# ---- mem_arbiter ----
### Power grid, mem_arbiter

Bar = 50 µm. Pins as bars on the die edge.
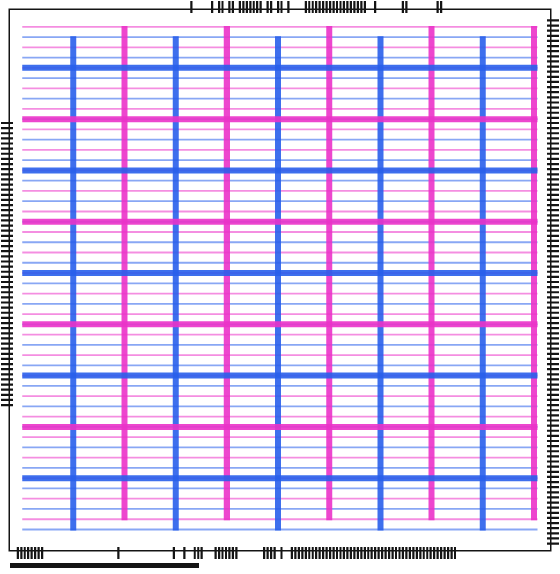
### Placed cells, one color a class, mem_arbiter

Bar = 50 µm.
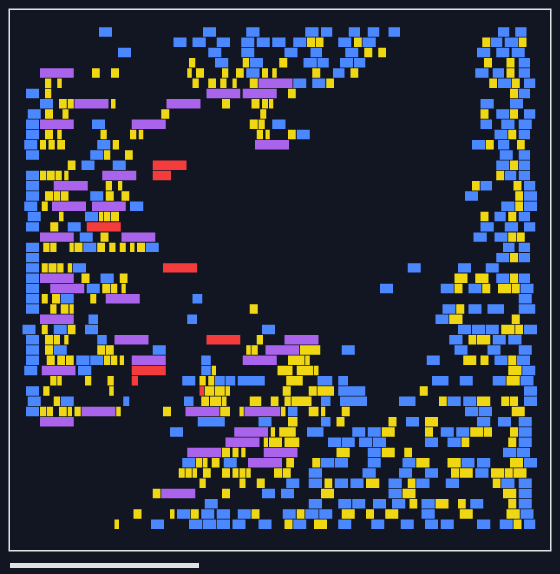
$ cat src/rtl/mem_arbiter_pkg.sv
// Shared types and constants for the instruction/data cache memory arbiter.
package mem_arbiter_pkg;

    // Arbiter control states: waiting for a request, moving a line, reporting completion.
    typedef enum logic [1:0] {
        ARB_IDLE  = 2'd0,
        ARB_BURST = 2'd1,
        ARB_DONE  = 2'd2
    } mem_arb_state_e;

    // Requester indices on the two-bit request/grant vectors.
    localparam logic REQ_ICACHE = 1'b0;
    localparam logic REQ_DCACHE = 1'b1;

    // Turns a requester index into its one-hot position on a two-bit vector.
    function automatic logic [1:0] onehot2(input logic idx);
        return idx ? 2'b10 : 2'b01;
    endfunction

endpackage

$ cat src/rtl/mem_arbiter_rr_arb2.sv
// Two-way round-robin pick: a lone requester always wins, a tie goes to the
// requester named by the priority bit.
module rr_arb2
    import mem_arbiter_pkg::*;
(
    input  logic [1:0] i_req,
    input  logic       i_prio,
    output logic [1:0] o_gnt,
    output logic       o_winner
);

    // Resolve the winner; with no request the grant stays empty and the index is don't-care.
    always_comb begin
        o_gnt    = 2'b00;
        o_winner = REQ_ICACHE;
        case (i_req)
            2'b01: begin
                o_winner = REQ_ICACHE;
                o_gnt    = onehot2(REQ_ICACHE);
            end
            2'b10: begin
                o_winner = REQ_DCACHE;
                o_gnt    = onehot2(REQ_DCACHE);
            end
            2'b11: begin
                o_winner = i_prio;
                o_gnt    = onehot2(i_prio);
            end
            default: begin
                o_gnt    = 2'b00;
                o_winner = REQ_ICACHE;
            end
        endcase
    end

endmodule

$ cat src/rtl/mem_arbiter.sv
// Shares the single main-memory port between the I-cache and D-cache miss
// handlers, moving one cache line per grant as a burst of word transfers.
module mem_arbiter
    import mem_arbiter_pkg::*;
#(
    parameter int ADDR_WIDTH = 32,
    parameter int DATA_WIDTH = 32,
    parameter int LINE_WORDS = 4
) (
    input  logic                  clk,
    input  logic                  rst_n,
    input  logic [1:0]            req_i,
    input  logic [1:0]            we_i,
    input  logic [ADDR_WIDTH-1:0] addr0_i,
    input  logic [ADDR_WIDTH-1:0] addr1_i,
    input  logic [DATA_WIDTH-1:0] wdata0_i,
    input  logic [DATA_WIDTH-1:0] wdata1_i,
    output logic [1:0]            gnt_o,
    output logic [1:0]            rvalid_o,
    output logic [1:0]            wready_o,
    output logic [DATA_WIDTH-1:0] rdata_o,
    output logic [1:0]            done_o,
    output logic                  busy_o,
    output logic                  mem_req_o,
    output logic                  mem_we_o,
    output logic [ADDR_WIDTH-1:0] mem_addr_o,
    output logic [DATA_WIDTH-1:0] mem_wdata_o,
    input  logic                  mem_ack_i,
    input  logic [DATA_WIDTH-1:0] mem_rdata_i
);

    localparam int BYTES         = DATA_WIDTH / 8;
    localparam int BYTE_SHIFT    = $clog2(BYTES);
    localparam int CNT_W         = $clog2(LINE_WORDS);
    localparam int LINE_OFF_BITS = $clog2(LINE_WORDS * BYTES);

    localparam logic [ADDR_WIDTH-1:0] LINE_MASK =
        ~((ADDR_WIDTH'(1) << LINE_OFF_BITS) - ADDR_WIDTH'(1));
    localparam logic [CNT_W-1:0] CNT_LAST = CNT_W'(LINE_WORDS - 1);

    mem_arb_state_e        r_state;
    mem_arb_state_e        w_nextState;
    logic                  r_owner;
    logic                  r_we;
    logic [ADDR_WIDTH-1:0] r_base;
    logic [CNT_W-1:0]      r_cnt;
    logic                  r_prio;

    logic [1:0]            w_arbGnt;
    logic                  w_arbWinner;
    logic [ADDR_WIDTH-1:0] w_winnerAddr;
    logic [ADDR_WIDTH-1:0] w_memAddr;
    logic [DATA_WIDTH-1:0] w_ownerWdata;
    logic                  w_lastWord;

    rr_arb2 u_rrArb (
        .i_req    (req_i),
        .i_prio   (r_prio),
        .o_gnt    (w_arbGnt),
        .o_winner (w_arbWinner)
    );

    // Pick the line address of whoever wins this cycle and the write word of the current owner.
    always_comb begin
        w_winnerAddr = (w_arbWinner == REQ_DCACHE) ? addr1_i : addr0_i;
        w_ownerWdata = (r_owner == REQ_DCACHE) ? wdata1_i : wdata0_i;
    end

    // Word address walks up from the aligned line base; the sum wraps at the top of the address space.
    always_comb begin
        w_memAddr  = r_base + (ADDR_WIDTH'(r_cnt) << BYTE_SHIFT);
        w_lastWord = mem_ack_i && (r_cnt == CNT_LAST);
    end

    // State register; reset drops straight to IDLE, which abandons any burst in flight.
    always_ff @(posedge clk or negedge rst_n) begin
        if (!rst_n) begin
            r_state <= ARB_IDLE;
        end else begin
            r_state <= w_nextState;
        end
    end

    // Next-state logic: grant from IDLE, leave BURST on the last acknowledged word, DONE lasts one cycle.
    always_comb begin
        w_nextState = r_state;
        case (r_state)
            ARB_IDLE: begin
                if (|w_arbGnt) begin
                    w_nextState = ARB_BURST;
                end
            end
            ARB_BURST: begin
                if (w_lastWord) begin
                    w_nextState = ARB_DONE;
                end
            end
            ARB_DONE: begin
                w_nextState = ARB_IDLE;
            end
            default: begin
                w_nextState = ARB_IDLE;
            end
        endcase
    end

    // Burst bookkeeping: capture the winner's request at grant, count acknowledged words, hand priority over at the end.
    always_ff @(posedge clk or negedge rst_n) begin
        if (!rst_n) begin
            r_owner <= REQ_ICACHE;
            r_we    <= 1'b0;
            r_base  <= '0;
            r_cnt   <= '0;
            r_prio  <= REQ_ICACHE;
        end else begin
            case (r_state)
                ARB_IDLE: begin
                    if (|w_arbGnt) begin
                        r_owner <= w_arbWinner;
                        r_we    <= we_i[w_arbWinner];
                        r_base  <= w_winnerAddr & LINE_MASK;
                        r_cnt   <= '0;
                    end
                end
                ARB_BURST: begin
                    if (mem_ack_i) begin
                        r_cnt <= r_cnt + CNT_W'(1);
                    end
                end
                ARB_DONE: begin
                    r_prio <= ~r_owner;
                end
                default: begin
                    r_cnt <= '0;
                end
            endcase
        end
    end

    // Output decode; the grant is also masked by reset so nothing leaks out while reset is held.
    always_comb begin
        gnt_o       = 2'b00;
        rvalid_o    = 2'b00;
        wready_o    = 2'b00;
        rdata_o     = '0;
        done_o      = 2'b00;
        busy_o      = 1'b0;
        mem_req_o   = 1'b0;
        mem_we_o    = 1'b0;
        mem_addr_o  = '0;
        mem_wdata_o = '0;
        case (r_state)
            ARB_IDLE: begin
                if (rst_n) begin
                    gnt_o = w_arbGnt;
                end
            end
            ARB_BURST: begin
                busy_o      = 1'b1;
                mem_req_o   = 1'b1;
                mem_we_o    = r_we;
                mem_addr_o  = w_memAddr;
                mem_wdata_o = w_ownerWdata;
                if (mem_ack_i) begin
                    if (r_we) begin
                        wready_o = onehot2(r_owner);
                    end else begin
                        rvalid_o = onehot2(r_owner);
                        rdata_o  = mem_rdata_i;
                    end
                end
            end
            ARB_DONE: begin
                busy_o = 1'b1;
                done_o = onehot2(r_owner);
            end
            default: begin
                busy_o = 1'b0;
            end
        endcase
    end

endmodule
$ cat config.mk
export PLATFORM = sky130hd
export DESIGN_NAME = mem_arbiter
export DESIGN_NICKNAME = d
export VERILOG_FILES = /design/src/rtl/mem_arbiter_pkg.sv /design/src/rtl/mem_arbiter_rr_arb2.sv /design/src/rtl/mem_arbiter.sv
export SDC_FILE = /design/constraint.sdc
export NUM_CORES = 1
export LEC_CHECK = 0
export CELL_PAD_IN_SITES_DETAIL_PLACEMENT = 0
export CELL_PAD_IN_SITES_GLOBAL_PLACEMENT = 2
export CORE_MARGIN = 3
export CORE_UTILIZATION = 15
export DETAILED_ROUTE_END_ITERATION = 16
export PLACE_DENSITY = 0.89
export SLEW_MARGIN = 10
export SYNTH_ARGS = -nofsm -noshare
export SYNTH_HDL_FRONTEND = slang
export SYNTH_SLANG_ARGS = --single-unit
$ cat constraint.sdc
create_clock -name clk -period 2.65 [get_ports clk]
set_input_delay 0.53 -clock clk [delete_from_list [all_inputs] [get_ports clk]]
set_output_delay 0.53 -clock clk [all_outputs]
set_load 0.02 [all_outputs]
==> results.toml <==
# yosys + openroad results
[global_routing]
antenna_found_initial = 1

[route]
vias = 3425
dr.pass1.iters = 4
remaining_drc_errors = 0
maxUsedRoutingLayer = "met5"

[run]
maxCapViolCount = 0

[cells_and_area]
buffers = 279
mostFrequentLayoutCells = "221 x clkdlybuf4s50_1, 65 x and2_1, 34 x nor2b_1, 34 x dlygate4sd2_1, 34 x dfrtp_1"
fin_nets = 776

[placed_design]
port_buffers = 263
place_congestion = 0.7533

[clocking]
cts_hold_buffers = 0

[status]
status = "complete, no violations"

[logic_synthesis]
ys_sh_adder = 0.02216
ys_area_um2 = 2823
yosysSeqAreaShare = 0.3103

[power]
seq_power_share = 0.192

[final_timing]
maxSlewViolCount = 0
fin_setup_tns_ns = 0

[die]
tap_cells = 229

[critical_path]
critPathMaxFanout = 29
About 'Power grid' of mem_arbiter:
- VDD: magenta
- VSS: blue
- signal pins: 274
- met5 straps: 9
- met1 rails: 50
Max IR drop VDD: 0.0003547 V
Die X: 143.2 µm
Die H: 143.2 µm
Core ar.: 18210 µm²

About 'Placed cells, one color a class' of mem_arbiter:
- combinational and other logic: yellow (cells 283)
- flops: purple (cells 35)
- other buffers and delay cells: blue (cells 279)
- clock drivers and dummy loads: red (cells 8)
flop share of the area: 0.1496
cell area after layout: 5863 µm²
fin util: 0.3220
Rows: 49

## metrics by stage
step / hold slack, ns / util / total power [mW] / instance area [µm²] / cells
6_report: 0.1284 / 0.3220 / 4.979 / 5863 / 834
5_1_grt: 0.1456 / 0.3220 / 5.361 / 5863 / 834
4_1_cts: 0.1338 / 0.3213 / 5.088 / 5851 / 834
3_5_place_dp: 0.4402 / 0.3153 / 4.479 / 5742 / 826
3_3_place_gp: 0.4359 / 0.3153 / 4.471 / 5742 / 826
2_1_floorplan: 0.2344 / - / 2.909 / 2826 / 353
## worst max-delay path by stage
| stage | from | end | slack, ns | cells past startpoint |
|---|---|---|---|---|
| floorplan | r_state[1] | wready_o[0] | 0.45 | 4 |
| global placement | mem_ack_i | rdata_o[25] | -0.17 | 6 |
| detailed placement | mem_ack_i | rdata_o[18] | -0.18 | 6 |
| CTS | r_state[1] | mem_addr_o[12] | 0.004 | 5 |
| global route | r_state[1] | mem_addr_o[26] | -0.07 | 5 |
| finish | r_state[1] | mem_wdata_o[30] | 0.06 | 5 |
## timing repair
item / 4_1_cts / 5_1_grt
resized: 35 / 5
setup endpoints to repair: 68 / 63
pin swaps: 0 / 0
cloned: 0 / 0

# ---- pc_ctrl ----
**src/rtl/pc_ctrl.sv**
```systemverilog
// Program-counter controller: increment, relative branch, absolute jump,
// call/return through a small LIFO return-address stack, sticky error flag.
module pc_ctrl #(
  parameter int                BITS       = 8,
  parameter int                DEPTH      = 4,
  parameter logic [BITS-1:0]   RESET_ADDR = '0,
  localparam int               DW         = $clog2(DEPTH + 1)
) (
  input  logic            clk,
  input  logic            rst_n,
  input  logic            en,
  input  logic [1:0]      sel,
  input  logic            call,
  input  logic [BITS-1:0] offset,
  input  logic [BITS-1:0] target,
  input  logic            err_clr,
  output logic [BITS-1:0] pc,
  output logic [DW-1:0]   depth,
  output logic            full,
  output logic            empty,
  output logic            err
);

  localparam int IW = $clog2(DEPTH);

  localparam logic [1:0] SEL_INC = 2'b00;
  localparam logic [1:0] SEL_REL = 2'b01;
  localparam logic [1:0] SEL_ABS = 2'b10;
  localparam logic [1:0] SEL_RET = 2'b11;

  logic [BITS-1:0] pc_q, pc_d;
  logic [DW-1:0]   depth_q, depth_d;
  logic            err_q, err_d;
  logic [BITS-1:0] stack_q [DEPTH];
  logic [BITS-1:0] stack_d [DEPTH];

  logic            full_w, empty_w;
  logic [IW-1:0]   push_idx, top_idx;

  // full/empty come purely from the registered depth, so no input reaches an output.
  assign full_w   = (depth_q == DW'(DEPTH));
  assign empty_w  = (depth_q == '0);
  assign push_idx = IW'(depth_q);
  assign top_idx  = IW'(depth_q - DW'(1));

  always_comb begin
    pc_d    = pc_q;
    depth_d = depth_q;
    err_d   = err_q;
    stack_d = stack_q;

    // Clear first so that a same-cycle error below overrides it.
    if (err_clr) err_d = 1'b0;

    if (en) begin
      case (sel)
        SEL_INC: pc_d = pc_q + BITS'(1);
        SEL_REL: pc_d = pc_q + offset;
        SEL_ABS: begin
          if (call) begin
            if (full_w) begin
              err_d = 1'b1;
            end else begin
              stack_d[push_idx] = pc_q + BITS'(1);
              depth_d           = depth_q + DW'(1);
              pc_d              = target;
            end
          end else begin
            pc_d = target;
          end
        end
        SEL_RET: begin
          if (empty_w) begin
            err_d = 1'b1;
          end else begin
            pc_d    = stack_q[top_idx];
            depth_d = depth_q - DW'(1);
          end
        end
        default: ;
      endcase
    end
  end

  always_ff @(posedge clk or negedge rst_n) begin
    if (!rst_n) begin
      pc_q    <= RESET_ADDR;
      depth_q <= '0;
      err_q   <= 1'b0;
    end else begin
      pc_q    <= pc_d;
      depth_q <= depth_d;
      err_q   <= err_d;
    end
  end

  // Stack storage is not reset; entries at or above depth are never read.
  always_ff @(posedge clk) begin
    stack_q <= stack_d;
  end

  assign pc    = pc_q;
  assign depth = depth_q;
  assign full  = full_w;
  assign empty = empty_w;
  assign err   = err_q;

endmodule

```
**config.mk**
```make
export PLATFORM = sky130hd
export DESIGN_NAME = pc_ctrl
export DESIGN_NICKNAME = d
export VERILOG_FILES = /design/src/rtl/pc_ctrl.sv
export SDC_FILE = /design/constraint.sdc
export NUM_CORES = 1
export LEC_CHECK = 0
export CORE_MARGIN = 2
export CORE_UTILIZATION = 45
export DETAILED_ROUTE_END_ITERATION = 8
export PLACE_DENSITY = 0.68
export SETUP_SLACK_MARGIN = 0.3
export SLEW_MARGIN = 40
export SYNTH_ARGS = -nofsm -noshare
export SYNTH_HDL_FRONTEND = slang
export SYNTH_SLANG_ARGS = --single-unit
```
**constraint.sdc**
```tcl
create_clock -name clk -period 2.4 [get_ports clk]
set_input_delay 0.24 -clock clk [delete_from_list [all_inputs] [get_ports clk]]
set_output_delay 0.24 -clock clk [all_outputs]
set_load 0.01 [all_outputs]
```
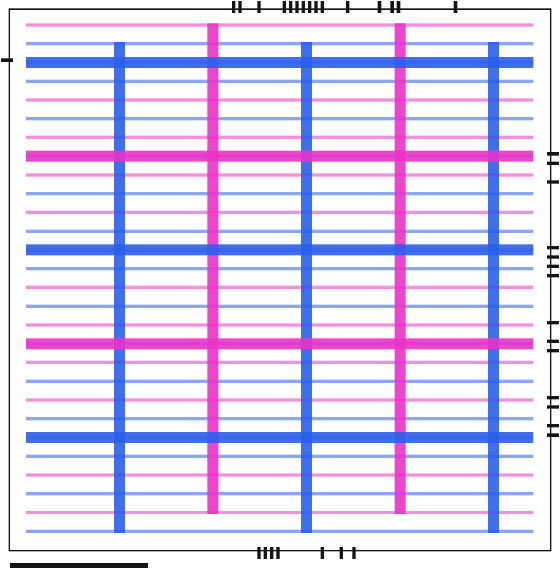
*Power grid, pc_ctrl*
Bar = 20 µm. Pins as bars on the die edge.
- VSS: blue
- VDD: magenta
- signal pins: 37
- rows: 27
- met5 straps: 5
- met1 rails: 28
- met4 straps: 5
Core ar.: 5405 µm²
Die X: 78.33 µm

==> results.toml <==
# yosys + openroad results
[power]
power_frac_clock = 0.164
p_per_area_nw_per_um2 = 1124

[logic_synthesis]
ys_types = 45

[clocking]
cts_resized = 1
cts_buffers = 5
clockBufferDepth = 2
cts_hold_buffers = 0

[cells_and_area]
regArea_um2 = 1261
nClkBuffers = 5
mostFrequentLayoutCell = "clkdlybuf4s50_1"
largest_reg_flops = 32

[status]
status = "complete, no violations"

[global_routing]
antenna_found_initial = 0
met1_usage = 0.2677

[final_timing]
relSlewSlack = 0.5839

[route]
dr.pass1.iters = 4
wl_um = 5430

[placed_design]
dp.cells = 307

[critical_path]
reg2reg_slack_ns = 0.36
crit_arrival_ns = 2.22

[die]
tap_cells = 72
-- logic make-up after synthesis --
| kind of cell | Yosys count | share of synthesized area |
|---|---|---|
| compound gates | 41 | 0.1147 |
| xor+xnor | 14 | 0.04932 |
| fa+ha+maj | 14 | 0.07348 |
| buf+inv | 17 | 0.02969 |
| flops | 44 | 0.5073 |
| mux | 15 | 0.1137 |
| simple gates | 54 | 0.1117 |
-- cells in the mapped netlist, types with 2 or more instances --
cell type   n
clkbuf_1    4
dfrtp_1    12
mux4_2      9
mux2_2      3
xnor2_1     9
nor3_1      5
nor2_1      5
a21oi_1    11
o21ai_0     4
o22ai_1     4
xor2_1      5
o211ai_1    2
mux2i_1     2
nand4b_1    2
nand3_1     7
a21o_1      2
edfxtp_1   32
o32ai_1     2
and2_1      5
inv_1      10
nor2b_1     4
and3_1      2
ha_1       13
a211oi_1    3
o21ai_1     2
nand4_1     4
nand2_1    17
nor4b_1     2
-- critical path: stages (launching register included) --
cell and delay (ns):
dfrtp_1 0.45, ha_1 0.25, fa_1 0.41, a21o_1 0.21, nand4_1 0.11, a311oi_1 0.10
o32ai_1 0.29, o21ai_1 0.09

# ---- uart_rx_frame ----
### Power grid, uart_rx_frame

Bar = 20 µm. Pins as bars on the die edge.
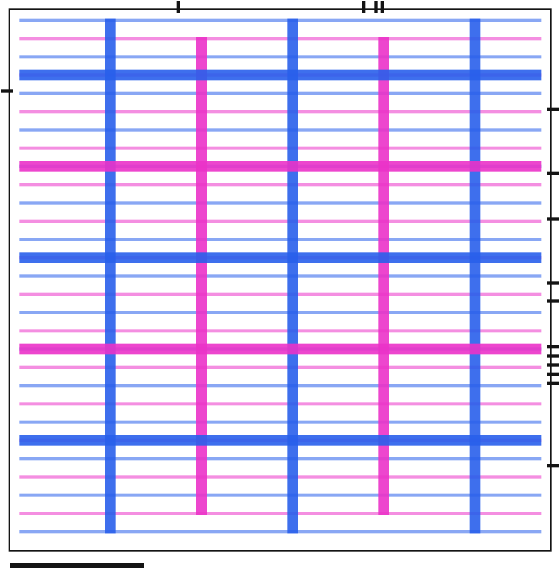
### Placed cells, one color a class, uart_rx_frame

Bar = 20 µm.
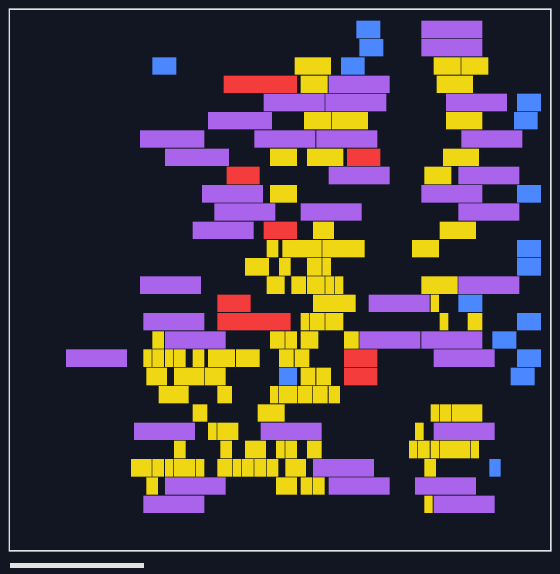
### Routed clock nets over the placement, uart_rx_frame

Bar = 20 µm.
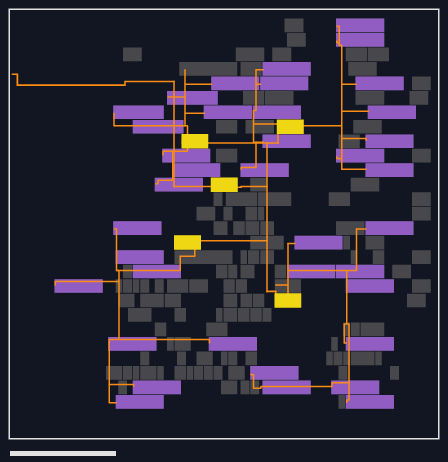
<file path="src/rtl/uart_pkg.sv">
// Shared types and constants for the UART receive path.
package uart_pkg;

  localparam int unsigned UART_DATA_W     = 8;
  localparam logic        UART_STOP_LEVEL = 1'b1;

  typedef enum logic [2:0] {
    IDLE,
    START,
    DATA,
    PARITY,
    STOP,
    BREAK
  } uart_state_e;

endpackage

</file>
<file path="src/rtl/uart_sync2.sv">
// Two-flop synchronizer for an asynchronous line input; resets to 1 (idle line).
module uart_sync2 (
  input  logic i_clk,
  input  logic i_rst_n,
  input  logic i_d,
  output logic o_q
);

  logic r_meta;
  logic r_sync;

  always_ff @(posedge i_clk or negedge i_rst_n) begin
    if (!i_rst_n) begin
      r_meta <= 1'b1;
      r_sync <= 1'b1;
    end else begin
      r_meta <= i_d;
      r_sync <= r_meta;
    end
  end

  assign o_q = r_sync;

endmodule

</file>
<file path="src/rtl/uart_rx_frame.sv">
// UART receiver, 8 data bits LSB first, one stop bit, level ready/ack handshake.
// Optional parity bit, parity_err port and PARITY_ODD parameter via UART_RX_PARITY_EN.
module uart_rx_frame
  import uart_pkg::*;
#(
  parameter int unsigned CLKS_PER_BIT = 868
`ifdef UART_RX_PARITY_EN
  ,
  parameter bit          PARITY_ODD   = 1'b0
`endif
) (
  input  logic                   clk,
  input  logic                   rst_n,
  input  logic                   rx,
  input  logic                   data_ack,
  output logic [UART_DATA_W-1:0] received_data,
  output logic                   data_ready,
  output logic                   frame_err,
  output logic                   overrun_err,
`ifdef UART_RX_PARITY_EN
  output logic                   parity_err,
`endif
  output logic                   rx_busy
);

  localparam int unsigned CW = $clog2(CLKS_PER_BIT);
  localparam int unsigned IW = $clog2(UART_DATA_W);
  localparam logic [CW-1:0] CNT_MID  = CW'(CLKS_PER_BIT / 2 - 1);
  localparam logic [CW-1:0] CNT_LAST = CW'(CLKS_PER_BIT - 1);
  localparam logic [IW-1:0] IDX_LAST = IW'(UART_DATA_W - 1);

  logic                   w_rx_s;
  logic                   r_rx_h;
  uart_state_e            r_state, w_state_n;
  logic [CW-1:0]          r_cnt, w_cnt_n;
  logic [IW-1:0]          r_idx, w_idx_n;
  logic [UART_DATA_W-1:0] r_shift, w_shift_n;
  logic [UART_DATA_W-1:0] r_data, w_data_n;
  logic                   r_ready, w_ready_n;
  logic                   r_ferr, w_ferr_n;
  logic                   r_oerr, w_oerr_n;
  logic                   w_cnt_last;
  logic [CW-1:0]          w_cnt_inc;
  logic                   w_stop_ok;
  logic                   w_par_ok;
`ifdef UART_RX_PARITY_EN
  logic                   r_par, w_par_n;
  logic                   r_perr, w_perr_n;
`endif

  uart_sync2 u_sync (
    .i_clk   (clk),
    .i_rst_n (rst_n),
    .i_d     (rx),
    .o_q     (w_rx_s)
  );

  always_ff @(posedge clk or negedge rst_n) begin
    if (!rst_n) begin
      r_rx_h  <= 1'b1;
      r_state <= IDLE;
      r_cnt   <= '0;
      r_idx   <= '0;
      r_shift <= '0;
      r_data  <= '0;
      r_ready <= 1'b0;
      r_ferr  <= 1'b0;
      r_oerr  <= 1'b0;
`ifdef UART_RX_PARITY_EN
      r_par   <= 1'b0;
      r_perr  <= 1'b0;
`endif
    end else begin
      r_rx_h  <= w_rx_s;
      r_state <= w_state_n;
      r_cnt   <= w_cnt_n;
      r_idx   <= w_idx_n;
      r_shift <= w_shift_n;
      r_data  <= w_data_n;
      r_ready <= w_ready_n;
      r_ferr  <= w_ferr_n;
      r_oerr  <= w_oerr_n;
`ifdef UART_RX_PARITY_EN
      r_par   <= w_par_n;
      r_perr  <= w_perr_n;
`endif
    end
  end

  assign w_cnt_last = (r_cnt == CNT_LAST);
  assign w_cnt_inc  = w_cnt_last ? '0 : r_cnt + CW'(1);

  always_comb begin
    w_state_n = r_state;
    w_cnt_n   = w_cnt_inc;
    w_idx_n   = r_idx;
    w_shift_n = r_shift;
    w_data_n  = r_data;
    w_ready_n = r_ready & ~data_ack;
    w_ferr_n  = 1'b0;
    w_oerr_n  = 1'b0;
    w_stop_ok = 1'b0;
    w_par_ok  = 1'b1;
`ifdef UART_RX_PARITY_EN
    w_par_n   = r_par;
    w_perr_n  = 1'b0;
`endif
    case (r_state)
      // Only entered with the line high, so a low history bit here is the falling edge.
      IDLE: begin
        w_cnt_n = '0;
        if (!r_rx_h) w_state_n = START;
      end
      START: begin
        if (r_cnt == CNT_MID) begin
          w_cnt_n   = '0;
          w_idx_n   = '0;
          w_state_n = r_rx_h ? IDLE : DATA;
        end
      end
      DATA: begin
        if (w_cnt_last) begin
          w_shift_n = {r_rx_h, r_shift[UART_DATA_W-1:1]};
          w_idx_n   = r_idx + IW'(1);
          if (r_idx == IDX_LAST) begin
`ifdef UART_RX_PARITY_EN
            w_state_n = PARITY;
`else
            w_state_n = STOP;
`endif
          end
        end
      end
`ifdef UART_RX_PARITY_EN
      PARITY: begin
        if (w_cnt_last) begin
          w_par_n   = r_rx_h;
          w_state_n = STOP;
        end
      end
`endif
      STOP: begin
        if (w_cnt_last) begin
          w_stop_ok = (r_rx_h == UART_STOP_LEVEL);
          w_ferr_n  = ~w_stop_ok;
          w_state_n = w_stop_ok ? IDLE : BREAK;
`ifdef UART_RX_PARITY_EN
          w_par_ok  = (((^r_shift) ^ r_par) == PARITY_ODD);
          w_perr_n  = ~w_par_ok;
`endif
          // A good byte wins over a same-cycle ack, and only counts as overrun if unacked.
          if (w_stop_ok && w_par_ok) begin
            w_data_n  = r_shift;
            w_ready_n = 1'b1;
            w_oerr_n  = r_ready & ~data_ack;
          end
        end
      end
      BREAK: begin
        w_cnt_n = '0;
        if (r_rx_h) w_state_n = IDLE;
      end
      default: begin
        w_cnt_n   = '0;
        w_state_n = IDLE;
      end
    endcase
  end

  assign received_data = r_data;
  assign data_ready    = r_ready;
  assign frame_err     = r_ferr;
  assign overrun_err   = r_oerr;
  assign rx_busy       = (r_state != IDLE);
`ifdef UART_RX_PARITY_EN
  assign parity_err    = r_perr;
`endif

endmodule

</file>
<file path="config.mk">
export PLATFORM = sky130hd
export DESIGN_NAME = uart_rx_frame
export DESIGN_NICKNAME = d
export VERILOG_FILES = /design/src/rtl/uart_pkg.sv /design/src/rtl/uart_sync2.sv /design/src/rtl/uart_rx_frame.sv
export SDC_FILE = /design/constraint.sdc
export NUM_CORES = 1
export LEC_CHECK = 0
export CORE_MARGIN = 1
export CORE_UTILIZATION = 28
export DETAILED_ROUTE_END_ITERATION = 10
export GPL_TIMING_DRIVEN = 1
export PLACE_DENSITY = 0.44
export SETUP_SLACK_MARGIN = 0.02
export SYNTH_ARGS = -nofsm -noshare
export SYNTH_HDL_FRONTEND = slang
export SYNTH_SLANG_ARGS = --single-unit
</file>
<file path="constraint.sdc">
create_clock -name clk -period 2.7 [get_ports clk]
set_clock_uncertainty 0.05 [all_clocks]
set_input_delay 0.54 -clock clk [delete_from_list [all_inputs] [get_ports clk]]
set_output_delay 0.54 -clock clk [all_outputs]
set_load 0.02 [all_outputs]
</file>
==> results.toml <==
# yosys + openroad results
[status]
status = "complete, no violations"

[route]
wl_met2_um = 1524
vias = 1115
drtIter0Drc = 42
maxUsedRoutingLayer = "met4"

[final_timing]
relSlewSlack = 0.4605
layout_setup_ws_ns = 0.3678
rsz0062_at_grt = "no"
setup_viol = 0

[logic_synthesis]
ys_types = 34
async_flop_share = 1.000
topCellsByArea = "dfrtp_1 51%, mux2_4 7.0%, mux2_1 5.2%, dfstp_2 4.6%, xnor2_1 3.6%"

[cells_and_area]
fin_cells = 235
fill_cells = 575
logic_area_um2 = 732.0

[die]
num_rows = 28

[critical_path]
r2r_cells = 5
r2r_end = "received_data[4]"

[clocking]
cts_buffers = 5
post_cts_buffers = 0
clock_sinks = 38
cts_tree = "yes"

[run]
maxCapViolCount = 0

[power]
netSwitchingFraction = 0.1768

[placed_design]
post_dp_cell_area_um2 = 1952
Notes on 'Power grid' of uart_rx_frame above:
- VSS: blue
- VDD: magenta
- met5 straps: 5
- rows: 28
Core ar.: 5921 µm²
Max IR drop VDD: 0.0001807 V

Notes on 'Placed cells, one color a class' of uart_rx_frame above:
- flops: purple (cells 38)
- combinational and other logic: yellow (cells 98)
- other buffers and delay cells: blue (cells 16)
- clock drivers and dummy loads: red (cells 8)

Notes on 'Routed clock nets over the placement' of uart_rx_frame above:
- flip-flops: purple (count 38)
- clock drivers: yellow (count 5)
- clock wires: orange (length 471 µm)
- routed clock nets: 6
clock network power: 0.589 mW
Insertion Delay late pin: 0.29 ns
power share of the clock group: 0.499

==> cells in the mapped netlist, types with 4 or more instances <==
cell	number
nor2_1	6
nor3_1	10
inv_1	5
nand2_1	9
mux2_1	8
mux2_4	8
ha_1	4
xnor2_1	7
a21oi_1	4
nand3_1	4
dfrtp_1	35
or3_1	4
==> metrics by stage <==
step	util	hold slack [ns]
after floorplan	-	0.1944
after global placement	0.3297	0.2980
after detailed placement	0.3297	0.2973
after CTS	0.3538	0.3094
after global routing	0.3538	0.3125
final	0.3538	0.2865
==> cell families after synthesis <==
| group | share of synthesized area |
|---|---|
| simple gates | 0.1810 |
| flops | 0.5545 |
| mux | 0.1221 |
| compound gates | 0.04724 |
| xor+xnor | 0.04579 |
| buf+inv | 0.02035 |
| fa+ha+maj | 0.02907 |
==> state kept, by name, summed over array words and instances (netlist names), 3 cells and up <==
signal,count
received_data,8
r_cnt,10
r_shift,8
r_idx,3
r_state,3
==> worst min-delay path by stage <==
stage	end	slack, ns	depth (start not counted)
2_1_floorplan	data_ready	0.19	0
4_1_cts	r_rx_h	0.31	0
5_1_grt	r_rx_h	0.31	0
6_report	r_cnt[7]	0.29	1
3_5_place_dp	r_rx_h	0.30	0
3_3_place_gp	r_rx_h	0.30	0

# ---- onchip_mem_stream_reader ----
### Power grid, onchip_mem_stream_reader

Bar = 50 µm. Pins as bars on the die edge.
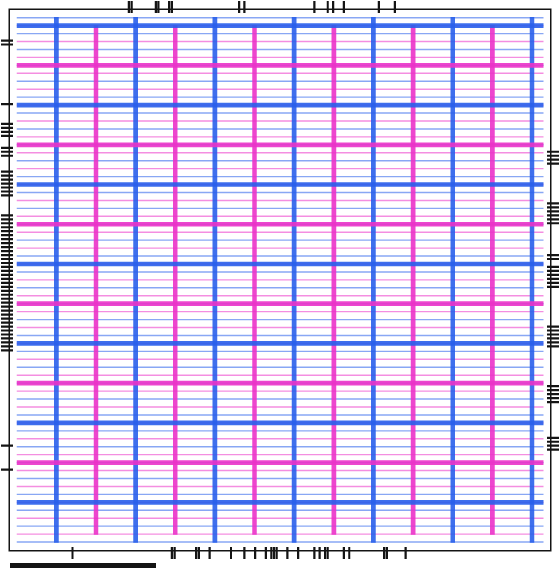
<file path="src/rtl/onchip_mem_stream_reader.sv">
// Avalon-MM read master that streams a block of on-chip memory words out as
// Avalon-ST beats through a small credit-managed FIFO.
module onchip_mem_stream_reader #(
  parameter int ADDR_W     = 15,
  parameter int DATA_W     = 32,
  parameter int CNT_W      = 16,
  parameter int FIFO_DEPTH = 4
) (
  input  logic              clk,
  input  logic              reset,
  input  logic              start,
  input  logic [ADDR_W-1:0] start_addr,
  input  logic [CNT_W-1:0]  word_count,
  output logic              busy,
  output logic              done,
  output logic [ADDR_W-1:0] mem_address,
  output logic              mem_chipselect,
  output logic              mem_write,
  output logic [3:0]        mem_byteenable,
  output logic              mem_clken,
  input  logic [DATA_W-1:0] mem_readdata,
  output logic [DATA_W-1:0] src_data,
  output logic              src_valid,
  input  logic              src_ready,
  output logic              src_last
);

  localparam int PTR_W  = (FIFO_DEPTH > 1) ? $clog2(FIFO_DEPTH) : 1;
  localparam int FCNT_W = PTR_W + 1;

  typedef enum logic [1:0] {
    IDLE  = 2'd0,
    RUN   = 2'd1,
    DRAIN = 2'd2
  } state_t;

  state_t state, state_next;

  logic [ADDR_W-1:0] addr;
  logic [CNT_W-1:0]  remaining;
  logic              pending;
  logic              pending_last;
  logic              done_next;
  logic              load;
  logic              issue;
  logic              issue_last;
  logic              credit_ok;
  logic [FCNT_W:0]   credit_sum;

  logic [DATA_W-1:0] fifo_data [FIFO_DEPTH];
  logic [FIFO_DEPTH-1:0] fifo_last;
  logic [PTR_W-1:0]  wr_ptr;
  logic [PTR_W-1:0]  rd_ptr;
  logic [FCNT_W-1:0] fifo_count;
  logic              push;
  logic              pop;
  logic              head_last;

  assign mem_write      = 1'b0;
  assign mem_byteenable = 4'hF;
  assign mem_clken      = 1'b1;

  // A slot is reserved for every read in flight so a returning word always fits.
  assign credit_sum = {1'b0, fifo_count} + (FCNT_W + 1)'(pending);
  assign credit_ok  = credit_sum < (FCNT_W + 1)'(FIFO_DEPTH);

  assign src_valid = (fifo_count != '0);
  assign src_data  = fifo_data[rd_ptr];
  assign head_last = fifo_last[rd_ptr];
  assign src_last  = src_valid & head_last;

  assign pop  = src_valid & src_ready;
  assign push = pending;

  assign busy           = (state != IDLE);
  assign mem_chipselect = issue;
  assign mem_address    = addr;
  assign issue_last     = issue && (remaining == CNT_W'(1));

  always_comb begin
    state_next = state;
    load       = 1'b0;
    issue      = 1'b0;
    done_next  = 1'b0;
    case (state)
      IDLE: begin
        if (start) begin
          if (word_count != '0) begin
            load       = 1'b1;
            state_next = RUN;
          end else begin
            done_next = 1'b1;
          end
        end
      end
      RUN: begin
        if ((remaining != '0) && credit_ok) begin
          issue = 1'b1;
          if (remaining == CNT_W'(1)) begin
            state_next = DRAIN;
          end
        end
      end
      DRAIN: begin
        if (pop && head_last) begin
          state_next = IDLE;
          done_next  = 1'b1;
        end
      end
      default: begin
        state_next = IDLE;
      end
    endcase
  end

  always_ff @(posedge clk or posedge reset) begin
    if (reset) begin
      state <= IDLE;
      done  <= 1'b0;
    end else begin
      state <= state_next;
      done  <= done_next;
    end
  end

  always_ff @(posedge clk or posedge reset) begin
    if (reset) begin
      addr         <= '0;
      remaining    <= '0;
      pending      <= 1'b0;
      pending_last <= 1'b0;
    end else begin
      pending      <= issue;
      pending_last <= issue_last;
      if (load) begin
        addr      <= start_addr;
        remaining <= word_count;
      end else if (issue) begin
        addr      <= addr + 1'b1;
        remaining <= remaining - 1'b1;
      end
    end
  end

  always_ff @(posedge clk or posedge reset) begin
    if (reset) begin
      for (int i = 0; i < FIFO_DEPTH; i++) begin
        fifo_data[i] <= '0;
      end
      fifo_last  <= '0;
      wr_ptr     <= '0;
      rd_ptr     <= '0;
      fifo_count <= '0;
    end else begin
      if (push) begin
        fifo_data[wr_ptr] <= mem_readdata;
        fifo_last[wr_ptr] <= pending_last;
        wr_ptr            <= wr_ptr + 1'b1;
      end
      if (pop) begin
        rd_ptr <= rd_ptr + 1'b1;
      end
      case ({push, pop})
        2'b10:   fifo_count <= fifo_count + 1'b1;
        2'b01:   fifo_count <= fifo_count - 1'b1;
        default: fifo_count <= fifo_count;
      endcase
    end
  end

endmodule

</file>
<file path="config.mk">
export PLATFORM = sky130hd
export DESIGN_NAME = onchip_mem_stream_reader
export DESIGN_NICKNAME = d
export VERILOG_FILES = /design/src/rtl/onchip_mem_stream_reader.sv
export SDC_FILE = /design/constraint.sdc
export NUM_CORES = 1
export LEC_CHECK = 0
export ABC_CLOCK_PERIOD_IN_PS = 14520
export CORE_MARGIN = 2
export CORE_UTILIZATION = 25
export CTS_BUF_LIST = sky130_fd_sc_hd__clkbuf_4
export DETAILED_ROUTE_END_ITERATION = 7
export GPL_TIMING_DRIVEN = 0
export PLACE_DENSITY = 0.43
export SETUP_SLACK_MARGIN = 0.05
export SYNTH_ARGS = -nofsm -noshare
export SYNTH_HDL_FRONTEND = slang
export SYNTH_SLANG_ARGS = --single-unit
</file>
<file path="constraint.sdc">
create_clock -name clk -period 14.52 [get_ports clk]
set_input_delay 2.904 -clock clk [delete_from_list [all_inputs] [get_ports clk]]
set_output_delay 2.904 -clock clk [all_outputs]
set_load 0.02 [all_outputs]
</file>
==> results.toml <==
# yosys + openroad results
[status]
status = "complete, no violations"

[final_timing]
rsz0062_at_grt = "no"
fin_crit_sh = 0.4217

[clocking]
clock-root-buffer = "clkbuf_4"
cts_resized = 0

[route]
remaining_drc_errors = 0
wl_per_cell_um = 18.05
dr.pass1.iters = 6

[critical_path]
crit_type = "reg2out"
r2r_start = "remaining[0]"
critPathMaxFanout = 11
crit_arrival_ns = 3.22

[placed_design]
port_buffers = 118
post_dp_cell_area_um2 = 9963

[logic_synthesis]
post_synth_most_frequent_cells = "175 x dfrtp_1, 133 x mux2_2, 33 x mux4_2"
syn_inst = 601
syn_area_um2 = 8179
synthMuxAreaShare = 0.2752
syn_avg_cell_area_um2 = 13.61

[power]
cellLeakagePower_nw = 4.090
peakVddDrop_v = 0.00007444

[min_path]
hold_end = "fifo_data[47]"

[global_routing]
grt_usage = 0.1327
About 'Power grid' of onchip_mem_stream_reader:
- VSS: blue
- VDD: magenta
- met5 straps: 13
- signal pins: 125
- met1 rails: 67

==> critical path, delay by kind of cell (launching register included) <==
family	cells	cell delay, ns
flops	1	0.44
simple gates	3	0.84
buf+inv	4	1.08
fa+ha+maj	1	0.28
==> layout make-up <==
type	instances	area (µm²)
Fill cell	3328	22110
Sequential cell	175	4379
Multi-Input combinational cell	373	3560
Timing Repair Buffer	119	1209
Tap cell	442	553.0
Buffer	38	183.9
Clock inverter	14	166.4
Clock buffer	17	127.6
Inverter	19	78.83
Antenna cell	2	5.005
==> state kept, by name (all words and copies together), names as in the netlist <==
name and flops:
pending_last 1, fifo_data 128, remaining 16, wr_ptr 2, fifo_count 3, state 2, mem_address 15, fifo_last 4
rd_ptr 2, done 1, pending 1
==> power breakdown <==
group / switching, mW / leakage [nW] / total [mW] / internal [mW]
clock network: 0.178 / 0.157 / 0.298 / 0.119
registers: 0.141 / 2.06 / 0.863 / 0.722
logic: 0.620 / 1.87 / 1.29 / 0.671
==> per-layer routing <==
metal  track usage  part of all wire
met2        0.2202              0.49
met4       0.03079            0.0072
met5             0                 0
met1        0.1740              0.46
met3       0.03382             0.044

# ---- mux_2to1_rr_arb ----
### Power grid, mux_2to1_rr_arb

Bar = 20 µm. Pins as bars on the die edge.
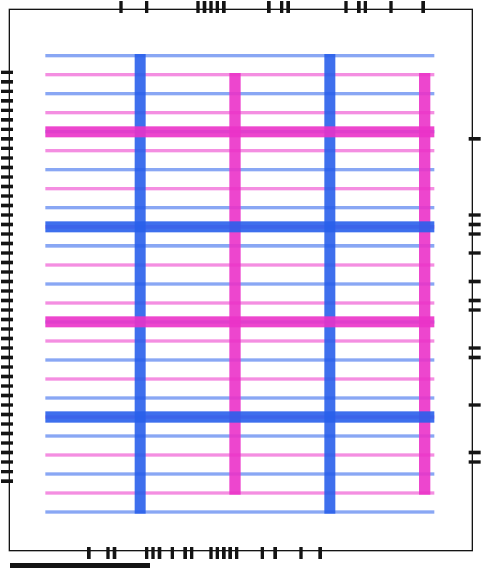
## src/rtl/mux_2to1_rr_arb.sv

```systemverilog
`default_nettype none
// ============================================================================
//  Module   : mux_2to1_rr_arb
//  Brief    : Round-robin arbitrated 2:1 valid/ready stage with registered out
//  Revision : 1.0 - initial release
// ============================================================================
module mux_2to1_rr_arb #(
    parameter int width     = 16,
    parameter int cnt_width = 16
) (
    input  logic                 clk,
    input  logic                 rst_n,
    input  logic [width-1:0]     a,
    input  logic                 valid_a,
    output logic                 ready_a,
    input  logic [width-1:0]     b,
    input  logic                 valid_b,
    output logic                 ready_b,
    output logic [width-1:0]     c,
    output logic                 valid_c,
    input  logic                 ready_c,
    output logic                 sel,
    input  logic                 cnt_clr,
    output logic [cnt_width-1:0] cnt_a,
    output logic [cnt_width-1:0] cnt_b
);

    localparam logic [0:0]           C_EMPTY   = 1'b0;
    localparam logic [0:0]           C_FULL    = 1'b1;
    localparam logic [cnt_width-1:0] C_CNT_ONE = {{(cnt_width-1){1'b0}}, 1'b1};

    logic [0:0]           r_state;
    logic [0:0]           w_state_nxt;
    logic                 r_last;
    logic [width-1:0]     r_c;
    logic                 r_sel;
    logic [cnt_width-1:0] r_cnt_a;
    logic [cnt_width-1:0] r_cnt_b;
    logic                 w_can_load;
    logic                 w_grant_a;
    logic                 w_grant_b;
    logic                 w_grant;

    // The output register may take a new word when empty or draining this cycle.
    assign w_can_load = (r_state == C_EMPTY) || ready_c;
    assign w_grant    = w_grant_a || w_grant_b;

    always_comb begin
        w_grant_a = 1'b0;
        w_grant_b = 1'b0;
        if (w_can_load) begin
            if (valid_a && valid_b) begin
                w_grant_a = r_last;
                w_grant_b = !r_last;
            end else begin
                w_grant_a = valid_a;
                w_grant_b = valid_b;
            end
        end
    end

    always_ff @(posedge clk or negedge rst_n) begin
        if (!rst_n) begin
            r_state <= C_EMPTY;
        end else begin
            r_state <= w_state_nxt;
        end
    end

    always_comb begin
        w_state_nxt = r_state;
        if (w_grant) begin
            w_state_nxt = C_FULL;
        end else if ((r_state == C_FULL) && ready_c) begin
            w_state_nxt = C_EMPTY;
        end
    end

    always_comb begin
        valid_c = (r_state == C_FULL);
        ready_a = w_grant_a;
        ready_b = w_grant_b;
    end

    // last resets to B so that A wins the first contention.
    always_ff @(posedge clk or negedge rst_n) begin
        if (!rst_n) begin
            r_c    <= '0;
            r_sel  <= 1'b0;
            r_last <= 1'b1;
        end else if (w_grant) begin
            r_c    <= w_grant_b ? b : a;
            r_sel  <= w_grant_b;
            r_last <= w_grant_b;
        end
    end

    always_ff @(posedge clk or negedge rst_n) begin
        if (!rst_n) begin
            r_cnt_a <= '0;
            r_cnt_b <= '0;
        end else if (cnt_clr) begin
            r_cnt_a <= '0;
            r_cnt_b <= '0;
        end else begin
            if (w_grant_a) begin
                r_cnt_a <= r_cnt_a + C_CNT_ONE;
            end
            if (w_grant_b) begin
                r_cnt_b <= r_cnt_b + C_CNT_ONE;
            end
        end
    end

    assign c     = r_c;
    assign sel   = r_sel;
    assign cnt_a = r_cnt_a;
    assign cnt_b = r_cnt_b;

endmodule
`default_nettype wire

```

## config.mk

```make
export PLATFORM = sky130hd
export DESIGN_NAME = mux_2to1_rr_arb
export DESIGN_NICKNAME = d
export VERILOG_FILES = /design/src/rtl/mux_2to1_rr_arb.sv
export SDC_FILE = /design/constraint.sdc
export NUM_CORES = 1
export LEC_CHECK = 0
export CAP_MARGIN = 20
export CORE_ASPECT_RATIO = 1.2
export CORE_MARGIN = 5
export CORE_UTILIZATION = 67
export DETAILED_ROUTE_END_ITERATION = 6
export DONT_BUFFER_PORTS = 1
export HOLD_SLACK_MARGIN = 0.06
export MAX_ROUTING_LAYER = met4
export PLACE_DENSITY = 0.91
export REMOVE_ABC_BUFFERS = 1
export SLEW_MARGIN = 5
export SYNTH_ARGS = -nofsm -noshare
export SYNTH_HDL_FRONTEND = slang
export SYNTH_SLANG_ARGS = --single-unit
```

## constraint.sdc

```tcl
create_clock -name clk -period 3.3 [get_ports clk]
set_input_delay 0.66 -clock clk [delete_from_list [all_inputs] [get_ports clk]]
set_output_delay 0.66 -clock clk [all_outputs]
set_load 0.1 [all_outputs]
```

==> results.toml <==
# yosys + openroad results
[final_timing]
hold_violations = 0
finClkSkew_ns = 0.01131

[die]
num_rows = 24
ios = 90
tap_cells = 52

[clocking]
clock-root-buffer = "clkbuf_8"
h-tree-depth = 2
clock_sinks = 51

[critical_path]
cp_cell_sequence = "buf_4 > nand4_1 > or4_1 > or3_1 > a21oi_1"
crit_family = "simple AND/OR/NAND/NOR gates"
critPathMaxFanout = 11

[logic_synthesis]
syn_inst = 262
ys.flops = 51

[global_routing]
grt.met2_usage = 0.4423

[status]
status = "complete, no violations"

[cells_and_area]
fill_cells = 252
fin_nets = 323
Notes on 'Power grid' of mux_2to1_rr_arb above:
- VDD: magenta
- VSS: blue
- signal pins: 90
- met4 straps: 4
- met5 straps: 4
- rows: 24
Die H: 77.27 µm
Max IR drop VDD: 0.0004896 V

[final timing paths]
| check | startpoint | to | depth (start not counted) |
|---|---|---|---|
| setup reg to reg | cnt_b[5] | cnt_b[10] | 5 |
| hold reg to reg | r_last | r_last | 2 |
| min in group clk | cnt_clr | cnt_a[10] | 1 |
| setup / recovery | cnt_b[5] | cnt_b[10] | 5 |
| max in group asynchronous | rst_n | c[5] | 1 |
| hold / removal | rst_n | r_last | 0 |
[sequential cells by signal, indices dropped and copies added (netlist names)]
| name | cells |
|---|---|
| cnt_b | 16 |
| sel | 1 |
| c | 16 |
| cnt_a | 16 |
| valid_c | 1 |
| r_last | 1 |
[report_power, final]
group / switching (mW) / internal [mW] / leakage (nW)
logic: 0.141 / 0.0604 / 0.569
registers: 0.307 / 0.664 / 0.674
clock network: 0.197 / 0.149 / 0.0422
total: 0.646 / 0.874 / 1.28
[per-stage QoR]
step	hold slack, ns	setup TNS (ns)	instance area (µm²)
after floorplan	0.3644	-0.1027	2465
after global placement	0.3658	0	2736
after detailed placement	0.3656	0	2736
after CTS	0.1801	0	2845
after global routing	0.1562	0	2860
final	0.1861	0	2860

# ---- ripple_count_monitor ----
### Power grid, ripple_count_monitor

Bar = 20 µm. Pins as bars on the die edge.
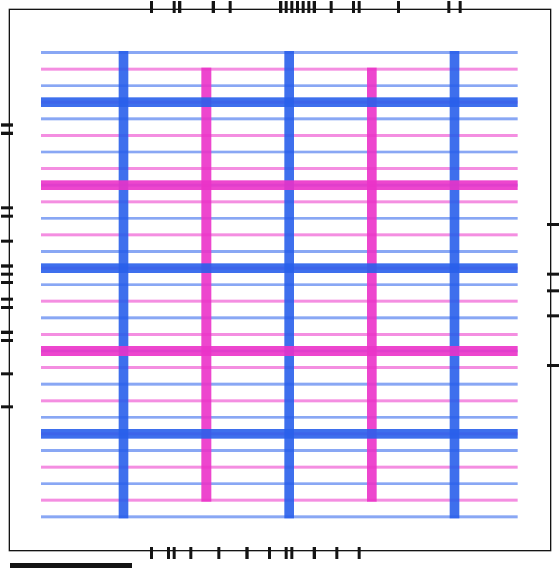
**config.mk**
```make
export PLATFORM = sky130hd
export DESIGN_NAME = ripple_count_monitor
export DESIGN_NICKNAME = d
export VERILOG_FILES = /design/src/rtl/ripple_count_monitor.sv
export SDC_FILE = /design/constraint.sdc
export NUM_CORES = 1
export LEC_CHECK = 0
export CAP_MARGIN = 20
export CORE_MARGIN = 5
export CORE_UTILIZATION = 30
export DETAILED_ROUTE_END_ITERATION = 8
export SYNTH_ARGS = -nofsm -noshare
export SYNTH_HDL_FRONTEND = slang
export SYNTH_SLANG_ARGS = --single-unit
```
**constraint.sdc**
```tcl
create_clock -name clk -period 2.8 [get_ports clk]
set_input_delay 0.56 -clock clk [delete_from_list [all_inputs] [get_ports clk]]
set_output_delay 0.56 -clock clk [all_outputs]
set_load 0.1 [all_outputs]
```
**src/rtl/ripple_count_monitor.sv**
```systemverilog
// ripple_count_monitor: extends an asynchronous 4-bit ripple counter with a wrap counter, error/overflow flags, match pulse and snapshot handshake
module ripple_count_monitor #(
    parameter int WRAP_W = 8
) (
    input  logic              clk,
    input  logic              reset_n,
    input  logic [3:0]        cnt_in,
    input  logic [WRAP_W+3:0] match_val,
    input  logic              err_clr,
    input  logic              snap_req,
    input  logic              snap_ready,
    output logic [WRAP_W+3:0] ext_count,
    output logic [WRAP_W+3:0] snap_data,
    output logic              snap_valid,
    output logic              match_pulse,
    output logic              seq_err,
    output logic              ovf
);
    localparam logic [0:0] IDLE = 1'b0;
    localparam logic [0:0] HOLD = 1'b1;

    logic [3:0]        s1_q, s1_d, s2_q, s2_d, cur_q, cur_d, delta;
    logic [WRAP_W-1:0] wrap_q, wrap_d;
    logic [1:0]        prime_q, prime_d;
    logic              primed, wrap_inc, bad;
    logic              seq_err_q, seq_err_d, ovf_q, ovf_d, match_pulse_q, match_pulse_d;
    logic [0:0]        state_q, state_d;
    logic [WRAP_W+3:0] snap_data_q, snap_data_d, ext_d;

    assign ext_count   = {wrap_q, cur_q};
    assign snap_data   = snap_data_q;
    assign snap_valid  = state_q == HOLD;
    assign match_pulse = match_pulse_q;
    assign seq_err     = seq_err_q;
    assign ovf         = ovf_q;

    // Next-state: sync chain, delta classification after priming, flags, match edge and snapshot FSM
    always_comb begin
        s1_d          = cnt_in;
        s2_d          = s1_q;
        delta         = s2_q - cur_q;
        primed        = prime_q == 2'd3;
        prime_d       = primed ? prime_q : prime_q + 2'd1;
        cur_d         = s2_q;
        wrap_inc      = primed && delta == 4'd1 && cur_q == 4'hF;
        bad           = primed && delta > 4'd1;
        wrap_d        = wrap_inc ? wrap_q + WRAP_W'(1) : wrap_q;
        ovf_d         = ovf_q | (wrap_inc & (&wrap_q));
        seq_err_d     = bad | (seq_err_q & ~err_clr);
        ext_d         = {wrap_d, cur_d};
        match_pulse_d = ext_d == match_val && ext_count != match_val;
        state_d       = state_q == IDLE ? (snap_req ? HOLD : IDLE) : (snap_ready ? IDLE : HOLD);
        snap_data_d   = (state_q == IDLE && snap_req) ? ext_count : snap_data_q;
    end

    // State registers, cleared asynchronously by reset_n
    always_ff @(posedge clk or negedge reset_n) begin
        if (!reset_n) begin
            s1_q          <= '0;
            s2_q          <= '0;
            cur_q         <= '0;
            wrap_q        <= '0;
            prime_q       <= '0;
            seq_err_q     <= 1'b0;
            ovf_q         <= 1'b0;
            match_pulse_q <= 1'b0;
            state_q       <= IDLE;
            snap_data_q   <= '0;
        end else begin
            s1_q          <= s1_d;
            s2_q          <= s2_d;
            cur_q         <= cur_d;
            wrap_q        <= wrap_d;
            prime_q       <= prime_d;
            seq_err_q     <= seq_err_d;
            ovf_q         <= ovf_d;
            match_pulse_q <= match_pulse_d;
            state_q       <= state_d;
            snap_data_q   <= snap_data_d;
        end
    end
endmodule
```
==> results.toml <==
# yosys + openroad results
[status]
status = "finished with violations"
failed_checks = "negative setup slack"

[min_path]
holdCritPathClass = "reg2reg"
min-delay-start = "s1_q[2]"

[global_routing]
grt-busiest-layer = "met2"
grt_usage = 0.1153
use_met3 = 0.03724

[cells_and_area]
logic_area_um2 = 884.6
fin_util = 0.4261
largest_reg_flops = 12
regArea_um2 = 957.2

[final_timing]
setup_viol = 1
period_minus_slack_ns = 2.837
layout_setup_ws_ns = -0.03712

[power]
comb_power_share = 0.290
finalPower_mw = 1.524

[clocking]
clock_sinks = 38
clockBufferDepth = 2

[die]
ios = 49

[logic_synthesis]
most_common_cell = "dfrtp_1"
edf_count = 0
syn_area_um2 = 1852

[route]
ant_nets = 0

[critical_path]
crit_required_ns = 3.00
startpoint = "cur_q[0]"

[placed_design]
dp_hpwl_um = 3165
port_buffers = 48
dp.cells = 283

[run]
maxCapViolCount = 0
Notes on 'Power grid' of ripple_count_monitor above:
- VSS: blue
- VDD: magenta
- signal pins: 49
- met5 straps: 5
- met1 rails: 29

power by group through the flow:
stage | combinational, mW | sequential, mW | clock [mW]
3_3_place_gp | 0.445 | 0.630 | 0
4_1_cts | 0.446 | 0.620 | 0.482
2_1_floorplan | 0.0921 | 0.852 | 0
6_report | 0.442 | 0.619 | 0.462
5_1_grt | 0.466 | 0.626 | 0.505
3_5_place_dp | 0.445 | 0.631 | 0
layout by cell type, fill, tap and decap left out, drive strengths merged, types with 2 or more instances in the layout:
master	synthesis	layout
or3	2	2
o21ai	7	7
xor2	18	18
buf	1	36
nand3	4	4
and4	3	3
nor4bb	2	2
xnor2	10	10
ha	5	5
dfrtp	38	38
mux2	12	12
inv	9	9
clkdlybuf4s50	0	19
a31oi	2	2
nor4	4	4
and3b	2	2
and3	2	2
clkbuf	5	6
or4	2	2
nand2	10	10
nor2	3	3
nand4	3	3
cell type report:
| type | count | area share |
|---|---|---|
| Clock buffer | 6 | 0.02860 |
| Multi-Input combinational cell | 106 | 0.3486 |
| Timing Repair Buffer | 55 | 0.1805 |
| Clock inverter | 2 | 0.01479 |
| Inverter | 9 | 0.01331 |
| Tap cell | 75 | 0.03698 |
| Sequential cell | 38 | 0.3772 |

# ---- vga_bar_gen ----
### Power grid, vga_bar_gen

Bar = 50 µm. Pins as bars on the die edge.
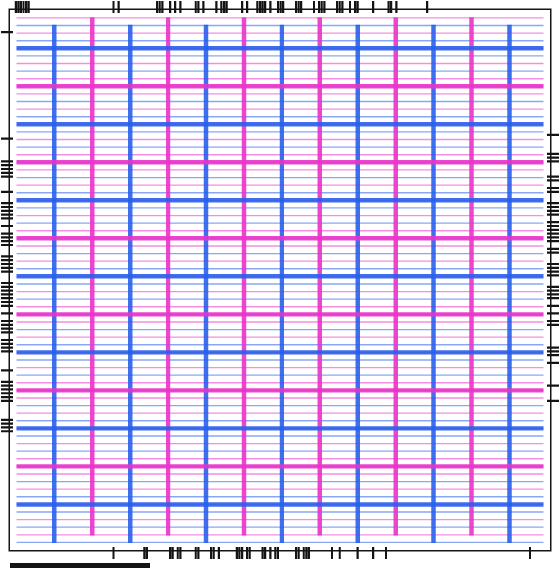
### Placed cells, one color a class, vga_bar_gen

Bar = 50 µm.
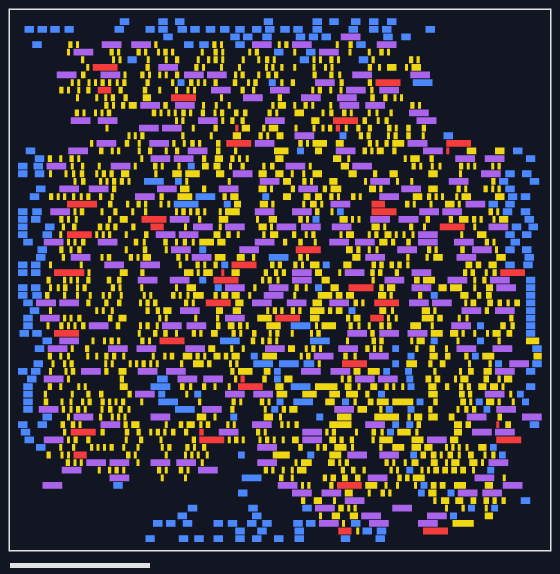
==> config.mk <==
export PLATFORM = sky130hd
export DESIGN_NAME = vga_bar_gen
export DESIGN_NICKNAME = d
export VERILOG_FILES = /design/src/rtl/vga_bar_pkg.sv /design/src/rtl/vga_bar_gen_timing.sv /design/src/rtl/vga_bar_gen.sv
export SDC_FILE = /design/constraint.sdc
export NUM_CORES = 1
export LEC_CHECK = 0
export CELL_PAD_IN_SITES_DETAIL_PLACEMENT = 1
export CELL_PAD_IN_SITES_GLOBAL_PLACEMENT = 1
export CORE_MARGIN = 2
export CORE_UTILIZATION = 30
export DETAILED_ROUTE_END_ITERATION = 10
export PLACE_DENSITY_LB_ADDON = 0.2
export SLEW_MARGIN = 20
export SYNTH_ARGS = -nofsm -noshare
export SYNTH_HDL_FRONTEND = slang
export SYNTH_SLANG_ARGS = --single-unit
==> constraint.sdc <==
create_clock -name i_clk -period 3.45 [get_ports i_clk]
set_input_delay 0.8625 -clock i_clk [delete_from_list [all_inputs] [get_ports i_clk]]
set_output_delay 0.8625 -clock i_clk [all_outputs]
set_load 0.02 [all_outputs]
==> src/rtl/vga_bar_pkg.sv <==
// vga_bar_pkg
//   Shared definitions for the VGA bar generator: the pattern-mode
//   encodings, a ceiling-log2 helper for sizing counters, and helpers
//   that derive the total line length and frame height from the timing
//   parameters.
//   No ports (package).
package vga_bar_pkg;

  // These are the pattern modes the bus register block can select.
  typedef enum logic [1:0] {
    MODE_VBARS  = 2'd0,
    MODE_SOLID  = 2'd1,
    MODE_BORDER = 2'd2,
    MODE_HBANDS = 2'd3
  } mode_e;

  // The minimum is one bit, so a count range of 1 still gets a real
  // register, for example the pixel divider when CLK_DIV=1.
  function automatic int clog2(input int value);
    int result;
    result = 1;
    while ((1 << result) < value) result++;
    return result;
  endfunction

  // This gives the pixels per line: active, front porch, sync and back porch.
  function automatic int h_total(input int active, input int fp,
                                 input int sync, input int bp);
    return active + fp + sync + bp;
  endfunction

  // This gives the lines per frame, in the same order as the pixels per line.
  function automatic int v_total(input int active, input int fp,
                                 input int sync, input int bp);
    return active + fp + sync + bp;
  endfunction

endpackage

==> src/rtl/vga_bar_gen_timing.sv <==
// vga_timing_core
//   Holds the pixel-rate divider, the horizontal and vertical position
//   counters, and the raw (unregistered) sync/DE decode of the counters.
//   Ports:
//     i_clk     system clock
//     i_rst     synchronous active-high reset
//     i_enable  counting runs when 1; when 0 the counters are held at zero
//     o_h_cnt   horizontal position, 0..H_TOTAL-1
//     o_v_cnt   vertical position, 0..V_TOTAL-1
//     o_pix_ce  one-CLK pixel enable, high on the last divider count
//     o_hs_act  counters are inside the hsync window
//     o_vs_act  counters are inside the vsync window
//     o_de      counters are inside the active picture
module vga_timing_core
  import vga_bar_pkg::*;
#(
  parameter int H_ACTIVE = 640,
  parameter int H_FP     = 16,
  parameter int H_SYNC   = 96,
  parameter int H_BP     = 48,
  parameter int V_ACTIVE = 480,
  parameter int V_FP     = 10,
  parameter int V_SYNC   = 2,
  parameter int V_BP     = 33,
  parameter int CLK_DIV  = 4,
  localparam int H_TOTAL = h_total(H_ACTIVE, H_FP, H_SYNC, H_BP),
  localparam int V_TOTAL = v_total(V_ACTIVE, V_FP, V_SYNC, V_BP),
  localparam int HC_W    = clog2(H_TOTAL),
  localparam int VC_W    = clog2(V_TOTAL)
) (
  input  logic            i_clk,
  input  logic            i_rst,
  input  logic            i_enable,
  output logic [HC_W-1:0] o_h_cnt,
  output logic [VC_W-1:0] o_v_cnt,
  output logic            o_pix_ce,
  output logic            o_hs_act,
  output logic            o_vs_act,
  output logic            o_de
);

  localparam int DIV_W = clog2(CLK_DIV);
  localparam logic [DIV_W-1:0] DIV_LAST  = DIV_W'(CLK_DIV - 1);
  localparam logic [HC_W-1:0]  H_LAST    = HC_W'(H_TOTAL - 1);
  localparam logic [VC_W-1:0]  V_LAST    = VC_W'(V_TOTAL - 1);
  localparam logic [HC_W-1:0]  H_ACT     = HC_W'(H_ACTIVE);
  localparam logic [VC_W-1:0]  V_ACT     = VC_W'(V_ACTIVE);
  localparam logic [HC_W-1:0]  HS_FIRST  = HC_W'(H_ACTIVE + H_FP);
  localparam logic [HC_W-1:0]  HS_LAST   = HC_W'(H_ACTIVE + H_FP + H_SYNC - 1);
  localparam logic [VC_W-1:0]  VS_FIRST  = VC_W'(V_ACTIVE + V_FP);
  localparam logic [VC_W-1:0]  VS_LAST   = VC_W'(V_ACTIVE + V_FP + V_SYNC - 1);

  logic [DIV_W-1:0] r_div_cnt;
  logic [HC_W-1:0]  r_h_cnt;
  logic [VC_W-1:0]  r_v_cnt;
  logic             w_pix_ce;

  // With CLK_DIV=1 the divider sits at zero, so this enable is always high.
  assign w_pix_ce = (r_div_cnt == DIV_LAST);

  // The divider and the raster counters advance here. Pulling enable low
  // has the same effect as reset, so a restart always begins at pixel (0,0).
  always_ff @(posedge i_clk) begin
    if (i_rst || !i_enable) begin
      r_div_cnt <= '0;
      r_h_cnt   <= '0;
      r_v_cnt   <= '0;
    end else begin
      if (w_pix_ce) r_div_cnt <= '0;
      else          r_div_cnt <= r_div_cnt + 1'b1;

      if (w_pix_ce) begin
        if (r_h_cnt == H_LAST) begin
          r_h_cnt <= '0;
          if (r_v_cnt == V_LAST) r_v_cnt <= '0;
          else                   r_v_cnt <= r_v_cnt + 1'b1;
        end else begin
          r_h_cnt <= r_h_cnt + 1'b1;
        end
      end
    end
  end

  assign o_h_cnt  = r_h_cnt;
  assign o_v_cnt  = r_v_cnt;
  assign o_pix_ce = w_pix_ce;
  assign o_hs_act = (r_h_cnt >= HS_FIRST) && (r_h_cnt <= HS_LAST);
  assign o_vs_act = (r_v_cnt >= VS_FIRST) && (r_v_cnt <= VS_LAST);
  assign o_de     = (r_h_cnt < H_ACT) && (r_v_cnt < V_ACT);

endmodule

==> src/rtl/vga_bar_gen.sv <==
// vga_bar_gen
//   VGA timing generator with a test-pattern engine. The pixel rate comes
//   from a clock enable on i_clk. Colours and mode are captured once per
//   frame, and every output is registered one pixel behind the counters.
//   Ports:
//     i_clk          system clock
//     i_rst          synchronous active-high reset (has priority over enable)
//     i_enable       run when 1; when 0 the outputs are held in their reset state
//     i_mode         0 vertical bars, 1 solid, 2 border, 3 horizontal bands
//     i_bar_colors   bar k = [k*PIX_W +: PIX_W], packed {R,G,B}
//     i_solid_color  colour for solid mode and for the border
//     o_vga_hs/vs    sync outputs, active level HS_POL/VS_POL
//     o_vga_de       active-video flag
//     o_vga_r/g/b    colour outputs, zero during blanking
//     o_frame_start  one-CLK pulse when pixel (0,0) appears on the outputs
//     o_line_start   one-CLK pulse when x=0 of an active line appears
module vga_bar_gen
  import vga_bar_pkg::*;
#(
  parameter int H_ACTIVE = 640,
  parameter int H_FP     = 16,
  parameter int H_SYNC   = 96,
  parameter int H_BP     = 48,
  parameter int V_ACTIVE = 480,
  parameter int V_FP     = 10,
  parameter int V_SYNC   = 2,
  parameter int V_BP     = 33,
  parameter bit HS_POL   = 1'b0,
  parameter bit VS_POL   = 1'b0,
  parameter int CLK_DIV  = 4,
  parameter int NUM_BARS = 8,
  parameter int R_W      = 5,
  parameter int G_W      = 6,
  parameter int B_W      = 5,
  localparam int PIX_W   = R_W + G_W + B_W
) (
  input  logic                      i_clk,
  input  logic                      i_rst,
  input  logic                      i_enable,
  input  logic [1:0]                i_mode,
  input  logic [NUM_BARS*PIX_W-1:0] i_bar_colors,
  input  logic [PIX_W-1:0]          i_solid_color,
  output logic                      o_vga_hs,
  output logic                      o_vga_vs,
  output logic                      o_vga_de,
  output logic [R_W-1:0]            o_vga_r,
  output logic [G_W-1:0]            o_vga_g,
  output logic [B_W-1:0]            o_vga_b,
  output logic                      o_frame_start,
  output logic                      o_line_start
);

  localparam int H_TOTAL = h_total(H_ACTIVE, H_FP, H_SYNC, H_BP);
  localparam int V_TOTAL = v_total(V_ACTIVE, V_FP, V_SYNC, V_BP);
  localparam int HC_W    = clog2(H_TOTAL);
  localparam int VC_W    = clog2(V_TOTAL);
  localparam int BAR_W   = H_ACTIVE / NUM_BARS;
  // If there are more bars than lines, the band height is clamped to one
  // line. The band index then stays at zero instead of dividing to nothing.
  localparam int BAR_H   = (V_ACTIVE / NUM_BARS > 0) ? V_ACTIVE / NUM_BARS : 1;
  localparam int IDX_W   = clog2(NUM_BARS);
  localparam int BPX_W   = clog2(BAR_W);
  localparam int BPY_W   = clog2(BAR_H);

  localparam logic [HC_W-1:0]  H_LAST     = HC_W'(H_TOTAL - 1);
  localparam logic [VC_W-1:0]  V_LAST     = VC_W'(V_TOTAL - 1);
  localparam logic [HC_W-1:0]  H_ACT_LAST = HC_W'(H_ACTIVE - 1);
  localparam logic [VC_W-1:0]  V_ACT_LAST = VC_W'(V_ACTIVE - 1);
  localparam logic [VC_W-1:0]  V_ACT      = VC_W'(V_ACTIVE);
  localparam logic [BPX_W-1:0] BAR_W_LAST = BPX_W'(BAR_W - 1);
  localparam logic [BPY_W-1:0] BAR_H_LAST = BPY_W'(BAR_H - 1);
  localparam logic [IDX_W-1:0] IDX_LAST   = IDX_W'(NUM_BARS - 1);

  logic [HC_W-1:0] w_h_cnt;
  logic [VC_W-1:0] w_v_cnt;
  logic            w_pix_ce;
  logic            w_hs_act;
  logic            w_vs_act;
  logic            w_de;

  vga_timing_core #(
    .H_ACTIVE (H_ACTIVE), .H_FP (H_FP), .H_SYNC (H_SYNC), .H_BP (H_BP),
    .V_ACTIVE (V_ACTIVE), .V_FP (V_FP), .V_SYNC (V_SYNC), .V_BP (V_BP),
    .CLK_DIV  (CLK_DIV)
  ) u_timing (
    .i_clk    (i_clk),
    .i_rst    (i_rst),
    .i_enable (i_enable),
    .o_h_cnt  (w_h_cnt),
    .o_v_cnt  (w_v_cnt),
    .o_pix_ce (w_pix_ce),
    .o_hs_act (w_hs_act),
    .o_vs_act (w_vs_act),
    .o_de     (w_de)
  );

  mode_e                     r_mode;
  logic [NUM_BARS*PIX_W-1:0] r_bar_colors;
  logic [PIX_W-1:0]          r_solid;
  mode_e                     w_mode;
  logic [NUM_BARS*PIX_W-1:0] w_bar_colors;
  logic [PIX_W-1:0]          w_solid;
  logic                      w_at_origin;

  logic [BPX_W-1:0] r_bar_px_x;
  logic [IDX_W-1:0] r_bar_idx_x;
  logic [BPY_W-1:0] r_bar_px_y;
  logic [IDX_W-1:0] r_bar_idx_y;

  logic [PIX_W-1:0] w_pix;
  logic [PIX_W-1:0] r_rgb;
  logic             r_hs;
  logic             r_vs;
  logic             r_de;
  logic             r_frame_start;
  logic             r_line_start;

  assign w_at_origin = (w_h_cnt == '0) && (w_v_cnt == '0);

  // At the origin the latch captures the live inputs. The mux also uses
  // the live inputs at that pixel, so a new frame's settings take effect
  // from pixel (0,0) and not one pixel later.
  assign w_mode       = w_at_origin ? mode_e'(i_mode) : r_mode;
  assign w_bar_colors = w_at_origin ? i_bar_colors    : r_bar_colors;
  assign w_solid      = w_at_origin ? i_solid_color   : r_solid;

  // The frame latch keeps the colours and mode fixed for the whole frame.
  always_ff @(posedge i_clk) begin
    if (i_rst || !i_enable) begin
      r_mode       <= MODE_VBARS;
      r_bar_colors <= '0;
      r_solid      <= '0;
    end else if (w_pix_ce && w_at_origin) begin
      r_mode       <= mode_e'(i_mode);
      r_bar_colors <= i_bar_colors;
      r_solid      <= i_solid_color;
    end
  end

  // Bar and band indices are found without a divider. A pixel counter
  // rolls over every BAR_W pixels (BAR_H lines) and steps the index. The
  // index saturates, so the leftover pixels take the last bar's colour.
  // The registers always describe the position the counters hold now.
  always_ff @(posedge i_clk) begin
    if (i_rst || !i_enable) begin
      r_bar_px_x  <= '0;
      r_bar_idx_x <= '0;
      r_bar_px_y  <= '0;
      r_bar_idx_y <= '0;
    end else if (w_pix_ce) begin
      if (w_h_cnt == H_LAST) begin
        r_bar_px_x  <= '0;
        r_bar_idx_x <= '0;
        if (w_v_cnt == V_LAST) begin
          r_bar_px_y  <= '0;
          r_bar_idx_y <= '0;
        end else if (r_bar_px_y == BAR_H_LAST) begin
          r_bar_px_y <= '0;
          if (r_bar_idx_y != IDX_LAST) r_bar_idx_y <= r_bar_idx_y + 1'b1;
        end else begin
          r_bar_px_y <= r_bar_px_y + 1'b1;
        end
      end else if (r_bar_px_x == BAR_W_LAST) begin
        r_bar_px_x <= '0;
        if (r_bar_idx_x != IDX_LAST) r_bar_idx_x <= r_bar_idx_x + 1'b1;
      end else begin
        r_bar_px_x <= r_bar_px_x + 1'b1;
      end
    end
  end

  // The colour mux picks a colour for the pixel the counters point at.
  // Anything outside the active picture is forced to black.
  always_comb begin
    w_pix = '0;
    case (w_mode)
      MODE_VBARS:  w_pix = w_bar_colors[int'(r_bar_idx_x)*PIX_W +: PIX_W];
      MODE_SOLID:  w_pix = w_solid;
      MODE_BORDER: begin
        if ((w_h_cnt == '0) || (w_h_cnt == H_ACT_LAST) ||
            (w_v_cnt == '0) || (w_v_cnt == V_ACT_LAST))
          w_pix = w_solid;
      end
      MODE_HBANDS: w_pix = w_bar_colors[int'(r_bar_idx_y)*PIX_W +: PIX_W];
    endcase
    if (!w_de) w_pix = '0;
  end

  // The output stage registers everything together on the pixel enable,
  // which keeps sync, DE, colour and the strobes aligned. Each strobe is
  // cleared on the next CLK, so it lasts exactly one CLK.
  always_ff @(posedge i_clk) begin
    if (i_rst || !i_enable) begin
      r_hs          <= ~HS_POL;
      r_vs          <= ~VS_POL;
      r_de          <= 1'b0;
      r_rgb         <= '0;
      r_frame_start <= 1'b0;
      r_line_start  <= 1'b0;
    end else begin
      r_frame_start <= 1'b0;
      r_line_start  <= 1'b0;
      if (w_pix_ce) begin
        r_hs          <= w_hs_act ? HS_POL : ~HS_POL;
        r_vs          <= w_vs_act ? VS_POL : ~VS_POL;
        r_de          <= w_de;
        r_rgb         <= w_pix;
        r_frame_start <= w_at_origin;
        r_line_start  <= (w_h_cnt == '0) && (w_v_cnt < V_ACT);
      end
    end
  end

  assign o_vga_hs      = r_hs;
  assign o_vga_vs      = r_vs;
  assign o_vga_de      = r_de;
  assign o_vga_r       = r_rgb[PIX_W-1 -: R_W];
  assign o_vga_g       = r_rgb[B_W +: G_W];
  assign o_vga_b       = r_rgb[B_W-1:0];
  assign o_frame_start = r_frame_start;
  assign o_line_start  = r_line_start;

endmodule

==> results.toml <==
# yosys + openroad results
[clocking]
insertion_delay_ns = 0.54
clock-root-buffer = "clkbuf_16"

[logic_synthesis]
syn_avg_cell_area_um2 = 7.363
async_flop_share = 0
synthTopLogicFamily = "simple AND/OR/NAND/NOR gates"
edf_count = 0

[final_timing]
fin_crit_sh = 0.9529
fmax_mhz = 304.2

[cells_and_area]
comb_share = 0.4278
nClkBuffers = 37
largest_reg_flops = 128
n_antenna_cell = 0

[power]
cellLeakagePower_nw = 4.999
peakVddDrop_v = 0.0003243

[min_path]
min-delay-start = "u_timing.r_div_cnt[0]"

[status]
status = "complete, no violations"

[global_routing]
met1_usage = 0.3042
grt-busiest-layer = "met2"
grt_max_degree = 127
grt.met2_usage = 0.3550

[route]
wl_met1_um = 20230
dr.pass1.iters = 5

[die]
num_rows = 69
initCoreUtil = 0.3035

[run]
maxCapViolCount = 0
## Picture notes: 'Power grid' of vga_bar_gen
- VDD: magenta
- VSS: blue
- met4 straps: 13
- met5 straps: 13
- met1 rails: 70
- rows: 69
- signal pins: 170

## Picture notes: 'Placed cells, one color a class' of vga_bar_gen
- combinational and other logic: yellow (cells 1135)
- other buffers and delay cells: blue (cells 251)
- flops: purple (cells 208)
- clock drivers and dummy loads: red (cells 42)
Core ar.: 35400 µm²
fin util: 0.4018

-- how the worst max path moves through the flow --
| stage | end | start | slack [ns] | cells after the start |
|---|---|---|---|---|
| global placement | r_rgb[3] | i_mode[1] | -0.26 | 10 |
| CTS | r_rgb[6] | u_timing.o_v_cnt[7] | 0.02 | 13 |
| global route | r_rgb[12] | u_timing.o_v_cnt[4] | -0.04 | 15 |
| detailed placement | r_rgb[3] | i_mode[1] | -0.25 | 10 |
| floorplan | r_rgb[9] | u_timing.o_v_cnt[0] | 0.05 | 18 |
| finish | r_rgb[10] | u_timing.o_v_cnt[2] | 0.16 | 12 |
-- critical path, stage by stage, from the launching register on --
cell and delay [ns]:
dfxtp_1 0.31, nor3_1 0.37, nand3_2 0.18, nor2_4 0.21, mux2i_2 0.27, inv_1 0.11, ha_4 0.20, mux2_4 0.40
buf_4 0.24, a211oi_1 0.26, a21oi_1 0.09, a311oi_1 0.37, o221ai_1 0.14
-- where the power goes --
part / internal [mW] / switching (mW)
Combinational: 0.209 / 0.201
Clock: 1.68 / 1.09
Sequential: 2.41 / 0.00350

# ---- scale_seq_arbiter_flat ----
<file path="src/rtl/scale_seq_arbiter_if.sv">
// Request/result bundle for scale_seq_arbiter: requester handshake in, tagged scaled results out.
// slave is the engine's view; master is the requester/consumer side.
interface scale_seq_arbiter_if #(
    parameter int N_REQ = 4,
    parameter int DW    = 8,
    parameter int IDW   = 2
);
    localparam int OW = DW + 3;

    logic [N_REQ-1:0]    req_valid;
    logic [N_REQ*DW-1:0] req_data;
    logic [N_REQ-1:0]    req_ready;
    logic                out_valid;
    logic [OW-1:0]       out_data;
    logic [IDW-1:0]      out_id;
    logic [1:0]          out_phase;
    logic                out_last;
    logic                busy;

    modport slave (
        input  req_valid, req_data,
        output req_ready, out_valid, out_data, out_id, out_phase, out_last, busy
    );

    modport master (
        output req_valid, req_data,
        input  req_ready, out_valid, out_data, out_id, out_phase, out_last, busy
    );
endinterface

</file>
<file path="src/rtl/scale_seq_arbiter.sv">
// Round-robin shared scaling engine: each granted byte yields x1, x3, x7, x8 on four
// consecutive cycles, tagged with requester id and phase.
module scale_seq_arbiter #(
    parameter int N_REQ = 4,
    parameter int DW    = 8,
    parameter int IDW   = 2
) (
    input  logic                 clk,
    input  logic                 rst,
    scale_seq_arbiter_if.slave   bus
);
    localparam int OW = DW + 3;

    // Phase to be produced on the next busy edge; PH_X1 doubles as the idle value.
    typedef enum logic [1:0] {
        PH_X1 = 2'd0,
        PH_X3 = 2'd1,
        PH_X7 = 2'd2,
        PH_X8 = 2'd3
    } ph_e;

    logic            r_busy;
    ph_e             r_ph;
    logic [DW-1:0]   r_dreg;
    logic [IDW-1:0]  r_gid;
    logic [IDW-1:0]  r_last;
    logic            r_out_valid;
    logic [OW-1:0]   r_out_data;
    logic [IDW-1:0]  r_out_id;
    logic [1:0]      r_out_phase;

    logic [N_REQ-1:0] w_grant;
    logic [IDW-1:0]   w_gidx;
    logic             w_found;
    logic [DW-1:0]    w_gdata;
    logic [OW-1:0]    w_ext;
    logic [OW-1:0]    w_x3;
    logic [OW-1:0]    w_x7;
    logic [OW-1:0]    w_x8;

    // Search upward from the requester after the last winner, wrapping at N_REQ.
    always_comb begin
        int idx;
        w_grant = '0;
        w_gidx  = '0;
        w_found = 1'b0;
        idx     = 0;
        if (!r_busy && !rst) begin
            for (int k = 1; k <= N_REQ; k++) begin
                idx = (int'(r_last) + k) % N_REQ;
                if (!w_found && bus.req_valid[idx]) begin
                    w_found      = 1'b1;
                    w_grant[idx] = 1'b1;
                    w_gidx       = IDW'(idx);
                end
            end
        end
    end

    assign w_gdata = bus.req_data[w_gidx*DW +: DW];

    // Products at full OW width via shift-add; x7 = x8 - x1 never underflows.
    assign w_ext = OW'(r_dreg);
    assign w_x3  = w_ext + (w_ext << 1);
    assign w_x8  = w_ext << 3;
    assign w_x7  = w_x8 - w_ext;

    always_ff @(posedge clk) begin
        if (rst) begin
            r_busy      <= 1'b0;
            r_ph        <= PH_X1;
            r_dreg      <= '0;
            r_gid       <= '0;
            r_last      <= IDW'(N_REQ - 1);
            r_out_valid <= 1'b0;
            r_out_data  <= '0;
            r_out_id    <= '0;
            r_out_phase <= 2'd0;
        end else if (r_busy) begin
            r_out_valid <= 1'b1;
            r_out_id    <= r_gid;
            case (r_ph)
                PH_X3: begin
                    r_out_data  <= w_x3;
                    r_out_phase <= 2'd1;
                    r_ph        <= PH_X7;
                end
                PH_X7: begin
                    r_out_data  <= w_x7;
                    r_out_phase <= 2'd2;
                    r_ph        <= PH_X8;
                end
                PH_X8: begin
                    r_out_data  <= w_x8;
                    r_out_phase <= 2'd3;
                    r_ph        <= PH_X1;
                    r_busy      <= 1'b0;
                end
                default: begin
                    r_ph   <= PH_X1;
                    r_busy <= 1'b0;
                end
            endcase
        end else if (w_found) begin
            r_dreg      <= w_gdata;
            r_gid       <= w_gidx;
            r_last      <= w_gidx;
            r_out_data  <= OW'(w_gdata);
            r_out_phase <= 2'd0;
            r_out_id    <= w_gidx;
            r_out_valid <= 1'b1;
            r_busy      <= 1'b1;
            r_ph        <= PH_X3;
        end else begin
            r_out_valid <= 1'b0;
        end
    end

    assign bus.req_ready = w_grant;
    assign bus.out_valid = r_out_valid;
    assign bus.out_data  = r_out_data;
    assign bus.out_id    = r_out_id;
    assign bus.out_phase = r_out_phase;
    assign bus.out_last  = r_out_valid & (r_out_phase == 2'd3);
    assign bus.busy      = r_busy;
endmodule

</file>
<file path="src/flat_wrapper.sv">
// flat-port wrapper written by rule: the top's interface ports become plain ports
module scale_seq_arbiter_flat 
#(
    parameter int N_REQ = 4,
    parameter int DW    = 8,
    parameter int IDW   = 2
)
  (clk, rst, bus_req_valid, bus_req_data, bus_req_ready, bus_out_valid, bus_out_data, bus_out_id, bus_out_phase, bus_out_last, bus_busy);
  scale_seq_arbiter_if #(.N_REQ(N_REQ), .DW(DW), .IDW(IDW)) bus_i ();
  input  logic clk;
  input  logic rst;
  input wire logic [$bits(bus_i.req_valid)-1:0] bus_req_valid;
  input wire logic [$bits(bus_i.req_data)-1:0] bus_req_data;
  output wire logic [$bits(bus_i.req_ready)-1:0] bus_req_ready;
  output wire logic [$bits(bus_i.out_valid)-1:0] bus_out_valid;
  output wire logic [$bits(bus_i.out_data)-1:0] bus_out_data;
  output wire logic [$bits(bus_i.out_id)-1:0] bus_out_id;
  output wire logic [$bits(bus_i.out_phase)-1:0] bus_out_phase;
  output wire logic [$bits(bus_i.out_last)-1:0] bus_out_last;
  output wire logic [$bits(bus_i.busy)-1:0] bus_busy;
  assign bus_i.req_valid = bus_req_valid;
  assign bus_i.req_data = bus_req_data;
  assign bus_req_ready = bus_i.req_ready;
  assign bus_out_valid = bus_i.out_valid;
  assign bus_out_data = bus_i.out_data;
  assign bus_out_id = bus_i.out_id;
  assign bus_out_phase = bus_i.out_phase;
  assign bus_out_last = bus_i.out_last;
  assign bus_busy = bus_i.busy;
  scale_seq_arbiter #(.N_REQ(N_REQ), .DW(DW), .IDW(IDW)) u_core (.clk(clk), .rst(rst), .bus(bus_i));
endmodule
</file>
<file path="config.mk">
export PLATFORM = sky130hd
export DESIGN_NAME = scale_seq_arbiter_flat
export DESIGN_NICKNAME = d
export VERILOG_FILES = /design/src/rtl/scale_seq_arbiter_if.sv /design/src/rtl/scale_seq_arbiter.sv /design/src/flat_wrapper.sv
export SDC_FILE = /design/constraint.sdc
export NUM_CORES = 1
export LEC_CHECK = 0
export ABC_AREA = 1
export CORE_ASPECT_RATIO = 0.7
export CORE_MARGIN = 2
export CORE_UTILIZATION = 47
export CTS_CLUSTER_DIAMETER = 60
export DETAILED_ROUTE_END_ITERATION = 8
export MAX_ROUTING_LAYER = met4
export PLACE_DENSITY = 0.77
export REMOVE_ABC_BUFFERS = 1
export SLEW_MARGIN = 30
export SYNTH_ARGS = -nofsm -noshare
export SYNTH_HDL_FRONTEND = slang
export SYNTH_SLANG_ARGS = --single-unit
</file>
<file path="constraint.sdc">
create_clock -name clk -period 2.4 [get_ports clk]
set_input_delay 0.72 -clock clk [delete_from_list [all_inputs] [get_ports clk]]
set_output_delay 0.72 -clock clk [all_outputs]
set_load 0.05 [all_outputs]
</file>
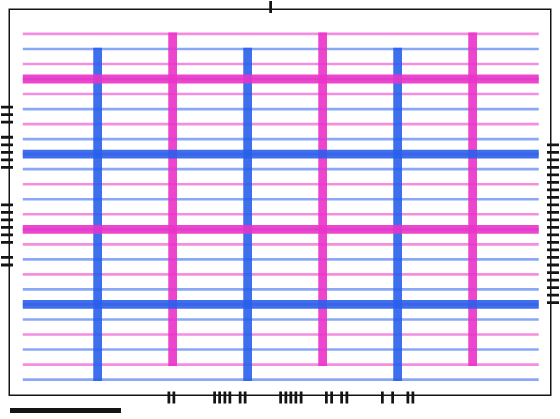
*Power grid, scale_seq_arbiter_flat*
Bar = 20 µm. Pins as bars on the die edge.
- VSS: blue
- VDD: magenta
- met5 straps: 4
- met1 rails: 24
- rows: 23
- signal pins: 60
- met4 straps: 6

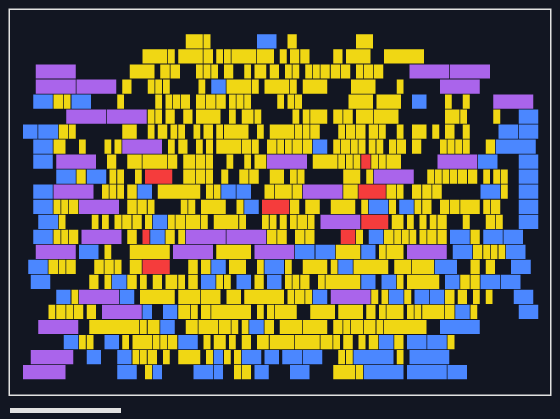
*Placed cells, one color a class, scale_seq_arbiter_flat*
Bar = 20 µm.
- flops: purple (cells 31)
- combinational and other logic: yellow (cells 411)
- other buffers and delay cells: blue (cells 99)
- clock drivers and dummy loads: red (cells 8)

==> results.toml <==
# yosys + openroad results
[min_path]
holdCritPathClass = "reg2reg"

[final_timing]
setup_viol = 4
fin_crit_sh = 1.113
layout_setup_ws_ns = -0.2716

[cells_and_area]
fin_util = 0.6976
largest_reg_flops = 11
buffers = 99
fin_cells = 624

[route]
maxUsedRoutingLayer = "met4"
wl_met2_um = 4128
wl_um = 9361
wl_met1_um = 4278
wl_per_cell_um = 15.00
vias = 3409

[placed_design]
post-place-ws_ns = -0.7380
dp_hpwl_um = 6922

[logic_synthesis]
synthMuxAreaShare = 0
most_common_cell = "nand2_1"
ys.flops = 31

[global_routing]
grt_max_degree = 30

[die]
chipArea_um2 = 6803
tap_cells = 75

[clocking]
clockBufferDepth = 2
post_cts_buffers = 5

[status]
status = "finished with violations"
failed_checks = "negative setup slack"

[power]
cellLeakagePower_nw = 1.940
p_int_mw = 3.044
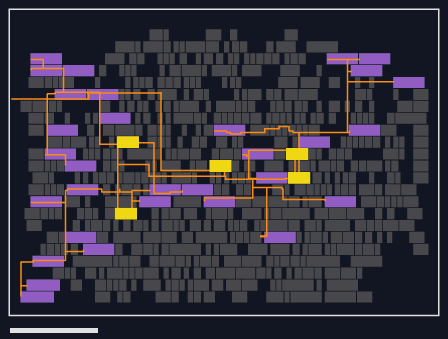
*Routed clock nets over the placement, scale_seq_arbiter_flat*
Bar = 20 µm.
- clock drivers: yellow (count 5)
- flip-flops: purple (count 31)
- clock wires: orange (length 463 µm)
- routed clock nets: 6
power share of the clock group: 0.061
clock network power: 0.409 mW
Insertion Delay late pin: 0.28 ns
clock skew: 0.004147 ns

-- worst min-delay path, delay by kind of cell (launching register included) --
family           cells  cell delay [ns]
AND-OR/OR-AND        1             0.05
AND/OR/NAND/NOR      1             0.06
flip-flops           1             0.31
-- power by group through the flow --
stage                     combinational, mW  sequential [mW]  clock [mW]
after floorplan                        2.68             1.22           0
after global placement                 4.62            0.854           0
after detailed placement               4.72            0.859           0
after CTS                              5.13            0.858       0.417
after global routing                   5.89            0.879       0.443
final                                  5.46            0.859       0.409
-- path summary, 6_finish.rpt --
kind / from / slack, ns / endpoint / cells past startpoint
worst min-delay path: u_core.bus.out_id[0] / 0.47 / u_core.bus.out_id[0] / 2
worst min register to register: u_core.bus.out_id[0] / 0.47 / u_core.bus.out_id[0] / 2
worst max register to register: u_core.r_last[0] / 0.04 / u_core.bus.out_data[5] / 18
worst max-delay path: u_core.r_last[1] / -0.27 / bus_req_ready[0] / 13
-- metal layers --
metal | global-route usage | vias up
li1 | - | 1688
met1 | 0.3774 | 1535
met2 | 0.4115 | 174
met3 | 0.05141 | 12
met4 | 0.04630 | 0
met5 | - | -

# ---- hist_eq_pass_sequencer ----
### Power grid, hist_eq_pass_sequencer

Bar = 20 µm. Pins as bars on the die edge.
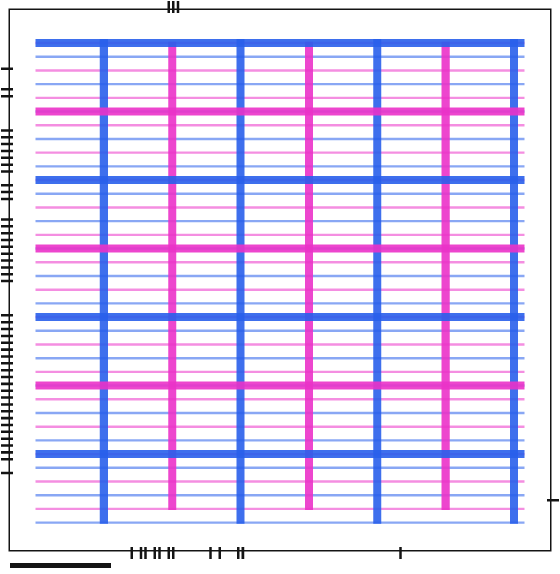
**src/rtl/hist_eq_pkg.sv**
```systemverilog
// hist_eq_pkg: shared definitions for the histogram-equalization control path.
//   state_t          - sequencer state codes (IDLE=0 .. DONE=5, exposed on state_o)
//   NBINS_DEF        - default number of histogram bins
//   CNT_W_DEF        - default pixel counter / t_total width
//   WDOG_CYCLES_DEF  - default watchdog limit (only used with HIST_EQ_WATCHDOG_EN)
package hist_eq_pkg;

  localparam int NBINS_DEF       = 256;
  localparam int CNT_W_DEF       = 32;
  localparam int WDOG_CYCLES_DEF = 65536;

  typedef enum logic [2:0] {
    ST_IDLE  = 3'd0,
    ST_CLEAR = 3'd1,
    ST_PASS1 = 3'd2,
    ST_CDF   = 3'd3,
    ST_PASS2 = 3'd4,
    ST_DONE  = 3'd5
  } state_t;

endpackage

```
**src/rtl/hist_eq_pass_sequencer.sv**
```systemverilog
// hist_eq_pass_sequencer: control sequencer for the histogram-equalization core.
// Flow per start: clear NBINS bins -> pass 1 (accumulate t_total pixels) ->
// CDF computation -> pass 2 (remap t_total pixels) -> done_irq pulse.
//
// Ports
//   S_AXI_ACLK / S_AXI_ARESETN    clock, asynchronous active-low reset
//   cfg_start / cfg_abort         one-cycle control pulses (abort wins)
//   cfg_t_total                   pixel count, latched on an accepted start
//   S_AXIS_TVALID/TLAST/TREADY    input stream handshake (TREADY owned here)
//   M_AXIS_TREADY / M_AXIS_TLAST  downstream ready, pass-2 output last
//   hist_clr / hist_clr_addr      bin clear strobe and address
//   hist_we / map_en              pass-1 / pass-2 pixel accepted
//   cdf_start / cdf_done          CDF kick (registered pulse) and completion
//   busy / done_irq / state_o     status
//   err_tlast / err_cfg / err_timeout  sticky error flags
//
// Build option: define HIST_EQ_WATCHDOG_EN to add a stall watchdog in
// PASS1/CDF/PASS2; without it err_timeout is constant 0.
module hist_eq_pass_sequencer
  import hist_eq_pkg::*;
#(
  parameter int NBINS       = NBINS_DEF,
  parameter int CNT_W       = CNT_W_DEF,
  parameter int WDOG_CYCLES = WDOG_CYCLES_DEF
) (
  input  logic             S_AXI_ACLK,
  input  logic             S_AXI_ARESETN,
  input  logic             cfg_start,
  input  logic             cfg_abort,
  input  logic [CNT_W-1:0] cfg_t_total,
  input  logic             S_AXIS_TVALID,
  input  logic             S_AXIS_TLAST,
  output logic             S_AXIS_TREADY,
  input  logic             M_AXIS_TREADY,
  output logic             M_AXIS_TLAST,
  output logic             hist_clr,
  output logic [7:0]       hist_clr_addr,
  output logic             hist_we,
  output logic             map_en,
  output logic             cdf_start,
  input  logic             cdf_done,
  output logic             busy,
  output logic             done_irq,
  output logic             err_tlast,
  output logic             err_cfg,
  output logic             err_timeout,
  output logic [2:0]       state_o
);

  localparam int CLR_W = $clog2(NBINS);

  if (NBINS < 2 || NBINS > 256 || WDOG_CYCLES < 2) begin : g_bad_params
    $error("hist_eq_pass_sequencer: NBINS must be 2..256 and WDOG_CYCLES >= 2");
  end

  state_t             state_reg, state_next;
  logic [CNT_W-1:0]   t_total_reg;
  logic [CNT_W-1:0]   pix_cnt_reg;
  logic [CLR_W-1:0]   clr_cnt_reg;
  logic               cdf_start_reg, done_irq_reg;
  logic               err_tlast_reg, err_cfg_reg;
  logic               s_ready, beat, pix_last, clr_last;
  logic               start_accept, start_zero, wdog_fire;

  assign pix_last     = (pix_cnt_reg == t_total_reg - CNT_W'(1));
  assign clr_last     = (clr_cnt_reg == CLR_W'(NBINS - 1));
  assign beat         = S_AXIS_TVALID & s_ready;
  // Abort in the same cycle cancels a start entirely, including err_cfg.
  assign start_accept = (state_reg == ST_IDLE) & cfg_start & ~cfg_abort & (cfg_t_total != '0);
  assign start_zero   = (state_reg == ST_IDLE) & cfg_start & ~cfg_abort & (cfg_t_total == '0);

  // State register
  always_ff @(posedge S_AXI_ACLK or negedge S_AXI_ARESETN) begin
    if (!S_AXI_ARESETN) state_reg <= ST_IDLE;
    else                state_reg <= state_next;
  end

  // Next-state logic; watchdog and abort override the normal flow.
  always_comb begin
    state_next = state_reg;
    case (state_reg)
      ST_IDLE:  if (start_accept)      state_next = ST_CLEAR;
      ST_CLEAR: if (clr_last)          state_next = ST_PASS1;
      ST_PASS1: if (beat && pix_last)  state_next = ST_CDF;
      ST_CDF:   if (cdf_done)          state_next = ST_PASS2;
      ST_PASS2: if (beat && pix_last)  state_next = ST_DONE;
      ST_DONE:                         state_next = ST_IDLE;
      default:                         state_next = ST_IDLE;
    endcase
    if (wdog_fire) state_next = ST_IDLE;
    if (cfg_abort) state_next = ST_IDLE;
  end

  // Combinational outputs from registered state/counters and stream inputs.
  always_comb begin
    s_ready      = 1'b0;
    hist_we      = 1'b0;
    map_en       = 1'b0;
    hist_clr     = 1'b0;
    M_AXIS_TLAST = 1'b0;
    case (state_reg)
      ST_CLEAR: hist_clr = 1'b1;
      ST_PASS1: begin
        s_ready = 1'b1;
        hist_we = S_AXIS_TVALID;
      end
      ST_PASS2: begin
        s_ready      = M_AXIS_TREADY;
        map_en       = S_AXIS_TVALID & M_AXIS_TREADY;
        M_AXIS_TLAST = pix_last;
      end
      default: ;
    endcase
  end

  assign S_AXIS_TREADY = s_ready;
  assign hist_clr_addr = 8'(clr_cnt_reg);
  assign busy          = (state_reg != ST_IDLE);
  assign state_o       = state_reg;
  assign cdf_start     = cdf_start_reg;
  assign done_irq      = done_irq_reg;
  assign err_tlast     = err_tlast_reg;
  assign err_cfg       = err_cfg_reg;

  // Counters, latched configuration, registered pulses and sticky errors.
  always_ff @(posedge S_AXI_ACLK or negedge S_AXI_ARESETN) begin
    if (!S_AXI_ARESETN) begin
      t_total_reg   <= '0;
      pix_cnt_reg   <= '0;
      clr_cnt_reg   <= '0;
      cdf_start_reg <= 1'b0;
      done_irq_reg  <= 1'b0;
      err_tlast_reg <= 1'b0;
      err_cfg_reg   <= 1'b0;
    end else begin
      // Pulses line up with the cycle the state register holds CDF / DONE.
      cdf_start_reg <= (state_next == ST_CDF) && (state_reg != ST_CDF);
      done_irq_reg  <= (state_next == ST_DONE);

      if (start_accept) t_total_reg <= cfg_t_total;

      if (cfg_abort || start_accept) begin
        pix_cnt_reg <= '0;
        clr_cnt_reg <= '0;
      end else begin
        if (state_reg == ST_CLEAR) clr_cnt_reg <= clr_last ? '0 : clr_cnt_reg + CLR_W'(1);
        if (beat)                  pix_cnt_reg <= pix_last ? '0 : pix_cnt_reg + CNT_W'(1);
      end

      if (start_accept) begin
        err_tlast_reg <= 1'b0;
        err_cfg_reg   <= 1'b0;
      end else begin
        if (start_zero) err_cfg_reg <= 1'b1;
        // TLAST must be high on exactly the t_total-th beat; it never ends a pass.
        if (beat && (S_AXIS_TLAST != pix_last)) err_tlast_reg <= 1'b1;
      end
    end
  end

`ifdef HIST_EQ_WATCHDOG_EN
  localparam int WD_W = $clog2(WDOG_CYCLES);

  logic [WD_W-1:0] wdog_cnt_reg;
  logic            wdog_active, err_timeout_reg;

  assign wdog_active = (state_reg == ST_PASS1) || (state_reg == ST_CDF) || (state_reg == ST_PASS2);
  assign wdog_fire   = wdog_active && (wdog_cnt_reg == WD_W'(WDOG_CYCLES - 1));
  assign err_timeout = err_timeout_reg;

  // Any sign of progress (beat, cdf_done, state change) restarts the count.
  always_ff @(posedge S_AXI_ACLK or negedge S_AXI_ARESETN) begin
    if (!S_AXI_ARESETN) begin
      wdog_cnt_reg    <= '0;
      err_timeout_reg <= 1'b0;
    end else begin
      if (!wdog_active || beat || cdf_done || (state_next != state_reg))
        wdog_cnt_reg <= '0;
      else
        wdog_cnt_reg <= wdog_cnt_reg + WD_W'(1);

      if (start_accept)   err_timeout_reg <= 1'b0;
      else if (wdog_fire) err_timeout_reg <= 1'b1;
    end
  end
`else
  assign wdog_fire   = 1'b0;
  assign err_timeout = 1'b0;
`endif

endmodule

```
**config.mk**
```make
export PLATFORM = sky130hd
export DESIGN_NAME = hist_eq_pass_sequencer
export DESIGN_NICKNAME = d
export VERILOG_FILES = /design/src/rtl/hist_eq_pkg.sv /design/src/rtl/hist_eq_pass_sequencer.sv
export SDC_FILE = /design/constraint.sdc
export NUM_CORES = 1
export LEC_CHECK = 0
export CORE_MARGIN = 5
export CORE_UTILIZATION = 55
export DETAILED_ROUTE_END_ITERATION = 7
export GPL_TIMING_DRIVEN = 0
export PLACE_DENSITY = 0.75
export SETUP_SLACK_MARGIN = 0.1
export SLEW_MARGIN = 10
export SYNTH_ARGS = -nofsm -noshare
export SYNTH_HDL_FRONTEND = slang
export SYNTH_SLANG_ARGS = --single-unit
export TNS_END_PERCENT = 50
```
**constraint.sdc**
```tcl
create_clock -name S_AXI_ACLK -period 6.38 [get_ports S_AXI_ACLK]
set_input_delay 1.276 -clock S_AXI_ACLK [delete_from_list [all_inputs] [get_ports S_AXI_ACLK]]
set_output_delay 1.276 -clock S_AXI_ACLK [all_outputs]
set_load 0.03 [all_outputs]
```
==> results.toml <==
# yosys + openroad results
[global_routing]
met1_usage = 0.3978
grt_pass1_vias = 4826
antenna_found_initial = 0

[power]
cellLeakagePower_nw = 2.576

[placed_design]
post-place-ws_ns = 0.8939
dp_hpwl_um = 11110

[logic_synthesis]
ys_sh_aoi = 0.1582
top_cell_area_share = 0.3804
syn_area_um2 = 5196
synthMuxAreaShare = 0.007946
yosysSeqAreaShare = 0.3804
post_synth_most_frequent_cells = "141 x nand2_1, 79 x dfrtp_1, 43 x nor2_1"

[cells_and_area]
mostFrequentLayoutCell = "nand2_1"
largest_class = "logic gates"
mostFrequentLayoutCells = "141 x nand2_1, 79 x dfrtp_1, 59 x clkdlybuf4s50_1"
synthToLayoutAreaGrowth_pct = 19.87
nClkBuffers = 10

[die]
die_h_um = 107.2
coreArea_um2 = 9240

[min_path]
min-delay-start = "err_tlast"

[critical_path]
critPathCaptureType = "output port"
r2r_start = "t_total_reg[0]"

[route]
ant_nets = 0

[clocking]
cts_hold_buffers = 0

[status]
status = "complete, no violations"

[run]
warning_count = 26

[final_timing]
tightestPinTransition_ns = 0.8146
Notes on 'Power grid' of hist_eq_pass_sequencer above:
- VSS: blue
- VDD: magenta
- met4 straps: 7
- met1 rails: 36

-- metal layers --
metal,routed length (µm),vias to the layer above,part of all wire
li1,-,2419,-
met1,6818,2340,0.47
met2,6367,207,0.44
met3,1078,22,0.074
met4,297,0,0.020
met5,0,-,0
-- power by group --
part           internal [mW]  switching, mW
Sequential             0.535         0.0523
Combinational          0.131          0.173
Clock                  0.269          0.189
-- metrics by stage --
| step | std cells | util | power, mW |
|---|---|---|---|
| 4_1_cts | 835 | 0.6741 | 1.351 |
| 2_1_floorplan | 629 | - | 0.7880 |
| 5_1_grt | 835 | 0.6741 | 1.413 |
| 6_report | 835 | 0.6741 | 1.350 |
| 3_3_place_gp | 818 | 0.6448 | 0.8845 |
| 3_5_place_dp | 819 | 0.6475 | 0.8957 |
-- worst max-delay path, cell delays in order (launching register included) --
cell and delay (ns):
dfrtp_1 0.43, inv_1 0.10, ha_1 0.23, nor4b_1 0.54
nand2_1 0.29, or4_1 0.59, a211oi_1 0.27, nor4bb_1 0.43
nand3_1 0.15, or3_1 0.49, nor2_1 0.15, clkdlybuf4s50_1 0.68

# ---- msc_rw_sequencer_flat ----
### Power grid, msc_rw_sequencer_flat

Bar = 50 µm. Pins as bars on the die edge.
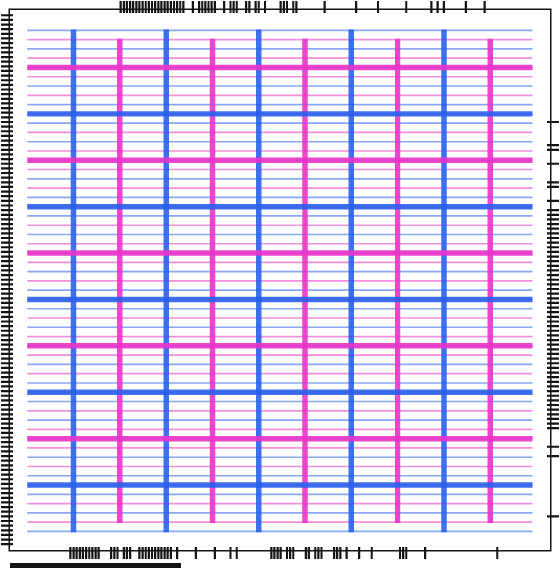
### Placed cells, one color a class, msc_rw_sequencer_flat

Bar = 50 µm.
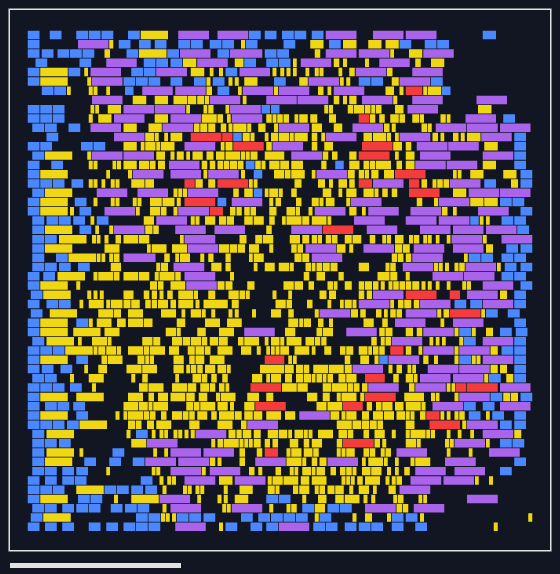
==> src/rtl/msc_rw_sequencer_if.sv <==
// rtl/msc_rw_sequencer_if.sv - mapper-side request/status bus of msc_rw_sequencer
interface msc_rw_sequencer_if #(
    parameter int MAX_LUNS = 4
);
    logic                    map_ready;
    logic                    map_read_req;
    logic                    map_write_req;
    logic [2:0]              map_lun;
    logic [31:0]             map_lba;
    logic [15:0]             map_count;
    logic                    map_done;
    logic                    map_error;
    logic [MAX_LUNS-1:0]     lun_present;
    logic [MAX_LUNS-1:0]     lun_readonly;
    logic [32*MAX_LUNS-1:0]  lun_capacity_flat;

    modport master (
        input  map_ready, map_done, map_error, lun_present, lun_readonly, lun_capacity_flat,
        output map_read_req, map_write_req, map_lun, map_lba, map_count
    );

    modport slave (
        output map_ready, map_done, map_error, lun_present, lun_readonly, lun_capacity_flat,
        input  map_read_req, map_write_req, map_lun, map_lba, map_count
    );
endinterface

==> src/rtl/msc_rw_sequencer.sv <==
// rtl/msc_rw_sequencer.sv - READ(10)/WRITE(10) validator and chunk sequencer feeding the LUN mapper
// Optional mapper watchdog enabled by defining MSC_RW_TIMEOUT_EN.
module msc_rw_sequencer #(
    parameter int MAX_LUNS       = 4,
    parameter int CHUNK_SECTORS  = 16,
    parameter int TIMEOUT_CYCLES = 2**24
) (
    input  logic        clk,
    input  logic        rst_n,
    input  logic        cmd_valid,
    output logic        cmd_ready,
    input  logic        cmd_is_write,
    input  logic [2:0]  cmd_lun,
    input  logic [31:0] cmd_lba,
    input  logic [15:0] cmd_blocks,
    output logic        rsp_valid,
    output logic        rsp_status,
    output logic [3:0]  rsp_sense_key,
    output logic [7:0]  rsp_asc,
    output logic [15:0] rsp_residue,
    output logic        seq_busy,
    msc_rw_sequencer_if.master map_if
);

    localparam int          LW         = (MAX_LUNS > 1) ? $clog2(MAX_LUNS) : 1;
    localparam logic [3:0]  MAX_LUNS_W = 4'(MAX_LUNS);
    localparam logic [15:0] CHUNK_W    = 16'(CHUNK_SECTORS);

    typedef enum logic [2:0] {S_IDLE, S_CHECK, S_ISSUE, S_WAIT, S_RESP} state_t;

    state_t      state;
    logic        is_write_q;
    logic [2:0]  lun_q;
    logic [31:0] cur_lba;
    logic [15:0] blocks_q;
    logic [15:0] remaining;
    logic        pend_status;
    logic [3:0]  pend_key;
    logic [7:0]  pend_asc;
    logic [15:0] pend_residue;

    logic [LW-1:0] lun_idx;
    logic [31:0]   lun_cap;
    logic [32:0]   end_sum;
    logic          lun_bad;
    logic [15:0]   chunk;
    logic          req_on;

    assign lun_idx = lun_q[LW-1:0];
    assign lun_cap = map_if.lun_capacity_flat[32*lun_idx +: 32];
    assign end_sum = {1'b0, cur_lba} + {17'b0, blocks_q};
    assign lun_bad = ({1'b0, lun_q} >= MAX_LUNS_W);
    assign chunk   = (remaining > CHUNK_W) ? CHUNK_W : remaining;
    assign req_on  = map_if.map_read_req | map_if.map_write_req;

`ifdef MSC_RW_TIMEOUT_EN
    localparam int          TW   = $clog2(TIMEOUT_CYCLES + 1);
    localparam logic [TW-1:0] TLIM = TW'(TIMEOUT_CYCLES - 1);
    logic [TW-1:0] wait_cnt;
`else
    localparam int unused_timeout = TIMEOUT_CYCLES;
`endif

    always_ff @(posedge clk or negedge rst_n) begin
        if (!rst_n) begin
            state                <= S_IDLE;
            cmd_ready            <= 1'b1;
            seq_busy             <= 1'b0;
            rsp_valid            <= 1'b0;
            rsp_status           <= 1'b0;
            rsp_sense_key        <= 4'h0;
            rsp_asc              <= 8'h00;
            rsp_residue          <= 16'h0;
            map_if.map_read_req  <= 1'b0;
            map_if.map_write_req <= 1'b0;
            map_if.map_lun       <= 3'd0;
            map_if.map_lba       <= 32'h0;
            map_if.map_count     <= 16'h0;
            is_write_q           <= 1'b0;
            lun_q                <= 3'd0;
            cur_lba              <= 32'h0;
            blocks_q             <= 16'h0;
            remaining            <= 16'h0;
            pend_status          <= 1'b0;
            pend_key             <= 4'h0;
            pend_asc             <= 8'h00;
            pend_residue         <= 16'h0;
`ifdef MSC_RW_TIMEOUT_EN
            wait_cnt             <= '0;
`endif
        end else begin
            rsp_valid <= 1'b0;
            case (state)
                S_IDLE: begin
                    if (cmd_valid && cmd_ready) begin
                        is_write_q <= cmd_is_write;
                        lun_q      <= cmd_lun;
                        cur_lba    <= cmd_lba;
                        blocks_q   <= cmd_blocks;
                        cmd_ready  <= 1'b0;
                        seq_busy   <= 1'b1;
                        state      <= S_CHECK;
                    end
                end
                S_CHECK: begin
                    remaining    <= blocks_q;
                    pend_status  <= 1'b1;
                    pend_residue <= blocks_q;
                    state        <= S_RESP;
                    if (lun_bad) begin
                        pend_key <= 4'h5;
                        pend_asc <= 8'h25;
                    end else if (!map_if.lun_present[lun_idx]) begin
                        pend_key <= 4'h2;
                        pend_asc <= 8'h3A;
                    end else if (is_write_q && map_if.lun_readonly[lun_idx]) begin
                        pend_key <= 4'h7;
                        pend_asc <= 8'h27;
                    end else if (end_sum > {1'b0, lun_cap}) begin
                        pend_key <= 4'h5;
                        pend_asc <= 8'h21;
                    end else if (blocks_q == 16'h0) begin
                        pend_status  <= 1'b0;
                        pend_key     <= 4'h0;
                        pend_asc     <= 8'h00;
                        pend_residue <= 16'h0;
                    end else begin
                        state <= S_ISSUE;
                    end
                end
                S_ISSUE: begin
                    // Request stays up through the mapper's routing cycle, i.e. until ready is seen low.
                    if (!req_on) begin
                        if (map_if.map_ready) begin
                            map_if.map_lun       <= lun_q;
                            map_if.map_lba       <= cur_lba;
                            map_if.map_count     <= chunk;
                            map_if.map_read_req  <= !is_write_q;
                            map_if.map_write_req <= is_write_q;
`ifdef MSC_RW_TIMEOUT_EN
                            wait_cnt             <= '0;
`endif
                        end
                    end else if (!map_if.map_ready) begin
                        map_if.map_read_req  <= 1'b0;
                        map_if.map_write_req <= 1'b0;
                        state                <= S_WAIT;
                    end
                end
                S_WAIT: begin
                    if (map_if.map_done) begin
                        cur_lba   <= cur_lba + 32'(chunk);
                        remaining <= remaining - chunk;
                        if (remaining == chunk) begin
                            pend_status  <= 1'b0;
                            pend_key     <= 4'h0;
                            pend_asc     <= 8'h00;
                            pend_residue <= 16'h0;
                            state        <= S_RESP;
                        end else begin
                            state <= S_ISSUE;
                        end
                    end else if (map_if.map_error) begin
                        pend_status  <= 1'b1;
                        pend_key     <= 4'h3;
                        pend_asc     <= is_write_q ? 8'h0C : 8'h11;
                        pend_residue <= remaining;
                        state        <= S_RESP;
`ifdef MSC_RW_TIMEOUT_EN
                    end else if (wait_cnt == TLIM) begin
                        pend_status  <= 1'b1;
                        pend_key     <= 4'h4;
                        pend_asc     <= 8'h44;
                        pend_residue <= remaining;
                        state        <= S_RESP;
                    end else begin
                        wait_cnt <= wait_cnt + 1'b1;
`endif
                    end
                end
                S_RESP: begin
                    rsp_valid     <= 1'b1;
                    rsp_status    <= pend_status;
                    rsp_sense_key <= pend_key;
                    rsp_asc       <= pend_asc;
                    rsp_residue   <= pend_residue;
                    cmd_ready     <= 1'b1;
                    seq_busy      <= 1'b0;
                    state         <= S_IDLE;
                end
                default: state <= S_IDLE;
            endcase
        end
    end

endmodule
==> src/flat_wrapper.sv <==
// flat-port wrapper written by rule: the top's interface ports become plain ports
module msc_rw_sequencer_flat 
#(
    parameter int MAX_LUNS       = 4,
    parameter int CHUNK_SECTORS  = 16,
    parameter int TIMEOUT_CYCLES = 2**24
)
  (clk, rst_n, cmd_valid, cmd_ready, cmd_is_write, cmd_lun, cmd_lba, cmd_blocks, rsp_valid, rsp_status, rsp_sense_key, rsp_asc, rsp_residue, seq_busy, map_if_map_ready, map_if_map_done, map_if_map_error, map_if_lun_present, map_if_lun_readonly, map_if_lun_capacity_flat, map_if_map_read_req, map_if_map_write_req, map_if_map_lun, map_if_map_lba, map_if_map_count);
  msc_rw_sequencer_if #(.MAX_LUNS(MAX_LUNS)) map_if_i ();
  input  logic clk;
  input  logic rst_n;
  input  logic cmd_valid;
  output logic cmd_ready;
  input  logic cmd_is_write;
  input  logic [2:0] cmd_lun;
  input  logic [31:0] cmd_lba;
  input  logic [15:0] cmd_blocks;
  output logic rsp_valid;
  output logic rsp_status;
  output logic [3:0] rsp_sense_key;
  output logic [7:0] rsp_asc;
  output logic [15:0] rsp_residue;
  output logic seq_busy;
  input wire logic [$bits(map_if_i.map_ready)-1:0] map_if_map_ready;
  input wire logic [$bits(map_if_i.map_done)-1:0] map_if_map_done;
  input wire logic [$bits(map_if_i.map_error)-1:0] map_if_map_error;
  input wire logic [$bits(map_if_i.lun_present)-1:0] map_if_lun_present;
  input wire logic [$bits(map_if_i.lun_readonly)-1:0] map_if_lun_readonly;
  input wire logic [$bits(map_if_i.lun_capacity_flat)-1:0] map_if_lun_capacity_flat;
  output wire logic [$bits(map_if_i.map_read_req)-1:0] map_if_map_read_req;
  output wire logic [$bits(map_if_i.map_write_req)-1:0] map_if_map_write_req;
  output wire logic [$bits(map_if_i.map_lun)-1:0] map_if_map_lun;
  output wire logic [$bits(map_if_i.map_lba)-1:0] map_if_map_lba;
  output wire logic [$bits(map_if_i.map_count)-1:0] map_if_map_count;
  assign map_if_i.map_ready = map_if_map_ready;
  assign map_if_i.map_done = map_if_map_done;
  assign map_if_i.map_error = map_if_map_error;
  assign map_if_i.lun_present = map_if_lun_present;
  assign map_if_i.lun_readonly = map_if_lun_readonly;
  assign map_if_i.lun_capacity_flat = map_if_lun_capacity_flat;
  assign map_if_map_read_req = map_if_i.map_read_req;
  assign map_if_map_write_req = map_if_i.map_write_req;
  assign map_if_map_lun = map_if_i.map_lun;
  assign map_if_map_lba = map_if_i.map_lba;
  assign map_if_map_count = map_if_i.map_count;
  msc_rw_sequencer #(.MAX_LUNS(MAX_LUNS), .CHUNK_SECTORS(CHUNK_SECTORS), .TIMEOUT_CYCLES(TIMEOUT_CYCLES)) u_core (.clk(clk), .rst_n(rst_n), .cmd_valid(cmd_valid), .cmd_ready(cmd_ready), .cmd_is_write(cmd_is_write), .cmd_lun(cmd_lun), .cmd_lba(cmd_lba), .cmd_blocks(cmd_blocks), .rsp_valid(rsp_valid), .rsp_status(rsp_status), .rsp_sense_key(rsp_sense_key), .rsp_asc(rsp_asc), .rsp_residue(rsp_residue), .seq_busy(seq_busy), .map_if(map_if_i));
endmodule
==> config.mk <==
export PLATFORM = sky130hd
export DESIGN_NAME = msc_rw_sequencer_flat
export DESIGN_NICKNAME = d
export VERILOG_FILES = /design/src/rtl/msc_rw_sequencer_if.sv /design/src/rtl/msc_rw_sequencer.sv /design/src/flat_wrapper.sv
export SDC_FILE = /design/constraint.sdc
export NUM_CORES = 1
export LEC_CHECK = 0
export ABC_AREA = 0
export CORE_MARGIN = 5
export CORE_UTILIZATION = 51
export CTS_CLUSTER_SIZE = 10
export DETAILED_ROUTE_END_ITERATION = 6
export PLACE_DENSITY = 0.82
export SKIP_LAST_GASP = 1
export SYNTH_ARGS = -nofsm -noshare
export SYNTH_HDL_FRONTEND = slang
export SYNTH_SLANG_ARGS = --single-unit
==> constraint.sdc <==
create_clock -name clk -period 6.73 [get_ports clk]
set_input_delay 1.346 -clock clk [delete_from_list [all_inputs] [get_ports clk]]
set_output_delay 1.346 -clock clk [all_outputs]
set_load 0.03 [all_outputs]
==> results.toml <==
# yosys + openroad results
[status]
status = "complete, no violations"

[logic_synthesis]
syn_avg_cell_area_um2 = 9.200
syn_area_um2 = 11210
simple_gate_area_frac = 0.1833
synthMuxAreaShare = 0.1043
edf_count = 0
top_cell_area_share = 0.3972

[cells_and_area]
mostFrequentLayoutCells = "274 x clkdlybuf4s50_1, 223 x nand2_1, 177 x dfrtp_1"
clk_share = 0.04036
largest_class = "logic gates"
num-nonclk-inverters = 56
n_antenna_cell = 0

[critical_path]
crit_arrival_ns = 5.82
critPathCaptureType = "flop"
crit_required_ns = 7.05
reg2reg_slack_ns = 1.23
crit_type = "reg2reg"
crit_family = "AND-OR/OR-AND gates"

[power]
combinationalPower_mw = 4.37
seq_power_share = 0.286

[die]
coreArea_um2 = 21760
initCoreUtil = 0.5155

[route]
maxUsedRoutingLayer = "met5"

[global_routing]
grt.met2_usage = 0.4680

[final_timing]
period_minus_slack_ns = 5.498
relSlewSlack = 0.2438
setup_viol = 0

[min_path]
min-delay-start = "u_core.map_if.map_lun[2]"

[clocking]
clkTransAtPathRegs_ns = 0.07

[placed_design]
post-place-ws_ns = 1.287
About 'Power grid' of msc_rw_sequencer_flat:
- VSS: blue
- VDD: magenta
- met1 rails: 55
- signal pins: 279

About 'Placed cells, one color a class' of msc_rw_sequencer_flat:
- combinational and other logic: yellow (cells 985)
- other buffers and delay cells: blue (cells 287)
- flops: purple (cells 179)
- clock drivers and dummy loads: red (cells 32)

per-stage QoR:
step                total power [mW]  area [µm²]  instances  hold WS (ns)
global route                   8.077       14790       1763        0.5063
CTS                            7.470       14790       1763        0.4799
detailed placement             6.447       14190       1731        0.4622
floorplan                      4.997       11260       1232        0.4522
finish                         7.528       14790       1763        0.4793
global placement               6.307       14190       1731        0.4586
Yosys cell counts (6+ instances only):
master / count
o211ai_1: 7
o22ai_1: 12
a21oi_1: 89
nor2_1: 80
buf_1: 7
dfrtp_1: 178
mux2_2: 29
a31oi_1: 13
clkbuf_1: 51
mux4_2: 34
mux2_1: 6
inv_1: 56
and2_1: 18
nand4_1: 13
o21ai_0: 57
nor2b_1: 7
a21o_1: 22
ha_1: 66
nand2_1: 225
xor2_1: 16
or3_1: 6
nor3_1: 31
nand3_1: 24
and3_1: 15
o21a_1: 8
a22oi_1: 13
nor4_1: 13
xnor2_1: 24
a211oi_1: 14
state kept, by name, summed over array words and instances, names as in the netlist, 6 cells and up:
signal and flops:
u_core.blocks_q 16, u_core.pend_asc 6, u_core.remaining 16, u_core.map_if.map_lba 32, u_core.rsp_residue 16, u_core.cur_lba 32, u_core.rsp_asc 6, u_core.pend_residue 16
u_core.map_if.map_count 16

# ---- pwm_decoder ----
$ cat config.mk
export PLATFORM = sky130hd
export DESIGN_NAME = pwm_decoder
export DESIGN_NICKNAME = d
export VERILOG_FILES = /design/src/rtl/pwm_decoder.sv
export SDC_FILE = /design/constraint.sdc
export NUM_CORES = 1
export LEC_CHECK = 0
export CAP_MARGIN = 20
export CORE_MARGIN = 5
export CORE_UTILIZATION = 25
export CTS_CLUSTER_SIZE = 12
export DETAILED_ROUTE_END_ITERATION = 10
export GPL_ROUTABILITY_DRIVEN = 1
export HOLD_SLACK_MARGIN = 0.02
export MAX_ROUTING_LAYER = met4
export SLEW_MARGIN = 5
export SYNTH_ARGS = -nofsm -noshare
export SYNTH_HDL_FRONTEND = slang
export SYNTH_SLANG_ARGS = --single-unit
$ cat constraint.sdc
create_clock -name clk -period 2.1 [get_ports clk]
set_input_delay 0.42 -clock clk [delete_from_list [all_inputs] [get_ports clk]]
set_output_delay 0.42 -clock clk [all_outputs]
set_load 0.1 [all_outputs]
$ cat src/rtl/pwm_decoder.sv
// PWM capture: measures high time (d) and rise-to-rise period (t) in clk cycles,
// with a dead-input timeout. Optional glitch filter enabled by PWM_DEC_FILTER_EN.
module pwm_decoder #(
  parameter logic [31:0] TIMEOUT    = 32'd4_000_000,
  parameter int unsigned FILTER_LEN = 4
) (
  input  logic        clk,
  input  logic        res,
  input  logic        enable,
  input  logic        pwm_in,
  output logic [31:0] d,
  output logic [31:0] t,
  output logic        valid,
  output logic        timeout
);

  typedef enum logic [1:0] {
    S_IDLE,
    S_HIGH,
    S_LOW
  } state_t;

  state_t      r_state;
  state_t      w_state_nxt;
  logic [1:0]  r_sync;
  logic        r_prev;
  logic        w_lvl;
  logic        w_rise;
  logic        w_fall;
  logic        w_start;
  logic        w_load;
  logic        w_to;
  logic        w_per_at_max;
  logic [31:0] r_hi_cnt;
  logic [31:0] r_per_cnt;
  logic [31:0] r_d;
  logic [31:0] r_t;
  logic        r_valid;
  logic        r_timeout;

  // Synchronizer and edge-detect history run regardless of enable, so
  // re-enabling never manufactures an edge from stale history.
  always_ff @(posedge clk) begin
    if (res) begin
      r_sync <= 2'b00;
      r_prev <= 1'b0;
    end else begin
      // NOTE: non-blocking (<=) so every flop samples pre-edge values; blocking
      // here would collapse the two synchronizer stages into one.
      r_sync <= {r_sync[0], pwm_in};
      r_prev <= w_lvl;
    end
  end

`ifdef PWM_DEC_FILTER_EN
  logic       r_filt;
  logic [7:0] r_fcnt;

  // Level follows the synchronized input only after FILTER_LEN agreeing samples.
  always_ff @(posedge clk) begin
    if (res) begin
      r_filt <= 1'b0;
      r_fcnt <= 8'd0;
    end else if (r_sync[1] != r_filt) begin
      if (r_fcnt == 8'(FILTER_LEN - 1)) begin
        r_filt <= r_sync[1];
        r_fcnt <= 8'd0;
      end else begin
        r_fcnt <= r_fcnt + 8'd1;
      end
    end else begin
      r_fcnt <= 8'd0;
    end
  end

  assign w_lvl = r_filt;
`else
  logic w_unused_filter_len;
  assign w_unused_filter_len = ^FILTER_LEN;
  assign w_lvl               = r_sync[1];
`endif

  assign w_rise       = w_lvl & ~r_prev;
  assign w_fall       = ~w_lvl & r_prev;
  assign w_per_at_max = (r_per_cnt == TIMEOUT);

  always_ff @(posedge clk) begin
    if (res) r_state <= S_IDLE;
    else     r_state <= w_state_nxt;
  end

  // A rising edge in LOW outranks a simultaneous timeout.
  always_comb begin
    // NOTE: every output gets a default before the case, so no path leaves
    // one unassigned and no latch is inferred.
    w_state_nxt = r_state;
    w_start     = 1'b0;
    w_load      = 1'b0;
    w_to        = 1'b0;
    if (!enable) begin
      w_state_nxt = S_IDLE;
    end else begin
      case (r_state)
        S_IDLE: begin
          if (w_rise) begin
            w_state_nxt = S_HIGH;
            w_start     = 1'b1;
          end
        end
        S_HIGH: begin
          if (w_per_at_max) begin
            w_state_nxt = S_IDLE;
            w_to        = 1'b1;
          end else if (w_fall) begin
            w_state_nxt = S_LOW;
          end
        end
        S_LOW: begin
          if (w_rise) begin
            w_state_nxt = S_HIGH;
            w_start     = 1'b1;
            w_load      = 1'b1;
          end else if (w_per_at_max) begin
            w_state_nxt = S_IDLE;
            w_to        = 1'b1;
          end
        end
        default: w_state_nxt = S_IDLE;
      endcase
    end
  end

  // Counters saturate at TIMEOUT; results and timeout hold while disabled.
  always_ff @(posedge clk) begin
    if (res) begin
      r_hi_cnt  <= 32'd0;
      r_per_cnt <= 32'd0;
      r_d       <= 32'd0;
      r_t       <= 32'd0;
      r_valid   <= 1'b0;
      r_timeout <= 1'b0;
    end else begin
      r_valid <= w_load;
      if (w_load) begin
        r_d       <= r_hi_cnt;
        r_t       <= r_per_cnt;
        r_timeout <= 1'b0;
      end else if (w_to) begin
        r_timeout <= 1'b1;
      end

      if (w_state_nxt == S_IDLE) begin
        r_hi_cnt  <= 32'd0;
        r_per_cnt <= 32'd0;
      end else if (w_start) begin
        r_hi_cnt  <= 32'd1;
        r_per_cnt <= 32'd1;
      end else begin
        if (!w_per_at_max) r_per_cnt <= r_per_cnt + 32'd1;
        if (r_state == S_HIGH && !w_fall && r_hi_cnt != TIMEOUT)
          r_hi_cnt <= r_hi_cnt + 32'd1;
      end
    end
  end

  assign d       = r_d;
  assign t       = r_t;
  assign valid   = r_valid;
  assign timeout = r_timeout;

endmodule
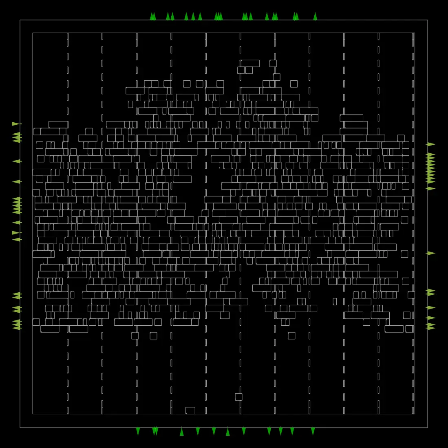
*Cell outlines without signal wires, pwm_decoder*
registers: 135
Core ar.: 23260 µm²

-- layout by cell type, fill, tap and decap left out, types with 2 or more instances in the layout --
cell type        netlist  layout
nor3b_1                3       3
ha_1                   8       8
and4_1                11      11
a211oi_1               4       4
clkdlybuf4s50_1        0       2
clkinv_2               0       5
buf_12                 0       6
clkbuf_8               0       3
nor2b_1                5       5
nand4_1               21      21
nor2_1                11      11
dfxtp_1              135     134
or3_1                  2       2
xnor2_1               35      35
and3_1                10       9
a21oi_1               70      70
clkbuf_1              36       4
xor2_1                25      25
nand3_1               25      24
o21ai_0                2       2
mux2i_1                2       2
nor4_1                23      22
clkbuf_16              0      19
nor3_1                68      68
clkinvlp_4             0       2
inv_1                 12      12
o22ai_1                2       2
bufinv_16              0       2
nand2_1              153     153
nor4b_1                6       4
nand2b_1               5       5
buf_4                  0     102
and2_1                 7       7
-- area by class of cell --
| class | count | share of cell area |
|---|---|---|
| well taps | 319 | 0.05242 |
| multi-input cells | 508 | 0.3804 |
| clock inverters | 9 | 0.01315 |
| inverters | 12 | 0.005916 |
| clock buffers | 23 | 0.06146 |
| repair buffers | 116 | 0.1315 |
| flip-flops and latches | 135 | 0.3551 |
==> results.toml <==
# yosys + openroad results
[status]
status = "complete, no violations"

[placed_design]
port_buffers = 69

[clocking]
cts_hold_buffers = 0
h-tree-depth = 4
clock-root-buffer = "clkbuf_16"
cts_buffers = 17
clockBufferDepth = 2

[critical_path]
cp_cell_sequence = "nor4b_2 > nand2_1 > or4_4 > nor2_8 > clkbuf_16 > nor3_1"
critPathCaptureType = "flop"
critPathMaxFanout = 15
cpPeakStageDelay_ns = 0.58

[cells_and_area]
regArea_um2 = 2704
postLayoutCellArea_um2 = 7614

[logic_synthesis]
synthMuxAreaShare = 0.003425
synthTopLogicFamily = "simple AND/OR/NAND/NOR gates"
syn_avg_cell_area_um2 = 8.302
yosysSeqAreaShare = 0.4624
ys_cells = 704

[power]
peakVddDrop_v = 0.0004520
combinationalPower_mw = 0.0754
comb_power_share = 0.014
cellLeakagePower_nw = 2.594

[global_routing]
grt-busiest-layer = "met2"
grt_max_degree = 70

[final_timing]
layout_setup_ws_ns = 0.08272
whs_ns = 0.4339

[min_path]
min-delay-start = "r_sync[0]"
hold_end = "r_sync[1]"


## Gallery

Cell outlines without signal wires.
Plate I
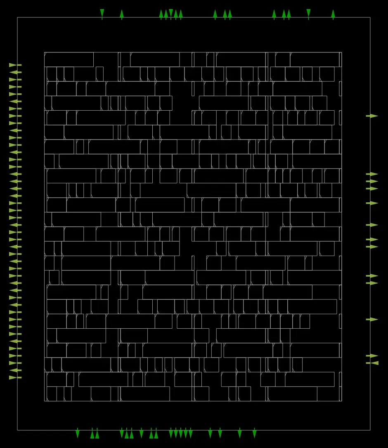
Plate II
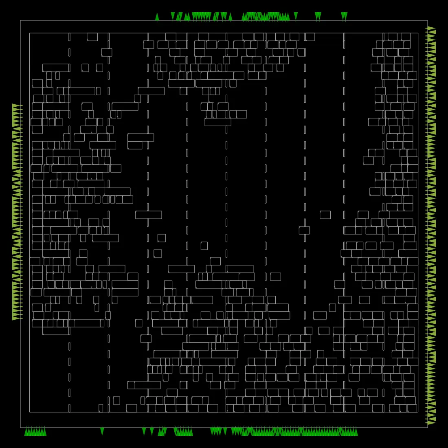
Plate III
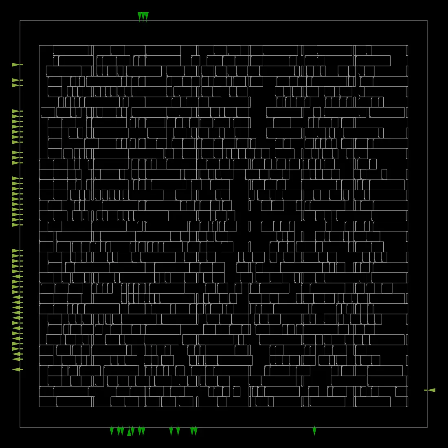
Plate IV
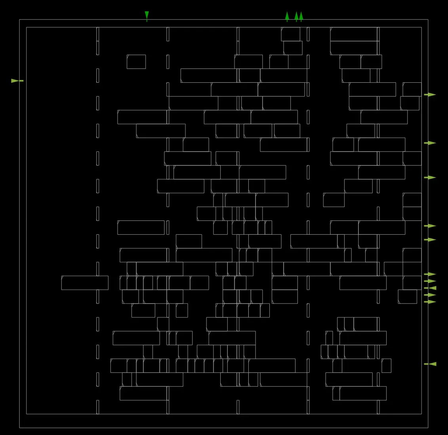
Plate V
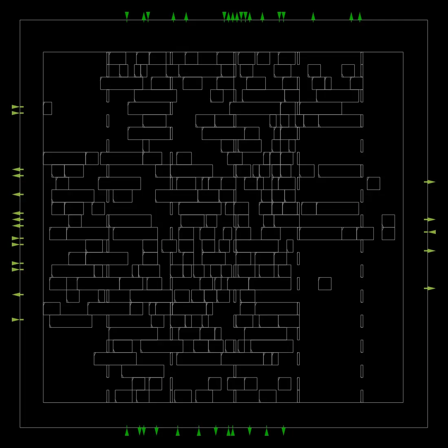
Plate VI
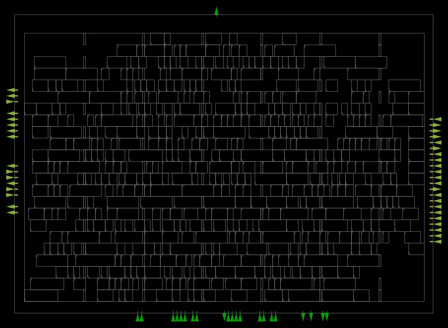
| picture | from |
|---|---|
| Plate VI | scale_seq_arbiter_flat |
| Plate II | mem_arbiter |
| Plate V | ripple_count_monitor |
| Plate IV | uart_rx_frame |
| Plate III | hist_eq_pass_sequencer |
| Plate I | mux_2to1_rr_arb |


==> notes/layouts.md <==
Pictures saved along the way, in no particular order.

Wiring by layer.
Two of the layers only.
(a)
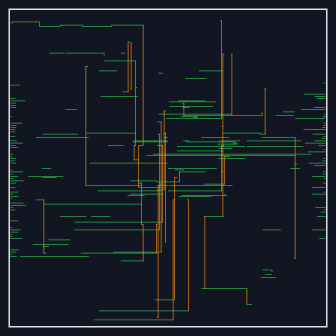
(b)
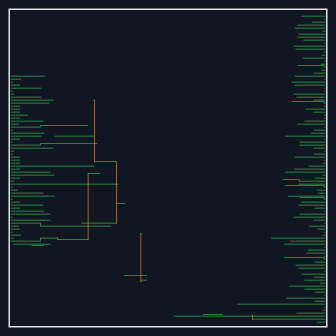
(c)
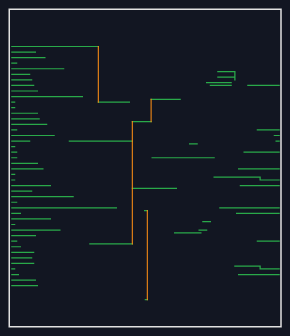
(d)
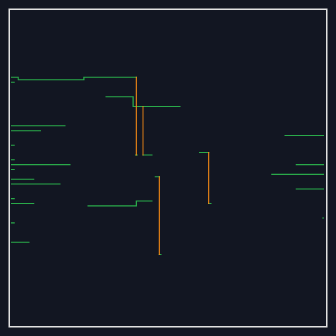
(e)
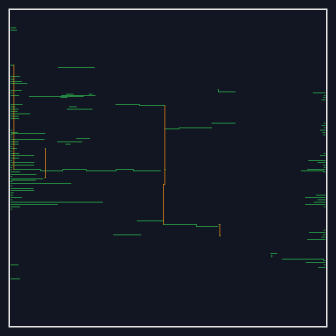
(f)
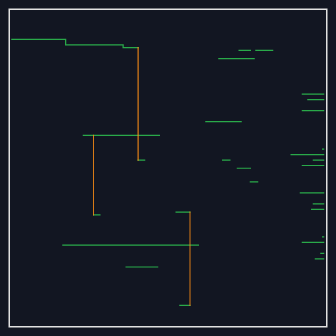
- (d) = ripple_count_monitor
- (e) = onchip_mem_stream_reader
- (f) = pc_ctrl
- (c) = mux_2to1_rr_arb
- (a) = vga_bar_gen
- (b) = mem_arbiter

Key to (d):
- metal 4: orange (wire length 71.4 µm)
- metal 3: green (wire length 201 µm)

Power is estimated from default activity; no workload was simulated.
